######## instr_dispatch_flat ########
==> src/rtl/instr_dispatch_if.sv <==
// Dispatcher bus: instruction-memory read port plus execution-FSM launch/done.
interface instr_dispatch_if #(
    parameter int ADDR_W = 8
);
    logic [ADDR_W-1:0] instr_addr;
    logic [15:0]       instr_data;
    logic [3:0]        FSM_start;
    logic [5:0]        source;
    logic [5:0]        dest;
    logic              fsm_done;

    modport master (
        output instr_addr,
        output FSM_start,
        output source,
        output dest,
        input  instr_data,
        input  fsm_done
    );

    modport slave (
        input  instr_addr,
        input  FSM_start,
        input  source,
        input  dest,
        output instr_data,
        output fsm_done
    );
endinterface

==> src/rtl/instr_dispatch.sv <==
// Fetch/decode/launch sequencer for the execution FSMs.
// Optional WAIT_DONE watchdog enabled by defining INSTR_DISPATCH_TIMEOUT_EN.
module instr_dispatch #(
    parameter int ADDR_W         = 8,
    parameter int TIMEOUT_CYCLES = 64
) (
    input  logic             clock,
    input  logic             reset,
    input  logic             run,
    instr_dispatch_if.master bus,
    output logic             busy,
    output logic             halted,
    output logic             error
);
    typedef enum logic [2:0] {
        IDLE,
        FETCH,
        WAIT_MEM,
        DECODE,
        ISSUE,
        WAIT_DONE,
        ADVANCE,
        HALTED
    } state_t;

    localparam logic [3:0] OP_NOP  = 4'h0;
    localparam logic [3:0] OP_HALT = 4'hF;

    state_t            state;
    logic [ADDR_W-1:0] pc;
    logic [15:0]       ir;
    logic [3:0]        fsm_start;
    logic [5:0]        source;
    logic [5:0]        dest;
    logic [3:0]        opcode;

    assign opcode = ir[15:12];

`ifdef INSTR_DISPATCH_TIMEOUT_EN
    localparam int WD_W = $clog2(TIMEOUT_CYCLES + 1);
    localparam logic [WD_W-1:0] WD_LAST = WD_W'(TIMEOUT_CYCLES - 1);

    logic [WD_W-1:0] wd_count;
    logic            error_q;

    assign error = error_q;
`else
    wire [31:0] unused_timeout = TIMEOUT_CYCLES;

    assign error = 1'b0;
`endif

    always_ff @(posedge clock) begin
        if (reset) begin
            state     <= IDLE;
            pc        <= '0;
            ir        <= '0;
            fsm_start <= '0;
            source    <= '0;
            dest      <= '0;
            busy      <= 1'b0;
            halted    <= 1'b0;
`ifdef INSTR_DISPATCH_TIMEOUT_EN
            wd_count  <= '0;
            error_q   <= 1'b0;
`endif
        end else begin
            fsm_start <= '0;
            unique case (state)
                IDLE: begin
                    if (run) begin
                        state <= FETCH;
                        busy  <= 1'b1;
                    end
                end
                FETCH: begin
                    state <= WAIT_MEM;
                end
                WAIT_MEM: begin
                    ir    <= bus.instr_data;
                    state <= DECODE;
                end
                DECODE: begin
                    source <= ir[11:6];
                    dest   <= ir[5:0];
                    unique case (1'b1)
                        (opcode == OP_NOP): begin
                            state <= ADVANCE;
                        end
                        (opcode == OP_HALT): begin
                            state  <= HALTED;
                            busy   <= 1'b0;
                            halted <= 1'b1;
                        end
                        default: begin
                            state     <= ISSUE;
                            fsm_start <= opcode;
                        end
                    endcase
                end
                ISSUE: begin
                    state    <= WAIT_DONE;
`ifdef INSTR_DISPATCH_TIMEOUT_EN
                    wd_count <= '0;
`endif
                end
                WAIT_DONE: begin
                    // a done landing on the limit cycle wins over the watchdog
                    if (bus.fsm_done) begin
                        state <= ADVANCE;
                    end
`ifdef INSTR_DISPATCH_TIMEOUT_EN
                    else if (wd_count == WD_LAST) begin
                        state   <= ADVANCE;
                        error_q <= 1'b1;
                    end else begin
                        wd_count <= wd_count + WD_W'(1);
                    end
`endif
                end
                ADVANCE: begin
                    pc <= pc + ADDR_W'(1);
                    if (run) begin
                        state <= FETCH;
                    end else begin
                        state <= IDLE;
                        busy  <= 1'b0;
                    end
                end
                HALTED: begin
                    state <= HALTED;
                end
                default: begin
                    state <= IDLE;
                end
            endcase
        end
    end

    assign bus.instr_addr = pc;
    assign bus.FSM_start  = fsm_start;
    assign bus.source     = source;
    assign bus.dest       = dest;
endmodule
==> src/flat_wrapper.sv <==
// flat-port wrapper written by rule: the top's interface ports become plain ports
module instr_dispatch_flat 
#(
    parameter int ADDR_W         = 8,
    parameter int TIMEOUT_CYCLES = 64
)
  (clock, reset, run, busy, halted, error, bus_instr_addr, bus_FSM_start, bus_source, bus_dest, bus_instr_data, bus_fsm_done);
  instr_dispatch_if #(.ADDR_W(ADDR_W)) bus_i ();
  input  logic clock;
  input  logic reset;
  input  logic run;
  output logic busy;
  output logic halted;
  output logic error;
  output wire logic [$bits(bus_i.instr_addr)-1:0] bus_instr_addr;
  output wire logic [$bits(bus_i.FSM_start)-1:0] bus_FSM_start;
  output wire logic [$bits(bus_i.source)-1:0] bus_source;
  output wire logic [$bits(bus_i.dest)-1:0] bus_dest;
  input wire logic [$bits(bus_i.instr_data)-1:0] bus_instr_data;
  input wire logic [$bits(bus_i.fsm_done)-1:0] bus_fsm_done;
  assign bus_instr_addr = bus_i.instr_addr;
  assign bus_FSM_start = bus_i.FSM_start;
  assign bus_source = bus_i.source;
  assign bus_dest = bus_i.dest;
  assign bus_i.instr_data = bus_instr_data;
  assign bus_i.fsm_done = bus_fsm_done;
  instr_dispatch #(.ADDR_W(ADDR_W), .TIMEOUT_CYCLES(TIMEOUT_CYCLES)) u_core (.clock(clock), .reset(reset), .run(run), .bus(bus_i), .busy(busy), .halted(halted), .error(error));
endmodule
==> config.mk <==
export PLATFORM = sky130hd
export DESIGN_NAME = instr_dispatch_flat
export DESIGN_NICKNAME = d
export VERILOG_FILES = /design/src/rtl/instr_dispatch_if.sv /design/src/rtl/instr_dispatch.sv /design/src/flat_wrapper.sv
export SDC_FILE = /design/constraint.sdc
export NUM_CORES = 1
export LEC_CHECK = 0
export ABC_AREA = 1
export CAP_MARGIN = 10
export CORE_MARGIN = 2
export CORE_UTILIZATION = 40
export CTS_BUF_LIST = sky130_fd_sc_hd__clkbuf_16
export CTS_CLUSTER_SIZE = 8
export DETAILED_ROUTE_END_ITERATION = 16
export PLACE_DENSITY = 0.67
export SYNTH_ARGS = -nofsm -noshare
export SYNTH_HDL_FRONTEND = slang
export SYNTH_SLANG_ARGS = --single-unit
export TNS_END_PERCENT = 50
==> constraint.sdc <==
create_clock -name clock -period 1.2 [get_ports clock]
set_input_delay 0.12 -clock clock [delete_from_list [all_inputs] [get_ports clock]]
set_output_delay 0.12 -clock clock [all_outputs]
set_load 0.02 [all_outputs]
######## instr_fetch_flat ########
--- config.mk ---
export PLATFORM = sky130hd
export DESIGN_NAME = instr_fetch_flat
export DESIGN_NICKNAME = d
export VERILOG_FILES = /design/src/rtl/instr_fetch_if.sv /design/src/rtl/instr_fetch.sv /design/src/flat_wrapper.sv
export SDC_FILE = /design/constraint.sdc
export NUM_CORES = 1
export LEC_CHECK = 0
export CORE_MARGIN = 8
export CORE_UTILIZATION = 55
export DETAILED_ROUTE_END_ITERATION = 8
export MAX_ROUTING_LAYER = met4
export PLACE_DENSITY = 0.83
export REMOVE_ABC_BUFFERS = 1
export SLEW_MARGIN = 30
export SYNTH_ARGS = -nofsm -noshare
export SYNTH_HDL_FRONTEND = slang
export SYNTH_SLANG_ARGS = --single-unit
--- constraint.sdc ---
create_clock -name clk -period 3.6 [get_ports clk]
set_input_delay 0.36 -clock clk [delete_from_list [all_inputs] [get_ports clk]]
set_output_delay 0.36 -clock clk [all_outputs]
set_load 0.05 [all_outputs]
--- src/rtl/instr_fetch_if.sv ---
// Instruction-memory read port: ready/valid request from the fetch stage to imem.
interface instr_fetch_if;
    logic        imem_req;
    logic [31:0] imem_addr;
    logic [31:0] imem_rdata;
    logic        imem_ready;

    modport master (output imem_req, output imem_addr, input imem_rdata, input imem_ready);
    modport slave  (input imem_req, input imem_addr, output imem_rdata, output imem_ready);
endinterface

--- src/rtl/instr_fetch.sv ---
// MIPS instruction-fetch stage: PC, imem handshake, IF/ID register with a
// one-entry stall hold buffer and redirect handling across outstanding requests.
module instr_fetch #(
    parameter logic [31:0] RESET_PC = 32'h0000_0000
) (
    input  logic                clk,
    input  logic                reset,
    input  logic                stall,
    input  logic                branch_taken,
    input  logic [31:0]         branch_target,
    input  logic                jump,
    input  logic [25:0]         jaddress,
    instr_fetch_if.master       imem,
    output logic [31:0]         word,
    output logic [31:0]         pc_plus4,
    output logic                valid
);
    localparam int unsigned XLEN = 32;

    typedef enum logic [1:0] {
        FETCH = 2'd0,
        HELD  = 2'd1,
        DRAIN = 2'd2
    } state_t;

    state_t            state;
    logic [XLEN-1:0]   pc;
    logic [XLEN-1:0]   hword;
    logic [XLEN-1:0]   hpc4;
    logic [XLEN-1:0]   rtarget;

    logic              redirect;
    logic [XLEN-1:0]   target;
    logic [XLEN-1:0]   pc_inc;

    // Branch wins over jump; jump target is relative to the instruction in ID.
    assign redirect = branch_taken | jump;
    assign target   = branch_taken ? branch_target
                                   : {pc_plus4[31:28], jaddress, 2'b00};
    assign pc_inc   = pc + XLEN'(4);

    // pc only advances on a completed fetch, so it is the outstanding address in DRAIN too.
    assign imem.imem_req  = !reset && (state != HELD);
    assign imem.imem_addr = pc;

    always_ff @(posedge clk) begin
        if (reset) begin
            state    <= FETCH;
            pc       <= RESET_PC;
            word     <= '0;
            pc_plus4 <= '0;
            valid    <= 1'b0;
            hword    <= '0;
            hpc4     <= '0;
            rtarget  <= '0;
        end else begin
            // Redirect squashes the IF/ID slot to a nop regardless of stall.
            if (redirect) begin
                valid <= 1'b0;
                word  <= '0;
            end

            unique case (state)
                FETCH: begin
                    if (imem.imem_ready) begin
                        if (redirect) begin
                            pc <= target;
                        end else if (!valid || !stall) begin
                            word     <= imem.imem_rdata;
                            pc_plus4 <= pc_inc;
                            valid    <= 1'b1;
                            pc       <= pc_inc;
                        end else begin
                            hword <= imem.imem_rdata;
                            hpc4  <= pc_inc;
                            pc    <= pc_inc;
                            state <= HELD;
                        end
                    end else if (redirect) begin
                        rtarget <= target;
                        state   <= DRAIN;
                    end else if (!stall) begin
                        valid <= 1'b0;
                    end
                end

                HELD: begin
                    if (redirect) begin
                        pc    <= target;
                        state <= FETCH;
                    end else if (!stall) begin
                        word     <= hword;
                        pc_plus4 <= hpc4;
                        valid    <= 1'b1;
                        state    <= FETCH;
                    end
                end

                DRAIN: begin
                    // The stale response is discarded; the latest redirect target wins.
                    if (redirect) begin
                        rtarget <= target;
                    end
                    if (imem.imem_ready) begin
                        pc    <= redirect ? target : rtarget;
                        state <= FETCH;
                    end
                    if (!stall && !redirect) begin
                        valid <= 1'b0;
                    end
                end

                default: begin
                    state <= FETCH;
                end
            endcase
        end
    end
endmodule

--- src/flat_wrapper.sv ---
// flat-port wrapper written by rule: the top's interface ports become plain ports
module instr_fetch_flat 
#(
    parameter logic [31:0] RESET_PC = 32'h0000_0000
)
  (clk, reset, stall, branch_taken, branch_target, jump, jaddress, word, pc_plus4, valid, imem_imem_req, imem_imem_addr, imem_imem_rdata, imem_imem_ready);
  instr_fetch_if imem_i ();
  input  logic clk;
  input  logic reset;
  input  logic stall;
  input  logic branch_taken;
  input  logic [31:0] branch_target;
  input  logic jump;
  input  logic [25:0] jaddress;
  output logic [31:0] word;
  output logic [31:0] pc_plus4;
  output logic valid;
  output wire logic [$bits(imem_i.imem_req)-1:0] imem_imem_req;
  output wire logic [$bits(imem_i.imem_addr)-1:0] imem_imem_addr;
  input wire logic [$bits(imem_i.imem_rdata)-1:0] imem_imem_rdata;
  input wire logic [$bits(imem_i.imem_ready)-1:0] imem_imem_ready;
  assign imem_imem_req = imem_i.imem_req;
  assign imem_imem_addr = imem_i.imem_addr;
  assign imem_i.imem_rdata = imem_imem_rdata;
  assign imem_i.imem_ready = imem_imem_ready;
  instr_fetch #(.RESET_PC(RESET_PC)) u_core (.clk(clk), .reset(reset), .stall(stall), .branch_taken(branch_taken), .branch_target(branch_target), .jump(jump), .jaddress(jaddress), .imem(imem_i), .word(word), .pc_plus4(pc_plus4), .valid(valid));
endmodule
######## device1_uart_tx ########
==> src/rtl/uart_tx_pkg.sv <==
// Shared types and constants for the device1 UART transmitter.
// State and word-length encodings plus the line idle level.
package uart_tx_pkg;

  typedef enum logic [2:0] {
    IDLE,
    START,
    DATA,
    PARITY,
    STOP
  } tx_state_e;

  typedef enum logic [1:0] {
    BITS5,
    BITS6,
    BITS7,
    BITS8
  } data_bits_e;

  localparam logic UART_IDLE_LEVEL = 1'b1;

  // Number of data bits carried by a frame for a given word-length code.
  function automatic logic [3:0] word_len(input data_bits_e db);
    return 4'(db) + 4'd5;
  endfunction

endpackage

==> src/rtl/uart_baud_counter.sv <==
// Bit-period timer: counts 0..BAUD_DIV-1 while enabled.
// Pulses bit_tick on the terminal count.
module uart_baud_counter #(
  parameter int BAUD_DIV = 16
) (
  input  logic clk,
  input  logic reset_n,
  input  logic clear,
  input  logic enable,
  output logic bit_tick
);

  localparam int CNT_W = $clog2(BAUD_DIV);
  localparam logic [CNT_W-1:0] TERMINAL = CNT_W'(BAUD_DIV - 1);

  logic [CNT_W-1:0] cnt_reg;
  logic [CNT_W-1:0] cnt_next;

  always_comb begin
    cnt_next = cnt_reg;
    if (clear) begin
      cnt_next = '0;
    end else if (enable) begin
      cnt_next = (cnt_reg == TERMINAL) ? '0 : cnt_reg + 1'b1;
    end
  end

  always_ff @(posedge clk or negedge reset_n) begin
    if (!reset_n) begin
      cnt_reg <= '0;
    end else begin
      cnt_reg <= cnt_next;
    end
  end

  assign bit_tick = enable && (cnt_reg == TERMINAL);

endmodule

==> src/rtl/device1_uart_tx.sv <==
// UART transmitter: accepts a byte over valid/ready and serializes it as
// start, 5-8 data bits LSB first, optional parity, then 1 or 2 stop bits.
module device1_uart_tx
  import uart_tx_pkg::*;
#(
  parameter int BAUD_DIV      = 16,
  parameter int MAX_DATA_BITS = 8
) (
  input  logic                     clk,
  input  logic                     reset_n,
  input  logic [MAX_DATA_BITS-1:0] tx_data,
  input  logic                     tx_valid,
  output logic                     tx_ready,
  input  logic [1:0]               data_bits,
  input  logic                     parity_en,
  input  logic                     parity_odd,
  input  logic                     stop_two,
  output logic                     tx,
  output logic                     busy,
  output logic                     tx_done
);

  tx_state_e                state_reg, state_next;
  logic [MAX_DATA_BITS-1:0] shift_reg, shift_next;
  logic [2:0]               bit_idx_reg, bit_idx_next;
  logic                     stop_cnt_reg, stop_cnt_next;
  data_bits_e               data_bits_reg;
  logic                     parity_en_reg;
  logic                     parity_reg;
  logic                     stop_two_reg;
  logic                     tx_reg, tx_next;
  logic                     busy_reg, busy_next;
  logic                     done_reg, done_next;

  logic                     accept;
  logic                     bit_tick;
  logic                     last_data_bit;
  logic [MAX_DATA_BITS-1:0] data_masked;
  logic                     parity_calc;

  assign tx_ready = (state_reg == IDLE);
  assign accept   = tx_valid && tx_ready;

  // Only the bits that will actually be sent contribute to parity.
  generate
    for (genvar gi = 0; gi < MAX_DATA_BITS; gi++) begin : g_mask
      assign data_masked[gi] = tx_data[gi] && (4'(gi) < word_len(data_bits_e'(data_bits)));
    end
  endgenerate

  assign parity_calc   = (^data_masked) ^ parity_odd;
  assign last_data_bit = (bit_idx_reg == 3'(word_len(data_bits_reg) - 4'd1));

  uart_baud_counter #(
    .BAUD_DIV (BAUD_DIV)
  ) u_baud (
    .clk      (clk),
    .reset_n  (reset_n),
    .clear    (accept),
    .enable   (state_reg != IDLE),
    .bit_tick (bit_tick)
  );

  always_ff @(posedge clk or negedge reset_n) begin
    if (!reset_n) begin
      state_reg <= IDLE;
    end else begin
      state_reg <= state_next;
    end
  end

  always_comb begin
    state_next = state_reg;
    case (state_reg)
      IDLE:    if (tx_valid) state_next = START;
      START:   if (bit_tick) state_next = DATA;
      DATA:    if (bit_tick && last_data_bit) state_next = parity_en_reg ? PARITY : STOP;
      PARITY:  if (bit_tick) state_next = STOP;
      STOP:    if (bit_tick && (stop_cnt_reg == stop_two_reg)) state_next = IDLE;
      default: state_next = IDLE;
    endcase
  end

  always_comb begin
    shift_next    = shift_reg;
    bit_idx_next  = bit_idx_reg;
    stop_cnt_next = stop_cnt_reg;
    if (accept) begin
      shift_next    = tx_data;
      bit_idx_next  = '0;
      stop_cnt_next = 1'b0;
    end else if (bit_tick) begin
      if (state_reg == DATA) begin
        shift_next   = shift_reg >> 1;
        bit_idx_next = bit_idx_reg + 3'd1;
      end
      if (state_reg == STOP) begin
        stop_cnt_next = 1'b1;
      end
    end
  end

  // Outputs are registered from the upcoming state so the line changes
  // on the same edge the state does.
  always_comb begin
    tx_next = UART_IDLE_LEVEL;
    case (state_next)
      START:   tx_next = 1'b0;
      DATA:    tx_next = shift_next[0];
      PARITY:  tx_next = parity_reg;
      default: tx_next = UART_IDLE_LEVEL;
    endcase
    busy_next = (state_next != IDLE);
    done_next = (state_reg == STOP) && (state_next == IDLE);
  end

  always_ff @(posedge clk or negedge reset_n) begin
    if (!reset_n) begin
      shift_reg     <= '0;
      bit_idx_reg   <= '0;
      stop_cnt_reg  <= 1'b0;
      data_bits_reg <= BITS8;
      parity_en_reg <= 1'b0;
      parity_reg    <= 1'b0;
      stop_two_reg  <= 1'b0;
      tx_reg        <= UART_IDLE_LEVEL;
      busy_reg      <= 1'b0;
      done_reg      <= 1'b0;
    end else begin
      shift_reg    <= shift_next;
      bit_idx_reg  <= bit_idx_next;
      stop_cnt_reg <= stop_cnt_next;
      if (accept) begin
        data_bits_reg <= data_bits_e'(data_bits);
        parity_en_reg <= parity_en;
        parity_reg    <= parity_calc;
        stop_two_reg  <= stop_two;
      end
      tx_reg   <= tx_next;
      busy_reg <= busy_next;
      done_reg <= done_next;
    end
  end

  assign tx      = tx_reg;
  assign busy    = busy_reg;
  assign tx_done = done_reg;

endmodule
==> config.mk <==
export PLATFORM = sky130hd
export DESIGN_NAME = device1_uart_tx
export DESIGN_NICKNAME = d
export VERILOG_FILES = /design/src/rtl/uart_tx_pkg.sv /design/src/rtl/uart_baud_counter.sv /design/src/rtl/device1_uart_tx.sv
export SDC_FILE = /design/constraint.sdc
export NUM_CORES = 1
export LEC_CHECK = 0
export CAP_MARGIN = 20
export CELL_PAD_IN_SITES_DETAIL_PLACEMENT = 0
export CELL_PAD_IN_SITES_GLOBAL_PLACEMENT = 1
export CORE_MARGIN = 1
export CORE_UTILIZATION = 40
export CTS_CLUSTER_SIZE = 10
export DETAILED_ROUTE_END_ITERATION = 7
export PLACE_DENSITY = 0.75
export SYNTH_ARGS = -nofsm -noshare
export SYNTH_HDL_FRONTEND = slang
export SYNTH_SLANG_ARGS = --single-unit
export TNS_END_PERCENT = 10
==> constraint.sdc <==
create_clock -name clk -period 2.3 [get_ports clk]
set_clock_uncertainty 0.15 [all_clocks]
set_input_delay 0.23 -clock clk [delete_from_list [all_inputs] [get_ports clk]]
set_output_delay 0.23 -clock clk [all_outputs]
set_load 0.1 [all_outputs]
instr_dispatch_flat, the metal 2 layer:
(4 px per um)
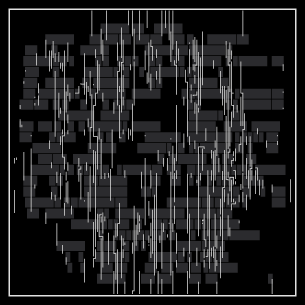
longest straight run: 25.8 um
wire length on this layer: 1600 um
GR Layer Usage met2: 21.4%
routed vias: 1543

instr_dispatch_flat, gate-type map:
(6 px per um)
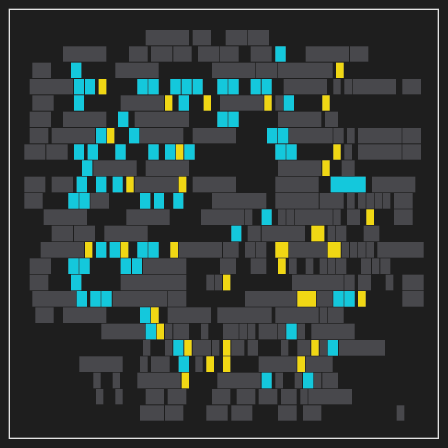
legend:
  cyan:
    family: inverting AOI/OAI gates
    cells: 65
  yellow:
    family: inverters
    cells: 32
most numerous logic cell after layout: dfxtp_1
Final Instance Count excl. Fillers: 332
Comb/total area: 28.6%

==> results.cfg, instr_dispatch_flat <==
; generated from flow reports
[yosys]
ys_cells = 225
ys_seq_share_pct = 49.8
top_cells_by_area = dfxtp_1 50%, a21oi_1 9.1%, o21ai_0 7.5%
ff_type = dfxtp_1
yosys_warnings = 0
synthTopCellsByCount = 45 x dfxtp_1, 33 x a21oi_1, 27 x o21ai_0
ys_chip_area_mm2 = 0.00181

[setup_path]
cp-end-kind = primary output

[final_layout]
final_cell_mix = 41 x dfxtp_1, 33 x a21oi_1, 27 x inv_1
area_dominant_class = registers
regArea_um2 = 911
postLayoutCellArea_mm2 = 0.00253

[grt]
grt_use_total_pct = 14.6
grt_use_met3_pct = 4.50

[timing]
finClkSkew_ns = 0.00320
hold_viol_final = 0

[floorplanning]
die_x_um = 71.3

[status]
status = complete, no violations

[detailed_routing]
avgViaCountPerCell = 4.65

[power]
p_leak_uw = 0.00115
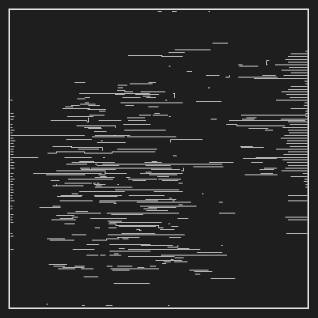
instr_fetch_flat: the metal 3 layer
(2 px per um)
wire length on this layer: 3090 um
main direction: horizontal
share of all routed wire: 9.9%
nets with wire on the layer: 243
longest straight run: 59.8 um
WL final: 31300 um
grt met3 use: 5.25%
routed vias: 9958

==> results.cfg, instr_fetch_flat <==
; generated from flow reports
[status]
status = complete, no violations

[cts]
cts_root_buf = clkbuf_16
postCtsSetupBuffers = 0
cts_tree = done

[timing]
finalSetupViolCount = 0
hold_viol_final = 0
tightest_slew_ns = 0.902
drv_slew = 0

[yosys]
ys_seq_share_pct = 40.3

[setup_path]
slowest_delay_ns = 0.59
crit_type = reg -> reg
crit_end = u_core.imem.imem_addr[27]$_SDFFE_PP0P_
startpoint = u_core.state[0]$_SDFFE_PP0P_
cpMaxStageDelayCell = nor2_1

[final_layout]
inv_count = 18
comb_share_pct = 43.0
comb_area_mm2 = 0.00530
nMultiInputCombCells = 885
regArea_mm2 = 0.00390

[detailed_routing]
wl_per_cell_um = 19.9
wl_met3_um = 3090

[power]
power.internal_uw = 3710

[floorplanning]
dieHeight_um = 149

[grt]
grtUsageMet1_pct = 35.9
device1_uart_tx, the metal 2 layer:
(4 px per um)
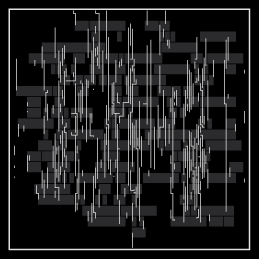
share of all routed wire: 48%
wire length on this layer: 1260 um
longest straight run: 32.0 um
routed vias: 1023
GR Layer Usage met2: 29.8%
WL final: 2630 um

device1_uart_tx, the metal 3 layer:
(4 px per um)
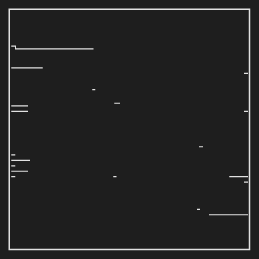
share of all routed wire: 2.5%
nets with wire on the layer: 16
grt met3 use: 2.81%

==> results.cfg, device1_uart_tx <==
; generated from flow reports
[setup_path]
crit_path_max_fanout = 8
critPathTopFamily = simple AND/OR/NAND/NOR gates
worst-path-buf-inv = 0
r2r_cells = 6
crit_end = tx$_DFF_PN1_
crit_cells = 6
cpMaxStageDelayCell = dfrtp_1
startpoint = u_baud.cnt_reg[0]$_DFFE_PN0P_
path_cells = ha_1, and3_1, or3_1, o211ai_2, nor2_1, a22oi_1
crit_type = reg -> reg
r2r_slack_ns = 0.31

[grt]
grt_pass1_vias = 1042
antenna_found_initial = 0
grt_pass1_wl_um = 4510

[cts]
path_clk_slew_ns = 0.15
cts_root_buf = clkbuf_4
cts_made_buffers = 3
clock_path_buffers = 2
postCtsSetupBuffers = 0

[yosys]
ys_cells = 136
aoi_share_pct = 14.6
yosys_warnings = 0
xor_share_pct = 7.89
ff_type = dfrtp_1
edf_count = 0
yosysTopAreaCell = dfrtp_1
synth_area_mm2 = 0.00133
avgSynthCellArea_um2 = 9.79

[final_layout]
layout.cells.non_filler = 203
nNetsFinal = 178
comb_area_um2 = 626
diodes = 0
ff_count = 27
comb_share_pct = 38.7

[timing]
tightest_slew_ns = 0.381
hold_viol_final = 0
finalSetupTns_ns = 0

[floorplanning]
tap_cells = 44
placementRows = 20
dieHeight_um = 59.7
core-area_mm2 = 0.00310
io-pin-count = 20

[detailed_routing]
wl_met2_um = 1260
wl_met3_um = 65
drc = 0

[power]
p_seq_share_pct = 52.0
power.internal_uw = 965
p_leak_uw = 0.000704
clock_power_share_pct = 13.6

[status]
status = complete, no violations

[placement]
hpwl_um = 1950
globalplace.congestion = 0.871
pre_cts_slack_ns = 0.352

[flow_run]
openroad.warnings = 26

==> layout pictures side by side <==
Track usage over the die.
Plate I
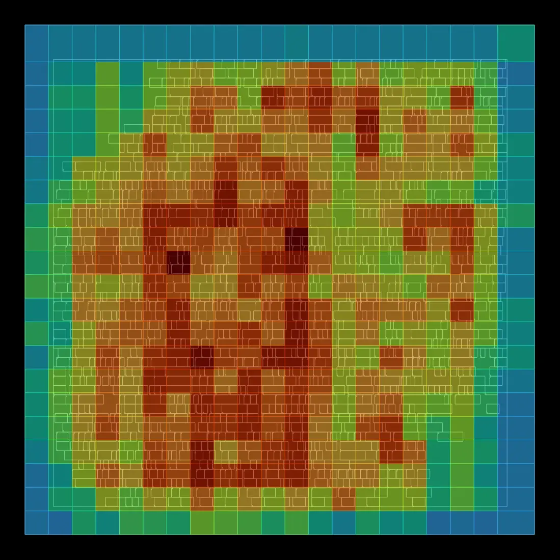
Plate II
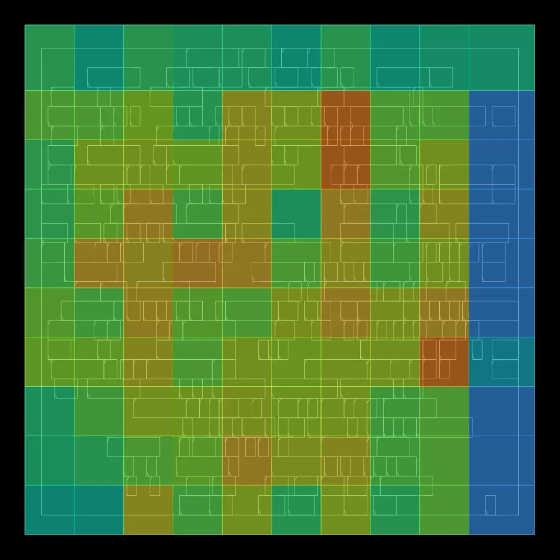
Plate III
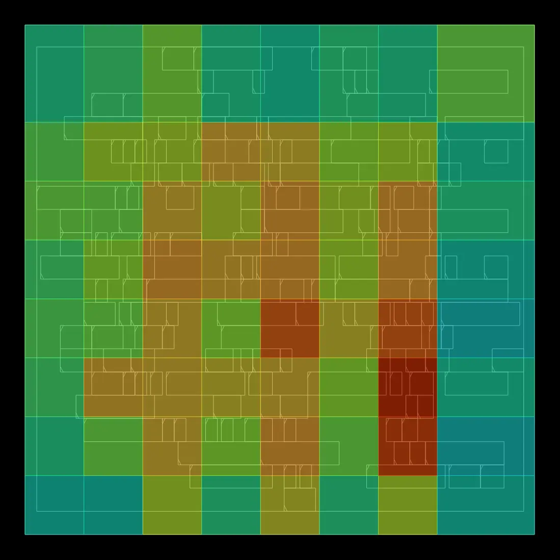
| picture | from |
|---|---|
| Plate II | instr_dispatch_flat |
| Plate I | instr_fetch_flat |
| Plate III | device1_uart_tx |
- highest track usage: Plate I
- highest utilization: Plate I


######## cv32e41s_sffr_monitor ########
cv32e41s_sffr_monitor, the metal 3 layer:
(6 px per um)
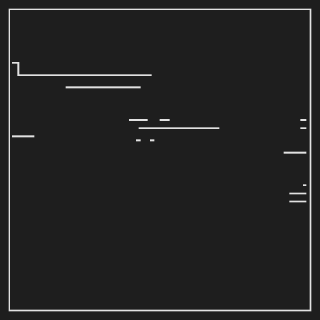

===== config.mk =====
export PLATFORM = sky130hd
export DESIGN_NAME = cv32e41s_sffr_monitor
export DESIGN_NICKNAME = d
export VERILOG_FILES = /design/src/rtl/cv32e41s_sffr_monitor.sv
export SDC_FILE = /design/constraint.sdc
export NUM_CORES = 1
export LEC_CHECK = 0
export CORE_UTILIZATION = 40
export DETAILED_ROUTE_END_ITERATION = 12
export PLACE_DENSITY = 0.73
export SYNTH_ARGS = -nofsm -noshare
export SYNTH_HDL_FRONTEND = slang
export SYNTH_SLANG_ARGS = --single-unit

===== constraint.sdc =====
create_clock -name clk -period 1.85 [get_ports clk]
set_input_delay 0.37 -clock clk [delete_from_list [all_inputs] [get_ports clk]]
set_output_delay 0.37 -clock clk [all_outputs]
set_load 0.03 [all_outputs]

===== src/rtl/cv32e41s_sffr_monitor.sv =====
// ============================================================================
// cv32e41s_sffr_monitor: scans true/shadow flop pairs one bit per cycle, filters
// transient non-complementary pairs and raises minor/sticky major alerts. Rev 1.0
// ============================================================================
`default_nettype none

module cv32e41s_sffr_monitor #(
  parameter int WIDTH  = 8,
  parameter int FILTER = 2,
  localparam int IW    = $clog2(WIDTH)
) (
  input  logic             clk,
  input  logic             rst,
  input  logic             en_i,
  input  logic [WIDTH-1:0] q_i,
  input  logic [WIDTH-1:0] q_shadow_i,
  input  logic             alert_clear_i,
  output logic [IW-1:0]    scan_idx_o,
  output logic             scan_done_o,
  output logic             alert_minor_o,
  output logic             alert_major_o,
  output logic             fault_valid_o,
  output logic [IW-1:0]    fault_idx_o
);

  localparam int CW = $clog2(FILTER + 1);
  localparam logic [IW-1:0] LAST_IDX = IW'(WIDTH - 1);
  localparam logic [CW-1:0] FILTER_C = CW'(FILTER);

  typedef enum logic [1:0] {
    S_IDLE    = 2'd0,
    S_SCAN    = 2'd1,
    S_CONFIRM = 2'd2,
    S_LOCKED  = 2'd3
  } state_t;

  state_t        state;
  logic [IW-1:0] idx;
  logic [CW-1:0] cnt;
  logic [CW-1:0] cnt_inc;
  logic          sampling;
  logic          mismatch;

  assign sampling   = (state == S_SCAN) || (state == S_CONFIRM);
  // A healthy pair is complementary, so equal bits indicate a fault.
  assign mismatch   = sampling && (q_i[idx] == q_shadow_i[idx]);
  assign cnt_inc    = cnt + CW'(1);
  assign scan_idx_o = idx;

  always_ff @(posedge clk) begin
    if (rst) begin
      state         <= S_IDLE;
      idx           <= '0;
      cnt           <= '0;
      scan_done_o   <= 1'b0;
      alert_minor_o <= 1'b0;
      alert_major_o <= 1'b0;
      fault_valid_o <= 1'b0;
      fault_idx_o   <= '0;
    end else begin
      scan_done_o   <= 1'b0;
      alert_minor_o <= 1'b0;
      case (state)
        S_IDLE: begin
          if (en_i) begin
            state <= S_SCAN;
            idx   <= '0;
          end
        end
        S_SCAN, S_CONFIRM: begin
          if (mismatch) begin
            alert_minor_o <= 1'b1;
            if ((state == S_SCAN) && (FILTER > 1)) begin
              cnt   <= CW'(1);
              state <= S_CONFIRM;
            end else if ((state == S_CONFIRM) && (cnt_inc != FILTER_C)) begin
              cnt <= cnt_inc;
            end else begin
              cnt           <= FILTER_C;
              state         <= S_LOCKED;
              alert_major_o <= 1'b1;
              fault_valid_o <= 1'b1;
              fault_idx_o   <= idx;
            end
          end else begin
            // A clean resample in CONFIRM resumes exactly like a clean scan step.
            cnt   <= '0;
            state <= S_SCAN;
            if (idx == LAST_IDX) begin
              idx         <= '0;
              scan_done_o <= 1'b1;
              if (!en_i) begin
                state <= S_IDLE;
              end
            end else begin
              idx <= idx + IW'(1);
            end
          end
        end
        S_LOCKED: begin
          if (alert_clear_i) begin
            state         <= S_IDLE;
            idx           <= '0;
            cnt           <= '0;
            alert_major_o <= 1'b0;
            fault_valid_o <= 1'b0;
            fault_idx_o   <= '0;
          end
        end
        default: begin
          state <= S_IDLE;
        end
      endcase
    end
  end

endmodule

`default_nettype wire


######## bbox_msg_reader_flat ########
[src/rtl/bbox_msg_reader_if.sv]
// -----------------------------------------------------------------------------
// bbox_msg_reader_if
//   Avalon-MM link between bbox_msg_reader (master) and the image-processor
//   message slave.
//
// Handshake: Avalon-MM with no waitrequest. A read is one cycle with
//   m_chipselect=1 and m_read=1. The slave presents m_readdata exactly one
//   cycle later, and the master samples it in that cycle. A write is one cycle
//   with m_chipselect=1 and m_write=1, and it is always accepted in that cycle.
//   The slave pops one word for each read, so reads are never back to back.
//
// Signals
//   m_chipselect  master -> slave  chip select
//   m_read        master -> slave  read strobe
//   m_write       master -> slave  write strobe
//   m_address     master -> slave  word address (0 = status, 1 = message)
//   m_writedata   master -> slave  write data
//   m_readdata    slave -> master  read data, valid the cycle after m_read
// -----------------------------------------------------------------------------
interface bbox_msg_reader_if;
  logic        m_chipselect;
  logic        m_read;
  logic        m_write;
  logic [2:0]  m_address;
  logic [31:0] m_writedata;
  logic [31:0] m_readdata;

  modport master (
    output m_chipselect,
    output m_read,
    output m_write,
    output m_address,
    output m_writedata,
    input  m_readdata
  );

  modport slave (
    input  m_chipselect,
    input  m_read,
    input  m_write,
    input  m_address,
    input  m_writedata,
    output m_readdata
  );
endinterface

[src/rtl/bbox_msg_reader.sv]
// -----------------------------------------------------------------------------
// bbox_msg_reader
//   Polls an image-processor slave for bounding-box messages. A message is
//   three words: the ID word, then {left,top}, then {right,bottom}. Each
//   coordinate is 11 bits, placed at [26:16] and [10:0].
//
//   While idle, the block waits POLL_CYCLES cycles and then reads the status
//   word. If the status word reports at least 3 queued words, the block reads
//   the ID word and the two coordinate words, and then publishes the box.
//
// Configuration macro
//   BBOX_RESYNC_FLUSH_EN  When defined, a bad ID word is followed by a single
//                         write of 0x10 to address 0, which asks the slave to
//                         flush its queue. When undefined, only the bad word is
//                         dropped, and the block waits for the next poll.
//
// Parameters
//   POLL_CYCLES  idle cycles between status polls
//   MSG_ID       required value of the first message word
//
// Ports
//   clk, reset   clock and asynchronous active-high reset
//   enable       polling permitted
//   avm          Avalon-MM master port (bbox_msg_reader_if.master)
//   bb_left/top/right/bottom  last decoded box
//   bb_found     the last box is non-empty (left<=right and top<=bottom)
//   bb_valid     one-cycle pulse when the bb_* outputs change
//   sync_err     one-cycle pulse after a bad ID word
//   msg_count    decoded message count, wraps at 16 bits
//   dbg_state    current FSM state
// -----------------------------------------------------------------------------
module bbox_msg_reader #(
  parameter int          POLL_CYCLES = 1024,
  parameter logic [31:0] MSG_ID      = 32'h00524242
) (
  input  logic                     clk,
  input  logic                     reset,
  input  logic                     enable,
  bbox_msg_reader_if.master        avm,
  output logic [10:0]              bb_left,
  output logic [10:0]              bb_top,
  output logic [10:0]              bb_right,
  output logic [10:0]              bb_bottom,
  output logic                     bb_found,
  output logic                     bb_valid,
  output logic                     sync_err,
  output logic [15:0]              msg_count,
  output logic [3:0]               dbg_state
);

  localparam int            CW        = (POLL_CYCLES > 1) ? $clog2(POLL_CYCLES) : 1;
  localparam logic [CW-1:0] POLL_LAST = CW'(POLL_CYCLES - 1);

  typedef enum logic [3:0] {
    IDLE,
    RD_STAT,
    CAP_STAT,
    RD_ID,
    CAP_ID,
    RD_TL,
    CAP_TL,
    RD_BR,
    CAP_BR,
    PUBLISH
`ifdef BBOX_RESYNC_FLUSH_EN
    ,
    FLUSH
`endif
  } state_t;

  state_t        state;
  state_t        state_n;
  logic [CW-1:0] poll_cnt;
  logic [10:0]   cap_left;
  logic [10:0]   cap_top;

  assign dbg_state = state;

  // State register
  always_ff @(posedge clk or posedge reset) begin
    if (reset) begin
      state <= IDLE;
    end else begin
      state <= state_n;
    end
  end

  // The poll counter runs only in IDLE while enable is high. It is held at 0
  // in every other case, so each visit to IDLE starts a full poll interval.
  always_ff @(posedge clk or posedge reset) begin
    if (reset) begin
      poll_cnt <= '0;
    end else if (state == IDLE && enable && poll_cnt != POLL_LAST) begin
      poll_cnt <= poll_cnt + 1'b1;
    end else begin
      poll_cnt <= '0;
    end
  end

  // Next-state logic and bus strobes. The strobes are decoded from the state
  // register, so an asynchronous reset removes them at once.
  always_comb begin
    state_n          = state;
    avm.m_chipselect = 1'b0;
    avm.m_read       = 1'b0;
    avm.m_write      = 1'b0;
    avm.m_address    = 3'd0;
    avm.m_writedata  = 32'd0;
    case (state)
      IDLE: begin
        if (enable && poll_cnt == POLL_LAST) state_n = RD_STAT;
      end
      RD_STAT: begin
        avm.m_chipselect = 1'b1;
        avm.m_read       = 1'b1;
        state_n          = CAP_STAT;
      end
      CAP_STAT: begin
        state_n = (avm.m_readdata[15:8] >= 8'd3) ? RD_ID : IDLE;
      end
      RD_ID: begin
        avm.m_chipselect = 1'b1;
        avm.m_read       = 1'b1;
        avm.m_address    = 3'd1;
        state_n          = CAP_ID;
      end
      CAP_ID: begin
        if (avm.m_readdata == MSG_ID) begin
          state_n = RD_TL;
        end else begin
`ifdef BBOX_RESYNC_FLUSH_EN
          state_n = FLUSH;
`else
          state_n = IDLE;
`endif
        end
      end
      RD_TL: begin
        avm.m_chipselect = 1'b1;
        avm.m_read       = 1'b1;
        avm.m_address    = 3'd1;
        state_n          = CAP_TL;
      end
      CAP_TL:  state_n = RD_BR;
      RD_BR: begin
        avm.m_chipselect = 1'b1;
        avm.m_read       = 1'b1;
        avm.m_address    = 3'd1;
        state_n          = CAP_BR;
      end
      CAP_BR:  state_n = PUBLISH;
      PUBLISH: state_n = IDLE;
`ifdef BBOX_RESYNC_FLUSH_EN
      FLUSH: begin
        avm.m_chipselect = 1'b1;
        avm.m_write      = 1'b1;
        avm.m_address    = 3'd0;
        avm.m_writedata  = 32'h0000_0010;
        state_n          = IDLE;
      end
`endif
      default: state_n = IDLE;
    endcase
  end

  // Datapath. The box registers are loaded on the clock edge that enters
  // PUBLISH. In the PUBLISH cycle, the new coordinates, bb_found and the
  // bb_valid pulse all appear together, 8 cycles after RD_STAT. Right and
  // bottom come straight from the CAP_BR read data, so a message cut short by
  // reset never reaches the outputs.
  always_ff @(posedge clk or posedge reset) begin
    if (reset) begin
      cap_left  <= '0;
      cap_top   <= '0;
      bb_left   <= '0;
      bb_top    <= '0;
      bb_right  <= '0;
      bb_bottom <= '0;
      bb_found  <= 1'b0;
      bb_valid  <= 1'b0;
      sync_err  <= 1'b0;
      msg_count <= '0;
    end else begin
      bb_valid <= 1'b0;
      sync_err <= 1'b0;
      if (state == CAP_ID && avm.m_readdata != MSG_ID) begin
        sync_err <= 1'b1;
      end
      if (state == CAP_TL) begin
        cap_left <= avm.m_readdata[26:16];
        cap_top  <= avm.m_readdata[10:0];
      end
      if (state == CAP_BR) begin
        bb_left   <= cap_left;
        bb_top    <= cap_top;
        bb_right  <= avm.m_readdata[26:16];
        bb_bottom <= avm.m_readdata[10:0];
        bb_found  <= (cap_left <= avm.m_readdata[26:16]) &&
                     (cap_top  <= avm.m_readdata[10:0]);
        bb_valid  <= 1'b1;
        msg_count <= msg_count + 16'd1;
      end
    end
  end

endmodule

[src/flat_wrapper.sv]
// flat-port wrapper written by rule: the top's interface ports become plain ports
module bbox_msg_reader_flat 
#(
  parameter int          POLL_CYCLES = 1024,
  parameter logic [31:0] MSG_ID      = 32'h00524242
)
  (clk, reset, enable, bb_left, bb_top, bb_right, bb_bottom, bb_found, bb_valid, sync_err, msg_count, dbg_state, avm_m_chipselect, avm_m_read, avm_m_write, avm_m_address, avm_m_writedata, avm_m_readdata);
  bbox_msg_reader_if avm_i ();
  input  logic clk;
  input  logic reset;
  input  logic enable;
  output logic [10:0] bb_left;
  output logic [10:0] bb_top;
  output logic [10:0] bb_right;
  output logic [10:0] bb_bottom;
  output logic bb_found;
  output logic bb_valid;
  output logic sync_err;
  output logic [15:0] msg_count;
  output logic [3:0] dbg_state;
  output wire logic [$bits(avm_i.m_chipselect)-1:0] avm_m_chipselect;
  output wire logic [$bits(avm_i.m_read)-1:0] avm_m_read;
  output wire logic [$bits(avm_i.m_write)-1:0] avm_m_write;
  output wire logic [$bits(avm_i.m_address)-1:0] avm_m_address;
  output wire logic [$bits(avm_i.m_writedata)-1:0] avm_m_writedata;
  input wire logic [$bits(avm_i.m_readdata)-1:0] avm_m_readdata;
  assign avm_m_chipselect = avm_i.m_chipselect;
  assign avm_m_read = avm_i.m_read;
  assign avm_m_write = avm_i.m_write;
  assign avm_m_address = avm_i.m_address;
  assign avm_m_writedata = avm_i.m_writedata;
  assign avm_i.m_readdata = avm_m_readdata;
  bbox_msg_reader #(.POLL_CYCLES(POLL_CYCLES), .MSG_ID(MSG_ID)) u_core (.clk(clk), .reset(reset), .enable(enable), .avm(avm_i), .bb_left(bb_left), .bb_top(bb_top), .bb_right(bb_right), .bb_bottom(bb_bottom), .bb_found(bb_found), .bb_valid(bb_valid), .sync_err(sync_err), .msg_count(msg_count), .dbg_state(dbg_state));
endmodule
[config.mk]
export PLATFORM = sky130hd
export DESIGN_NAME = bbox_msg_reader_flat
export DESIGN_NICKNAME = d
export VERILOG_FILES = /design/src/rtl/bbox_msg_reader_if.sv /design/src/rtl/bbox_msg_reader.sv /design/src/flat_wrapper.sv
export SDC_FILE = /design/constraint.sdc
export NUM_CORES = 1
export LEC_CHECK = 0
export CORE_MARGIN = 3
export CORE_UTILIZATION = 48
export DETAILED_ROUTE_END_ITERATION = 12
export PLACE_DENSITY = 0.81
export REMOVE_ABC_BUFFERS = 1
export SETUP_SLACK_MARGIN = 0.3
export SLEW_MARGIN = 40
export SYNTH_ARGS = -nofsm -noshare
export SYNTH_HDL_FRONTEND = slang
export SYNTH_SLANG_ARGS = --single-unit
[constraint.sdc]
create_clock -name clk -period 4.2 [get_ports clk]
set_clock_uncertainty 0.1 [all_clocks]
set_input_delay 0.63 -clock clk [delete_from_list [all_inputs] [get_ports clk]]
set_output_delay 0.63 -clock clk [all_outputs]
set_load 0.02 [all_outputs]
######## load_store_unit ########
**src/rtl/mips_pkg.sv**
```systemverilog
// Shared MIPS memory-op definitions: load/store op codes, LSU FSM states
// and the op/alignment legality check.
package mips_pkg;

  // Low three bits of req_op (the MIPS load/store opcode low bits).
  localparam logic [2:0] OP_B  = 3'b000;
  localparam logic [2:0] OP_H  = 3'b001;
  localparam logic [2:0] OP_W  = 3'b011;
  localparam logic [2:0] OP_BU = 3'b100;
  localparam logic [2:0] OP_HU = 3'b101;

  // Bit of req_op that marks a store.
  localparam int ST_BIT = 3;

  typedef enum logic [2:0] {
    S_IDLE,
    S_LD_RD,
    S_LD_DATA,
    S_ST_WR,
    S_RMW_RD,
    S_RMW_MRG,
    S_RMW_WR,
    S_ERR
  } lsu_state_e;

  // True when the op is unsupported or the address is misaligned for its size.
  function automatic logic op_error(input logic [3:0] op, input logic [1:0] byte_off);
    logic is_store;
    is_store = op[ST_BIT];
    case (op[2:0])
      OP_B:    op_error = 1'b0;
      OP_H:    op_error = byte_off[0];
      OP_W:    op_error = (byte_off != 2'b00);
      OP_BU:   op_error = is_store;
      OP_HU:   op_error = is_store | byte_off[0];
      default: op_error = 1'b1;
    endcase
  endfunction

endpackage

```
**src/rtl/lsu_align.sv**
```systemverilog
// lsu_align: byte-lane steering between a memory word and the register file.
// Load side extracts and sign/zero-extends a byte or half; store side merges
// the store lane(s) into the old word for read-modify-write.
module lsu_align
  import mips_pkg::*;
(
  input  logic [31:0] word_i,
  input  logic [31:0] wdata_i,
  input  logic [1:0]  byte_off_i,
  input  logic [2:0]  op_i,
  output logic [31:0] load_data_o,
  output logic [31:0] merged_o
);

  logic [7:0]  lane_b;
  logic [15:0] lane_h;

  // Little-endian lanes: offset 0 is bits 7:0, half offset 2 is bits 31:16.
  assign lane_b = word_i[{byte_off_i, 3'b000} +: 8];
  assign lane_h = word_i[{byte_off_i[1], 4'b0000} +: 16];

  // Load extract and extend.
  always_comb begin
    // NOTE: every combinational output gets a default first so no path infers a latch.
    load_data_o = '0;
    case (op_i)
      OP_B:    load_data_o = {{24{lane_b[7]}}, lane_b};
      OP_BU:   load_data_o = {24'b0, lane_b};
      OP_H:    load_data_o = {{16{lane_h[15]}}, lane_h};
      OP_HU:   load_data_o = {16'b0, lane_h};
      OP_W:    load_data_o = word_i;
      default: load_data_o = '0;
    endcase
  end

  // Store merge: overwrite only the addressed lane(s) of the old word.
  always_comb begin
    merged_o = word_i;
    case (op_i)
      OP_B:    merged_o[{byte_off_i, 3'b000} +: 8]     = wdata_i[7:0];
      OP_H:    merged_o[{byte_off_i[1], 4'b0000} +: 16] = wdata_i[15:0];
      default: merged_o = wdata_i;
    endcase
  end

endmodule

```
**src/rtl/load_store_unit.sv**
```systemverilog
// load_store_unit: MEM-stage front end for a byte-enable-less data_memory.
// Latches one request, drives word-indexed reads/writes, performs sub-word
// stores by read-modify-write and returns formatted load data.
module load_store_unit
  import mips_pkg::*;
#(
  parameter int WORD_IDX_W = 6
) (
  input  logic                  clk,
  input  logic                  rst_n,
  input  logic                  req_valid,
  output logic                  req_ready,
  input  logic [3:0]            req_op,
  input  logic [31:0]           req_addr,
  input  logic [31:0]           req_wdata,
  output logic                  rsp_valid,
  output logic                  rsp_err,
  output logic [31:0]           rsp_rdata,
  output logic [WORD_IDX_W-1:0] mem_addr,
  output logic [31:0]           mem_wdata,
  output logic                  mem_write,
  output logic                  mem_read,
  input  logic [31:0]           mem_rdata
);

  localparam int ADDR_W = WORD_IDX_W + 2;

  lsu_state_e        state_q, state_d;
  logic [2:0]        op_q, op_d;
  logic [ADDR_W-1:0] addr_q, addr_d;
  logic [31:0]       wdata_q, wdata_d;
  logic [31:0]       merged_q, merged_d;
  logic              accept;
  logic [31:0]       load_data;
  logic [31:0]       merge_word;

  // Address bits above the word index are deliberately dropped: the address wraps.
  logic unused_addr_hi;
  assign unused_addr_hi = ^req_addr[31:ADDR_W];

  lsu_align u_align (
    .word_i      (mem_rdata),
    .wdata_i     (wdata_q),
    .byte_off_i  (addr_q[1:0]),
    .op_i        (op_q),
    .load_data_o (load_data),
    .merged_o    (merge_word)
  );

  // State and latched-request registers.
  always_ff @(posedge clk or negedge rst_n) begin
    // NOTE: only the small request/merge registers are reset; there is no storage array here to clear.
    if (!rst_n) begin
      state_q  <= S_IDLE;
      op_q     <= '0;
      addr_q   <= '0;
      wdata_q  <= '0;
      merged_q <= '0;
    end else begin
      // NOTE: sequential state uses non-blocking assignment so all registers update together.
      state_q  <= state_d;
      op_q     <= op_d;
      addr_q   <= addr_d;
      wdata_q  <= wdata_d;
      merged_q <= merged_d;
    end
  end

  // Next-state, request latching and all outputs decoded from the current state.
  always_comb begin
    state_d   = state_q;
    op_d      = op_q;
    addr_d    = addr_q;
    wdata_d   = wdata_q;
    merged_d  = merged_q;
    req_ready = rst_n && (state_q == S_IDLE);
    accept    = req_valid && req_ready;
    rsp_valid = 1'b0;
    rsp_err   = 1'b0;
    rsp_rdata = '0;
    mem_read  = 1'b0;
    mem_write = 1'b0;
    mem_wdata = '0;
    mem_addr  = (state_q == S_IDLE) ? '0 : addr_q[ADDR_W-1:2];

    case (state_q)
      S_IDLE: begin
        if (accept) begin
          op_d    = req_op[2:0];
          addr_d  = req_addr[ADDR_W-1:0];
          wdata_d = req_wdata;
          if (op_error(req_op, req_addr[1:0])) begin
            state_d = S_ERR;
          end else if (!req_op[ST_BIT]) begin
            state_d = S_LD_RD;
          end else if (req_op[2:0] == OP_W) begin
            state_d = S_ST_WR;
          end else begin
            state_d = S_RMW_RD;
          end
        end
      end
      S_LD_RD: begin
        mem_read = 1'b1;
        state_d  = S_LD_DATA;
      end
      S_LD_DATA: begin
        rsp_valid = 1'b1;
        rsp_rdata = load_data;
        state_d   = S_IDLE;
      end
      S_ST_WR: begin
        mem_write = 1'b1;
        mem_wdata = wdata_q;
        rsp_valid = 1'b1;
        state_d   = S_IDLE;
      end
      S_RMW_RD: begin
        mem_read = 1'b1;
        state_d  = S_RMW_MRG;
      end
      S_RMW_MRG: begin
        merged_d = merge_word;
        state_d  = S_RMW_WR;
      end
      S_RMW_WR: begin
        mem_write = 1'b1;
        mem_wdata = merged_q;
        rsp_valid = 1'b1;
        state_d   = S_IDLE;
      end
      S_ERR: begin
        rsp_valid = 1'b1;
        rsp_err   = 1'b1;
        state_d   = S_IDLE;
      end
      default: state_d = S_IDLE;
    endcase
  end

endmodule

```
**config.mk**
```make
export PLATFORM = sky130hd
export DESIGN_NAME = load_store_unit
export DESIGN_NICKNAME = d
export VERILOG_FILES = /design/src/rtl/mips_pkg.sv /design/src/rtl/lsu_align.sv /design/src/rtl/load_store_unit.sv
export SDC_FILE = /design/constraint.sdc
export NUM_CORES = 1
export LEC_CHECK = 0
export ABC_CLOCK_PERIOD_IN_PS = 2800
export CELL_PAD_IN_SITES_DETAIL_PLACEMENT = 1
export CELL_PAD_IN_SITES_GLOBAL_PLACEMENT = 1
export CORE_ASPECT_RATIO = 2
export CORE_MARGIN = 2
export CORE_UTILIZATION = 33
export DETAILED_ROUTE_END_ITERATION = 10
export GPL_TIMING_DRIVEN = 0
export MAX_ROUTING_LAYER = met4
export PLACE_DENSITY = 0.75
export SYNTH_ARGS = -nofsm -noshare
export SYNTH_HDL_FRONTEND = slang
export SYNTH_HIERARCHICAL = 1
export SYNTH_SLANG_ARGS = --single-unit
```
**constraint.sdc**
```tcl
create_clock -name clk -period 2.8 [get_ports clk]
set_input_delay 0.84 -clock clk [delete_from_list [all_inputs] [get_ports clk]]
set_output_delay 0.84 -clock clk [all_outputs]
set_load 0.01 [all_outputs]
```
######## p_addsub_arb ########
===== config.mk =====
export PLATFORM = sky130hd
export DESIGN_NAME = p_addsub_arb
export DESIGN_NICKNAME = d
export VERILOG_FILES = /design/src/rtl/p_arith_pkg.sv /design/src/rtl/p_addsub_arb.sv
export SDC_FILE = /design/constraint.sdc
export NUM_CORES = 1
export LEC_CHECK = 0
export CORE_AREA = 5 5 157 159
export CTS_CLUSTER_DIAMETER = 100
export DETAILED_ROUTE_END_ITERATION = 10
export DIE_AREA = 0 0 162 164
export HOLD_SLACK_MARGIN = 0.03
export PLACE_DENSITY = 0.56
export SYNTH_ARGS = -nofsm -noshare
export SYNTH_HDL_FRONTEND = slang
export SYNTH_SLANG_ARGS = --single-unit

===== constraint.sdc =====
create_clock -name clock -period 3.5 [get_ports clock]
set_input_delay 0.525 -clock clock [delete_from_list [all_inputs] [get_ports clock]]
set_output_delay 0.525 -clock clock [all_outputs]
set_load 0.02 [all_outputs]

===== src/rtl/p_arith_pkg.sv =====
// Shared definitions for the packed-arithmetic unit: arbiter state
// encoding, one-hot pack-width bit positions and default widths.
package p_arith_pkg;

  typedef enum logic {
    IDLE = 1'b0,
    MUL  = 1'b1
  } arb_state_e;

  // Bit positions inside the one-hot pack-width field.
  localparam int PW_32 = 0;
  localparam int PW_16 = 1;
  localparam int PW_8  = 2;
  localparam int PW_4  = 3;
  localparam int PW_2  = 4;

  // Default width of the ALU stall counter.
  localparam int SCW_DEF = 8;

endpackage


===== src/rtl/p_addsub_arb.sv =====
// Arbiter sharing one packed add/sub adder between the multi-cycle
// multiplier core and the single-cycle ALU path. A multiply owns the
// adder until it completes or is aborted; the ALU is owed the first
// slot after every multiply.
module p_addsub_arb
  import p_arith_pkg::*;
#(
  parameter int SCW = SCW_DEF
) (
  input  logic           clock,
  input  logic           reset,
  input  logic           alu_req,
  output logic           alu_gnt,
  input  logic [31:0]    alu_lhs,
  input  logic [31:0]    alu_rhs,
  input  logic [4:0]     alu_pw,
  input  logic           alu_sub,
  output logic [31:0]    alu_result,
  output logic [31:0]    alu_carry,
  input  logic           mul_req,
  output logic           mul_gnt,
  output logic           core_valid,
  input  logic           core_ready,
  output logic           mul_ready,
  input  logic [31:0]    mul_lhs,
  input  logic [31:0]    mul_rhs,
  input  logic [4:0]     mul_pw,
  input  logic           mul_sub,
  output logic [31:0]    mul_result,
  output logic [31:0]    mul_carry,
  output logic [31:0]    padd_lhs,
  output logic [31:0]    padd_rhs,
  output logic [4:0]     padd_pw,
  output logic           padd_sub,
  input  logic [31:0]    padd_result,
  input  logic [31:0]    padd_carry,
  output logic [SCW-1:0] alu_stall
);

  arb_state_e     state_q, state_d;
  logic           prefer_q, prefer_d;
  logic [SCW-1:0] stall_q, stall_d;
  logic           alu_g, mul_g;

  // Saturating increment for the stall counter.
  function automatic logic [SCW-1:0] sat_inc(input logic [SCW-1:0] v);
    return (&v) ? v : v + 1'b1;
  endfunction

  // Next-state, grant and prefer-flag decisions.
  always_comb begin
    state_d  = state_q;
    prefer_d = prefer_q;
    alu_g    = 1'b0;
    mul_g    = 1'b0;
    case (state_q)
      IDLE: begin
        if (alu_req && (!mul_req || prefer_q)) begin
          alu_g    = 1'b1;
          prefer_d = 1'b0;
        end else if (mul_req) begin
          // Core step 0 is taken in the grant cycle itself.
          mul_g   = 1'b1;
          state_d = MUL;
        end
      end
      MUL: begin
        mul_g = mul_req;
        if (!mul_req) begin
          // Abort: core_valid drops now so the core clears itself.
          state_d  = IDLE;
          prefer_d = alu_req;
        end else if (core_ready) begin
          state_d  = IDLE;
          prefer_d = 1'b1;
        end
      end
      default: state_d = IDLE;
    endcase
    // No grant at all in a reset cycle.
    if (reset) begin
      alu_g = 1'b0;
      mul_g = 1'b0;
    end
  end

  // Consecutive ungranted ALU request cycles.
  always_comb begin
    stall_d = '0;
    if (alu_req && !alu_g) stall_d = sat_inc(stall_q);
  end

  // Arbiter state, prefer flag and stall counter registers.
  always_ff @(posedge clock) begin
    if (reset) begin
      state_q  <= IDLE;
      prefer_q <= 1'b0;
      stall_q  <= '0;
    end else begin
      state_q  <= state_d;
      prefer_q <= prefer_d;
      stall_q  <= stall_d;
    end
  end

  // Grant outputs and shared-adder steering.
  always_comb begin
    alu_gnt    = alu_g;
    mul_gnt    = mul_g;
    core_valid = mul_g;
    mul_ready  = core_ready & mul_g;
    alu_stall  = reset ? '0 : stall_q;
    padd_lhs   = '0;
    padd_rhs   = '0;
    padd_pw    = '0;
    padd_sub   = 1'b0;
    if (alu_g) begin
      padd_lhs = alu_lhs;
      padd_rhs = alu_rhs;
      padd_pw  = alu_pw;
      padd_sub = alu_sub;
    end else if (mul_g) begin
      padd_lhs = mul_lhs;
      padd_rhs = mul_rhs;
      padd_pw  = mul_pw;
      padd_sub = mul_sub;
    end
    alu_result = alu_g ? padd_result : '0;
    alu_carry  = alu_g ? padd_carry  : '0;
    mul_result = mul_g ? padd_result : '0;
    mul_carry  = mul_g ? padd_carry  : '0;
  end

endmodule


p_addsub_arb, the metal 3 layer:
(1.5 px per um)
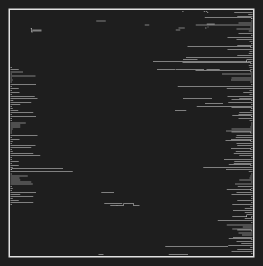
main direction: horizontal
share of all routed wire: 10%
wire length on this layer: 2020 um
routed vias: 3853
WL final: 19700 um

==> results.cfg, p_addsub_arb <==
; generated from flow reports
[setup_path]
start_kind = input pin
path_cells = clkdlybuf4s50_1, nor2b_2, nor3b_4, buf_12, buf_4, a22o_1, clkdlybuf4s50_1
r2r_slack_ns = 2.00
crit_path_max_fanout = 20
required_ns = 2.97
crit_top_cell = clkdlybuf4s50_1
crit_type = in -> out

[cts]
cts_made_buffers = 3
cts_root_buf = clkbuf_16

[yosys]
fa_ha_area_share_pct = 0.571
ys_ff = 10
xor_share_pct = 0
aoi_share_pct = 34.1
fp_nets = 511

[final_layout]
largestRegisters = stall_q (8), prefer_q (1), state_q (1)
regArea_um2 = 200
num-fill-cells = 2462
nMultiInputCombCells = 254
top_register = stall_q
fin_util_pct = 29.5
inv_count = 2
sh_seq_area_pct = 2.94
largest_register_ffs = 8
ff_count = 10
drive_gt1_share_pct = 4.84

[detailed_routing]
avgViaCountPerCell = 3.87
wl_met2_um = 9370
wl_per_cell_um = 19.8
drc = 0

[timing]
period_minus_slack_ns = 3.35
fin_ws_ns = 0.155
finalSetupTns_ns = 0
finalSetupViolCount = 0
finClkSkew_ns = 0.00142
rsz0062_at_grt = false

[placement]
numPortBuffers = 418
hpwl_um = 16500
globalplace.congestion = 0.811

[grt]
met2_usage_pct = 21.9
grt_overflow_total = 0
grtUsageMet1_pct = 16.2
grt_max_degree = 82
antenna_found_initial = 3
grt_pass1_wl_um = 26300

[power]
clock_power_share_pct = 18.2
switching_share_pct = 34.6
comb_cell_power_uw = 776
p_seq_share_pct = 11.0
power-top-group = combinational cells

[floorplanning]
dieHeight_um = 164

[flow_run]
openroad.warnings = 26

[worst_hold_path]
hp-start = stall_q[6]$_SDFFE_PP0N_

[status]
status = complete, no violations
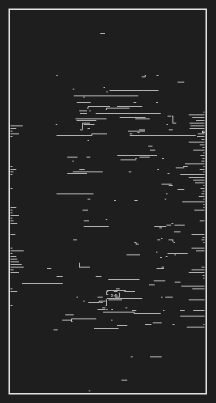
load_store_unit: the metal 3 layer
(2 px per um)
wire length on this layer: 982 um
share of all routed wire: 3.7%
longest straight run: 32.7 um
routed vias: 5890
WL final: 26600 um
grt met3 use: 3.03%

load_store_unit, drive-strength map:
(3 px per um)
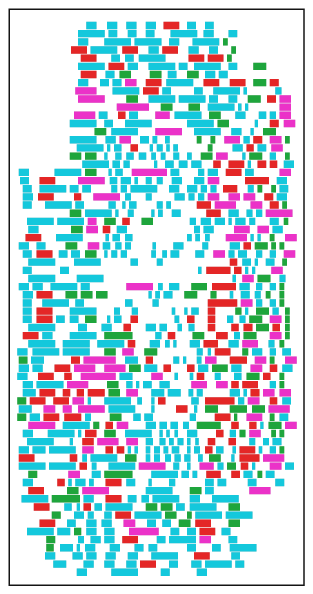
legend:
  magenta:
    size: _6 and larger
    cells: 83
    share: 10%
  red:
    size: _3 and _4 cells
    cells: 121
    share: 15%
  cyan:
    size: _0 and _1 cells
    cells: 476
    share: 60%
  green:
    size: _2 cells
    cells: 113
    share: 14%
final instance area: 0.00894 mm2
Worst Slack Setup Final: -0.286 ns

==> results.cfg, load_store_unit <==
; generated from flow reports
[timing]
fin_ws_ns = -0.286
finalSetupViolCount = 29
fin_crit_sh_pct = 110
period_minus_slack_ns = 3.09
slew_headroom_pct = 29.8

[detailed_routing]
met1Wirelength_um = 8760
final_antenna_net_count = 0
wl_per_cell_um = 26.5

[yosys]
synthTopCellsByCount = 78 x dfrtp_1, 46 x mux2_2, 41 x nand2_1
muxShareOfSynthArea_pct = 20.4
top_logic_kind = multiplexers
avgSynthCellArea_um2 = 10.4
ys_ff = 78
aoi_share_pct = 20.3
ys_seq_share_pct = 33.6
fa_ha_area_share_pct = 1.08
ys_chip_area_mm2 = 0.00580

[cts]
postCtsSetupBuffers = 49
cts.sinks = 78
ctsResizeCount = 344

[setup_path]
start_kind = input pin
worst-path-buf-inv = 2
critPathTopFamily = multiplexers
r2r_start = addr_q[1]$_DFFE_PN0P_
worstReg2RegEnd = merged_q[28]$_DFFE_PN0P_
slowest_delay_ns = 0.53
crit_type = in -> out

[final_layout]
nNonClkBuffers = 268
ff_count = 78
comb_share_pct = 42.6
area_dominant_class = multi-input combinational cells
num-fill-cells = 1871
clk_share_pct = 3.71
sh_seq_area_pct = 21.9

[floorplanning]
placementRows = 68
tap_cells = 210
core-area_mm2 = 0.0173
initial_utilization_pct = 33.6

[flow_run]
openroad.warnings = 57

[status]
status = complete, but fails checks
failed_checks = negative setup slack

[power]
switching_share_pct = 42.1
comb_cell_power_uw = 6600
vdd_drop_max_v = 0.000689
seq_power_uw = 2420

[grt]
grt_pass1_wl_um = 39000
grt_use_total_pct = 28.5
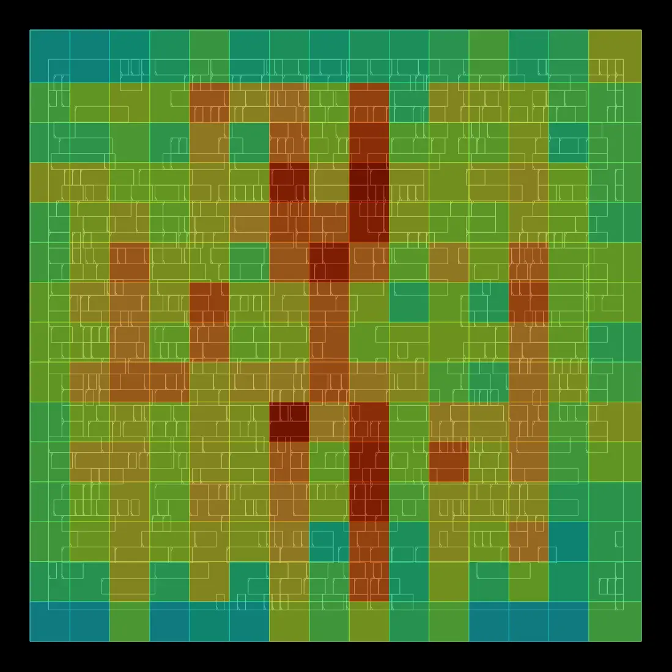
bbox_msg_reader_flat: track usage over the die
Routed WL per cell: 15.1 um
grt met3 use: 5.94%
gr busiest metal: met2

bbox_msg_reader_flat, the metal 3 layer:
(2 px per um)
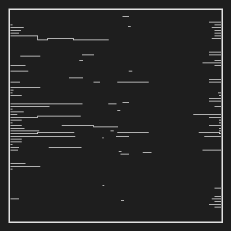
share of all routed wire: 6.0%
wire length on this layer: 644 um
nets with wire on the layer: 79
longest straight run: 35.6 um
routed vias: 3525
WL final: 10700 um

==> results.cfg, bbox_msg_reader_flat <==
; generated from flow reports
[status]
status = complete, no violations

[worst_hold_path]
hp-start = u_core.msg_count[15]$_DFFE_PP0P_

[detailed_routing]
final_antenna_net_count = 0
wl_met2_um = 5390
met1Wirelength_um = 4470
drc = 0
highest_layer = met4

[placement]
numPortBuffers = 104
placed_cells = 694
placed_cell_area_mm2 = 0.00579

[yosys]
synthTopCellsByCount = 105 x nand2_1, 99 x dfrtp_1, 38 x buf_4
aoi_share_pct = 6.53
ff_type = dfrtp_1
ys_cells = 473
fa_ha_area_share_pct = 6.29
post-synth-top-count-cell = nand2_1
top_logic_kind = simple AND/OR/NAND/NOR gates
ys_chip_area_mm2 = 0.00477
edf_count = 0
simple_gate_area_share_pct = 16.9
avgSynthCellArea_um2 = 10.1
ys_seq_share_pct = 51.9

[final_layout]
comb_area_mm2 = 0.00198
regArea_mm2 = 0.00248
final_common_cell = nand2_1
syn2layout_area_growth_pct = 26.1
inv_count = 27
sh_seq_area_pct = 41.2
comb_share_pct = 32.9
area_dominant_class = registers
ff_count = 99
nNonClkBuffers = 108

[timing]
hold_viol_final = 0
drv_slew = 0
finalSetupTns_ns = 0
timing.fmax_mhz = 393
holdWs_ns = 0.376
rsz0062_at_grt = false
period_minus_slack_ns = 2.54

[setup_path]
crit_cells = 3
critPathArrivalTime_ns = 1.81
r2r_cells = 7
worstReg2RegEnd = u_core.msg_count[11]$_DFFE_PP0P_
cpMaxStageDelayCell = clkdlybuf4s50_1
crit_end = avm_m_address[0]
crit_path_max_fanout = 7

[power]
comb_cell_power_uw = 162
power.density_mw_per_mm2 = 302
p_sw_uw = 436
vdd_drop_max_v = 0.000186
power-top-group = sequential cells
p_leak_uw = 0.00296
clock_power_share_pct = 37.4
seq_power_uw = 975
p_total_uw = 1820

[floorplanning]
placementRows = 35
core-area_mm2 = 0.00946
io-pin-count = 140
die_x_um = 106

[grt]
grt_use_total_pct = 20.1
grt_max_degree = 71
grt_overflow_total = 0

[flow_run]
drv_cap = 0
openroad.warnings = 25

[cts]
cts_made_buffers = 9
clock_latency_ns = 0.36
ctsResizeCount = 0
cts.sinks = 99
cts_hold_buf = 0
cv32e41s_sffr_monitor, drive-strength map:
(10 px per um)
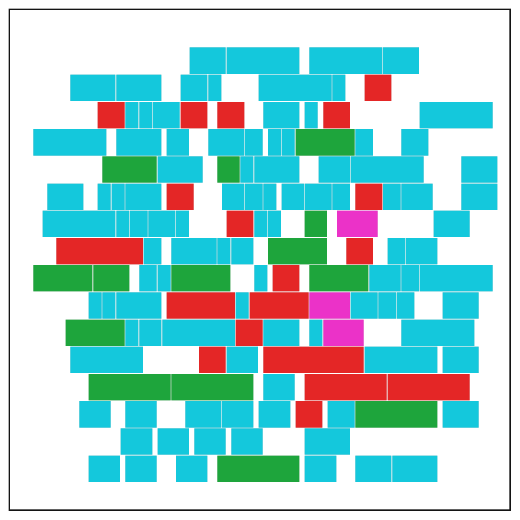
legend:
  magenta:
    size: _6 and larger
    cells: 3
    share: 2.2%
  green:
    size: _2 cells
    cells: 14
    share: 10%
  red:
    size: _3 and _4 cells
    cells: 19
    share: 14%
  cyan:
    size: _0 and _1 cells
    cells: 101
    share: 74%
Area Growth Syn to Fin: 53.6%
Buffers excl. clock: 42
Worst Slack Setup Final: -0.213 ns
final instance area: 0.00141 mm2

Notes on 'the metal 3 layer' of cv32e41s_sffr_monitor above:
main direction: horizontal
longest straight run: 22.1 um
WL final: 2300 um
routed vias: 893
grt met3 use: 6.48%

==> results.cfg, cv32e41s_sffr_monitor <==
; generated from flow reports
[placement]
hpwl_um = 1750
placed_cell_area_mm2 = 0.00128

[status]
status = complete, but fails checks
failed_checks = negative setup slack

[cts]
ctsResizeCount = 19
cts_max_level = 1
postCtsSetupBuffers = 3
cts.sinks = 13
cts_hold_buf = 0

[detailed_routing]
wl_met2_um = 1150
met1Wirelength_um = 1070
final_antenna_net_count = 0
first_pass_iters = 4
wl_met3_um = 68
drc = 0

[flow_run]
drv_cap = 0
openroad.warnings = 32

[yosys]
fp_nets = 125
synthTopCellsByCount = 13 x dfxtp_1, 11 x nand2_1, 10 x inv_1
synth_area_um2 = 920
muxShareOfSynthArea_pct = 16.9
ff_type = dfxtp_1
top_logic_kind = simple AND/OR/NAND/NOR gates
syn_inst = 98
ys_ff = 13
synthArstFlopShare_pct = 0
post-synth-top-count-cell = dfxtp_1
yosysTopAreaCell = dfxtp_1

[power]
p_seq_share_pct = 22.6
p_leak_uw = 0.000598
power-top-group = combinational cells
power.internal_uw = 996
switching_share_pct = 44.4
pg_clk_uw = 186
vdd_drop_max_v = 0.00119
comb_cell_power_uw = 1200

[final_layout]
inv_count = 10
area_share_nonclk_buffers_pct = 27.4
regArea_um2 = 264
area_dominant_class = multi-input combinational cells
drive_gt1_share_pct = 26.3
ff_count = 13
fin_util_pct = 68.5
num-fill-cells = 143

[setup_path]
r2r_start = scan_idx_o[0]$_SDFFE_PP0P_
crit_cells = 5
slowest_delay_ns = 0.54
required_ns = 2.08
r2r_slack_ns = -0.21

[grt]
antenna_found_initial = 0
grt_max_degree = 13
grt_pass1_vias = 837
grt_use_total_pct = 19.6
top_usage_layer = met2

[floorplanning]
dieHeight_um = 50.0
die_x_um = 50.0
io-pin-count = 30
die_area_mm2 = 0.00250
initial_utilization_pct = 44.6
tap_cells = 27

[timing]
drv_slew = 0
finalSetupViolCount = 12
finalSetupTns_ns = -1.45
tightest_slew_ns = 0.684
fin_ws_ns = -0.213
finClkSkew_ns = 0.00437

[worst_hold_path]
hold_class = reg -> reg
hp-start = cnt[1]$_SDFFE_PP0P_


==> gallery <==
Track usage over the die.
image #1
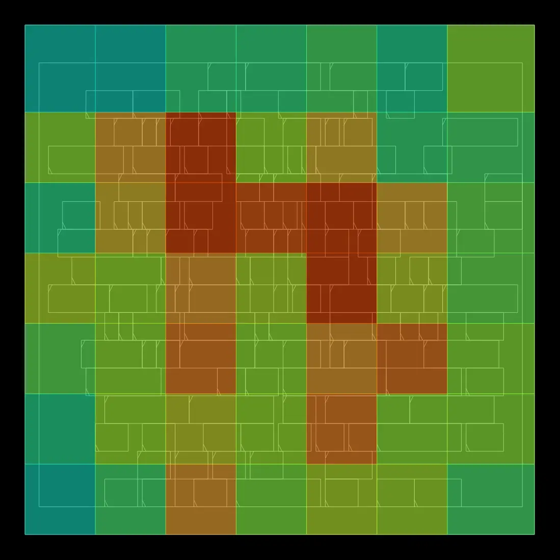
image #2
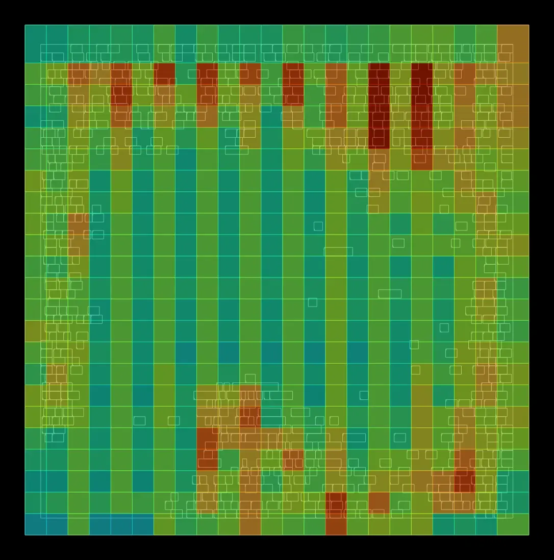
image #3
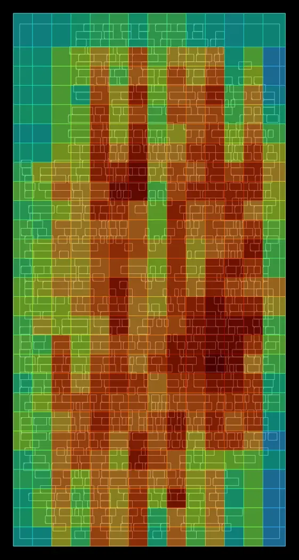
Image #3 comes from load_store_unit.
Image #1 comes from cv32e41s_sffr_monitor.
Image #2 comes from p_addsub_arb.
- highest track usage: image #3
- lowest utilization: image #2


==> notes/layouts.md <==
Pictures saved along the way, in no particular order.

Gate-type map.
picture 1
(10 px per um)
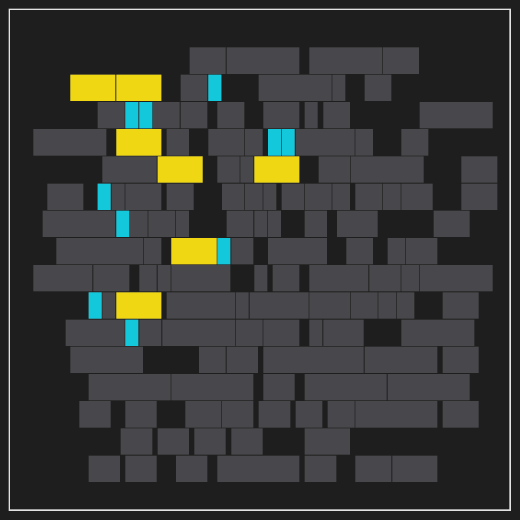
picture 2
(3 px per um)
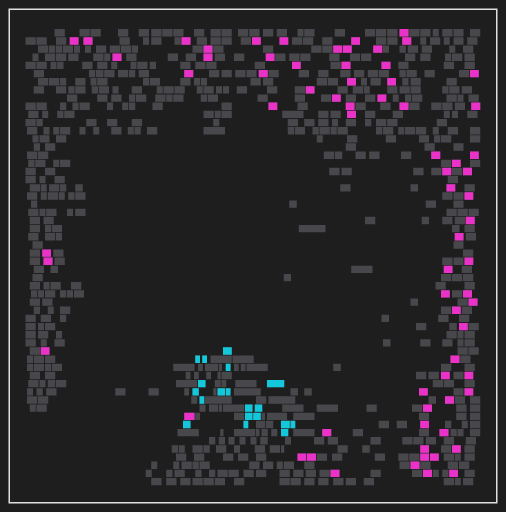
picture 3
(8 px per um)
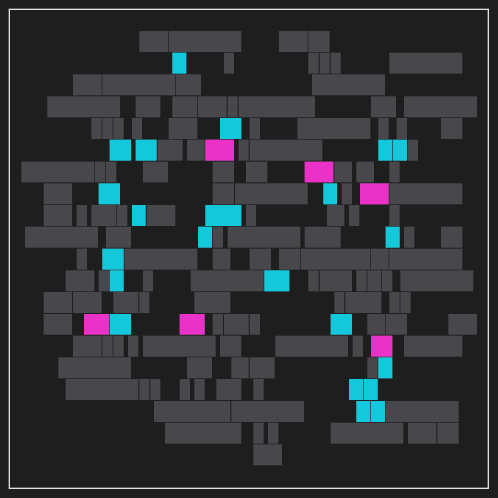
picture 4
(4 px per um)
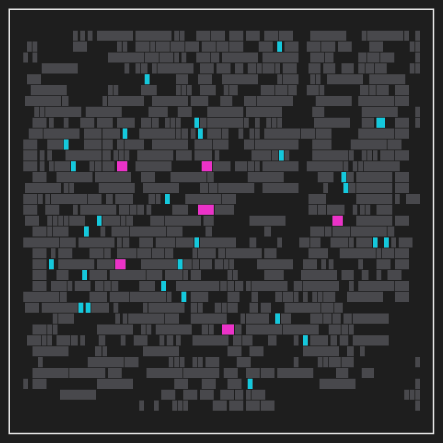
picture 5
(3 px per um)
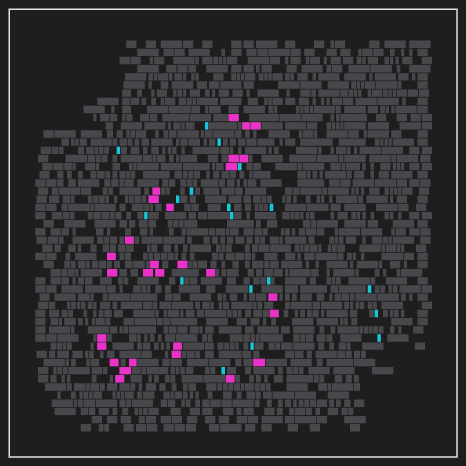
picture 6
(3 px per um)
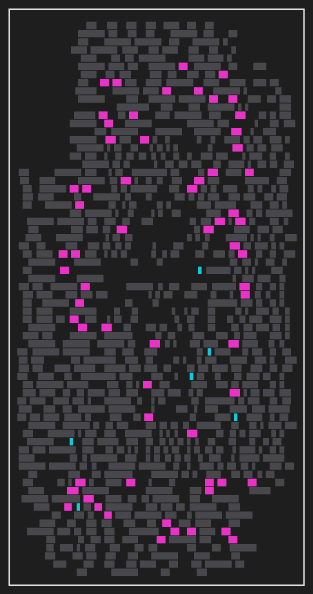
Of these, most cells: picture 5
Of these, smallest die: picture 1
- instr_fetch_flat = picture 5
- bbox_msg_reader_flat = picture 4
- p_addsub_arb = picture 2
- device1_uart_tx = picture 3
- load_store_unit = picture 6
- cv32e41s_sffr_monitor = picture 1

Key to picture 5:
legend:
  cyan:
    family: inverters
    cells: 18
  magenta:
    family: AND-OR and OR-AND gates
    cells: 29

Power and IR drop assume default switching activity.
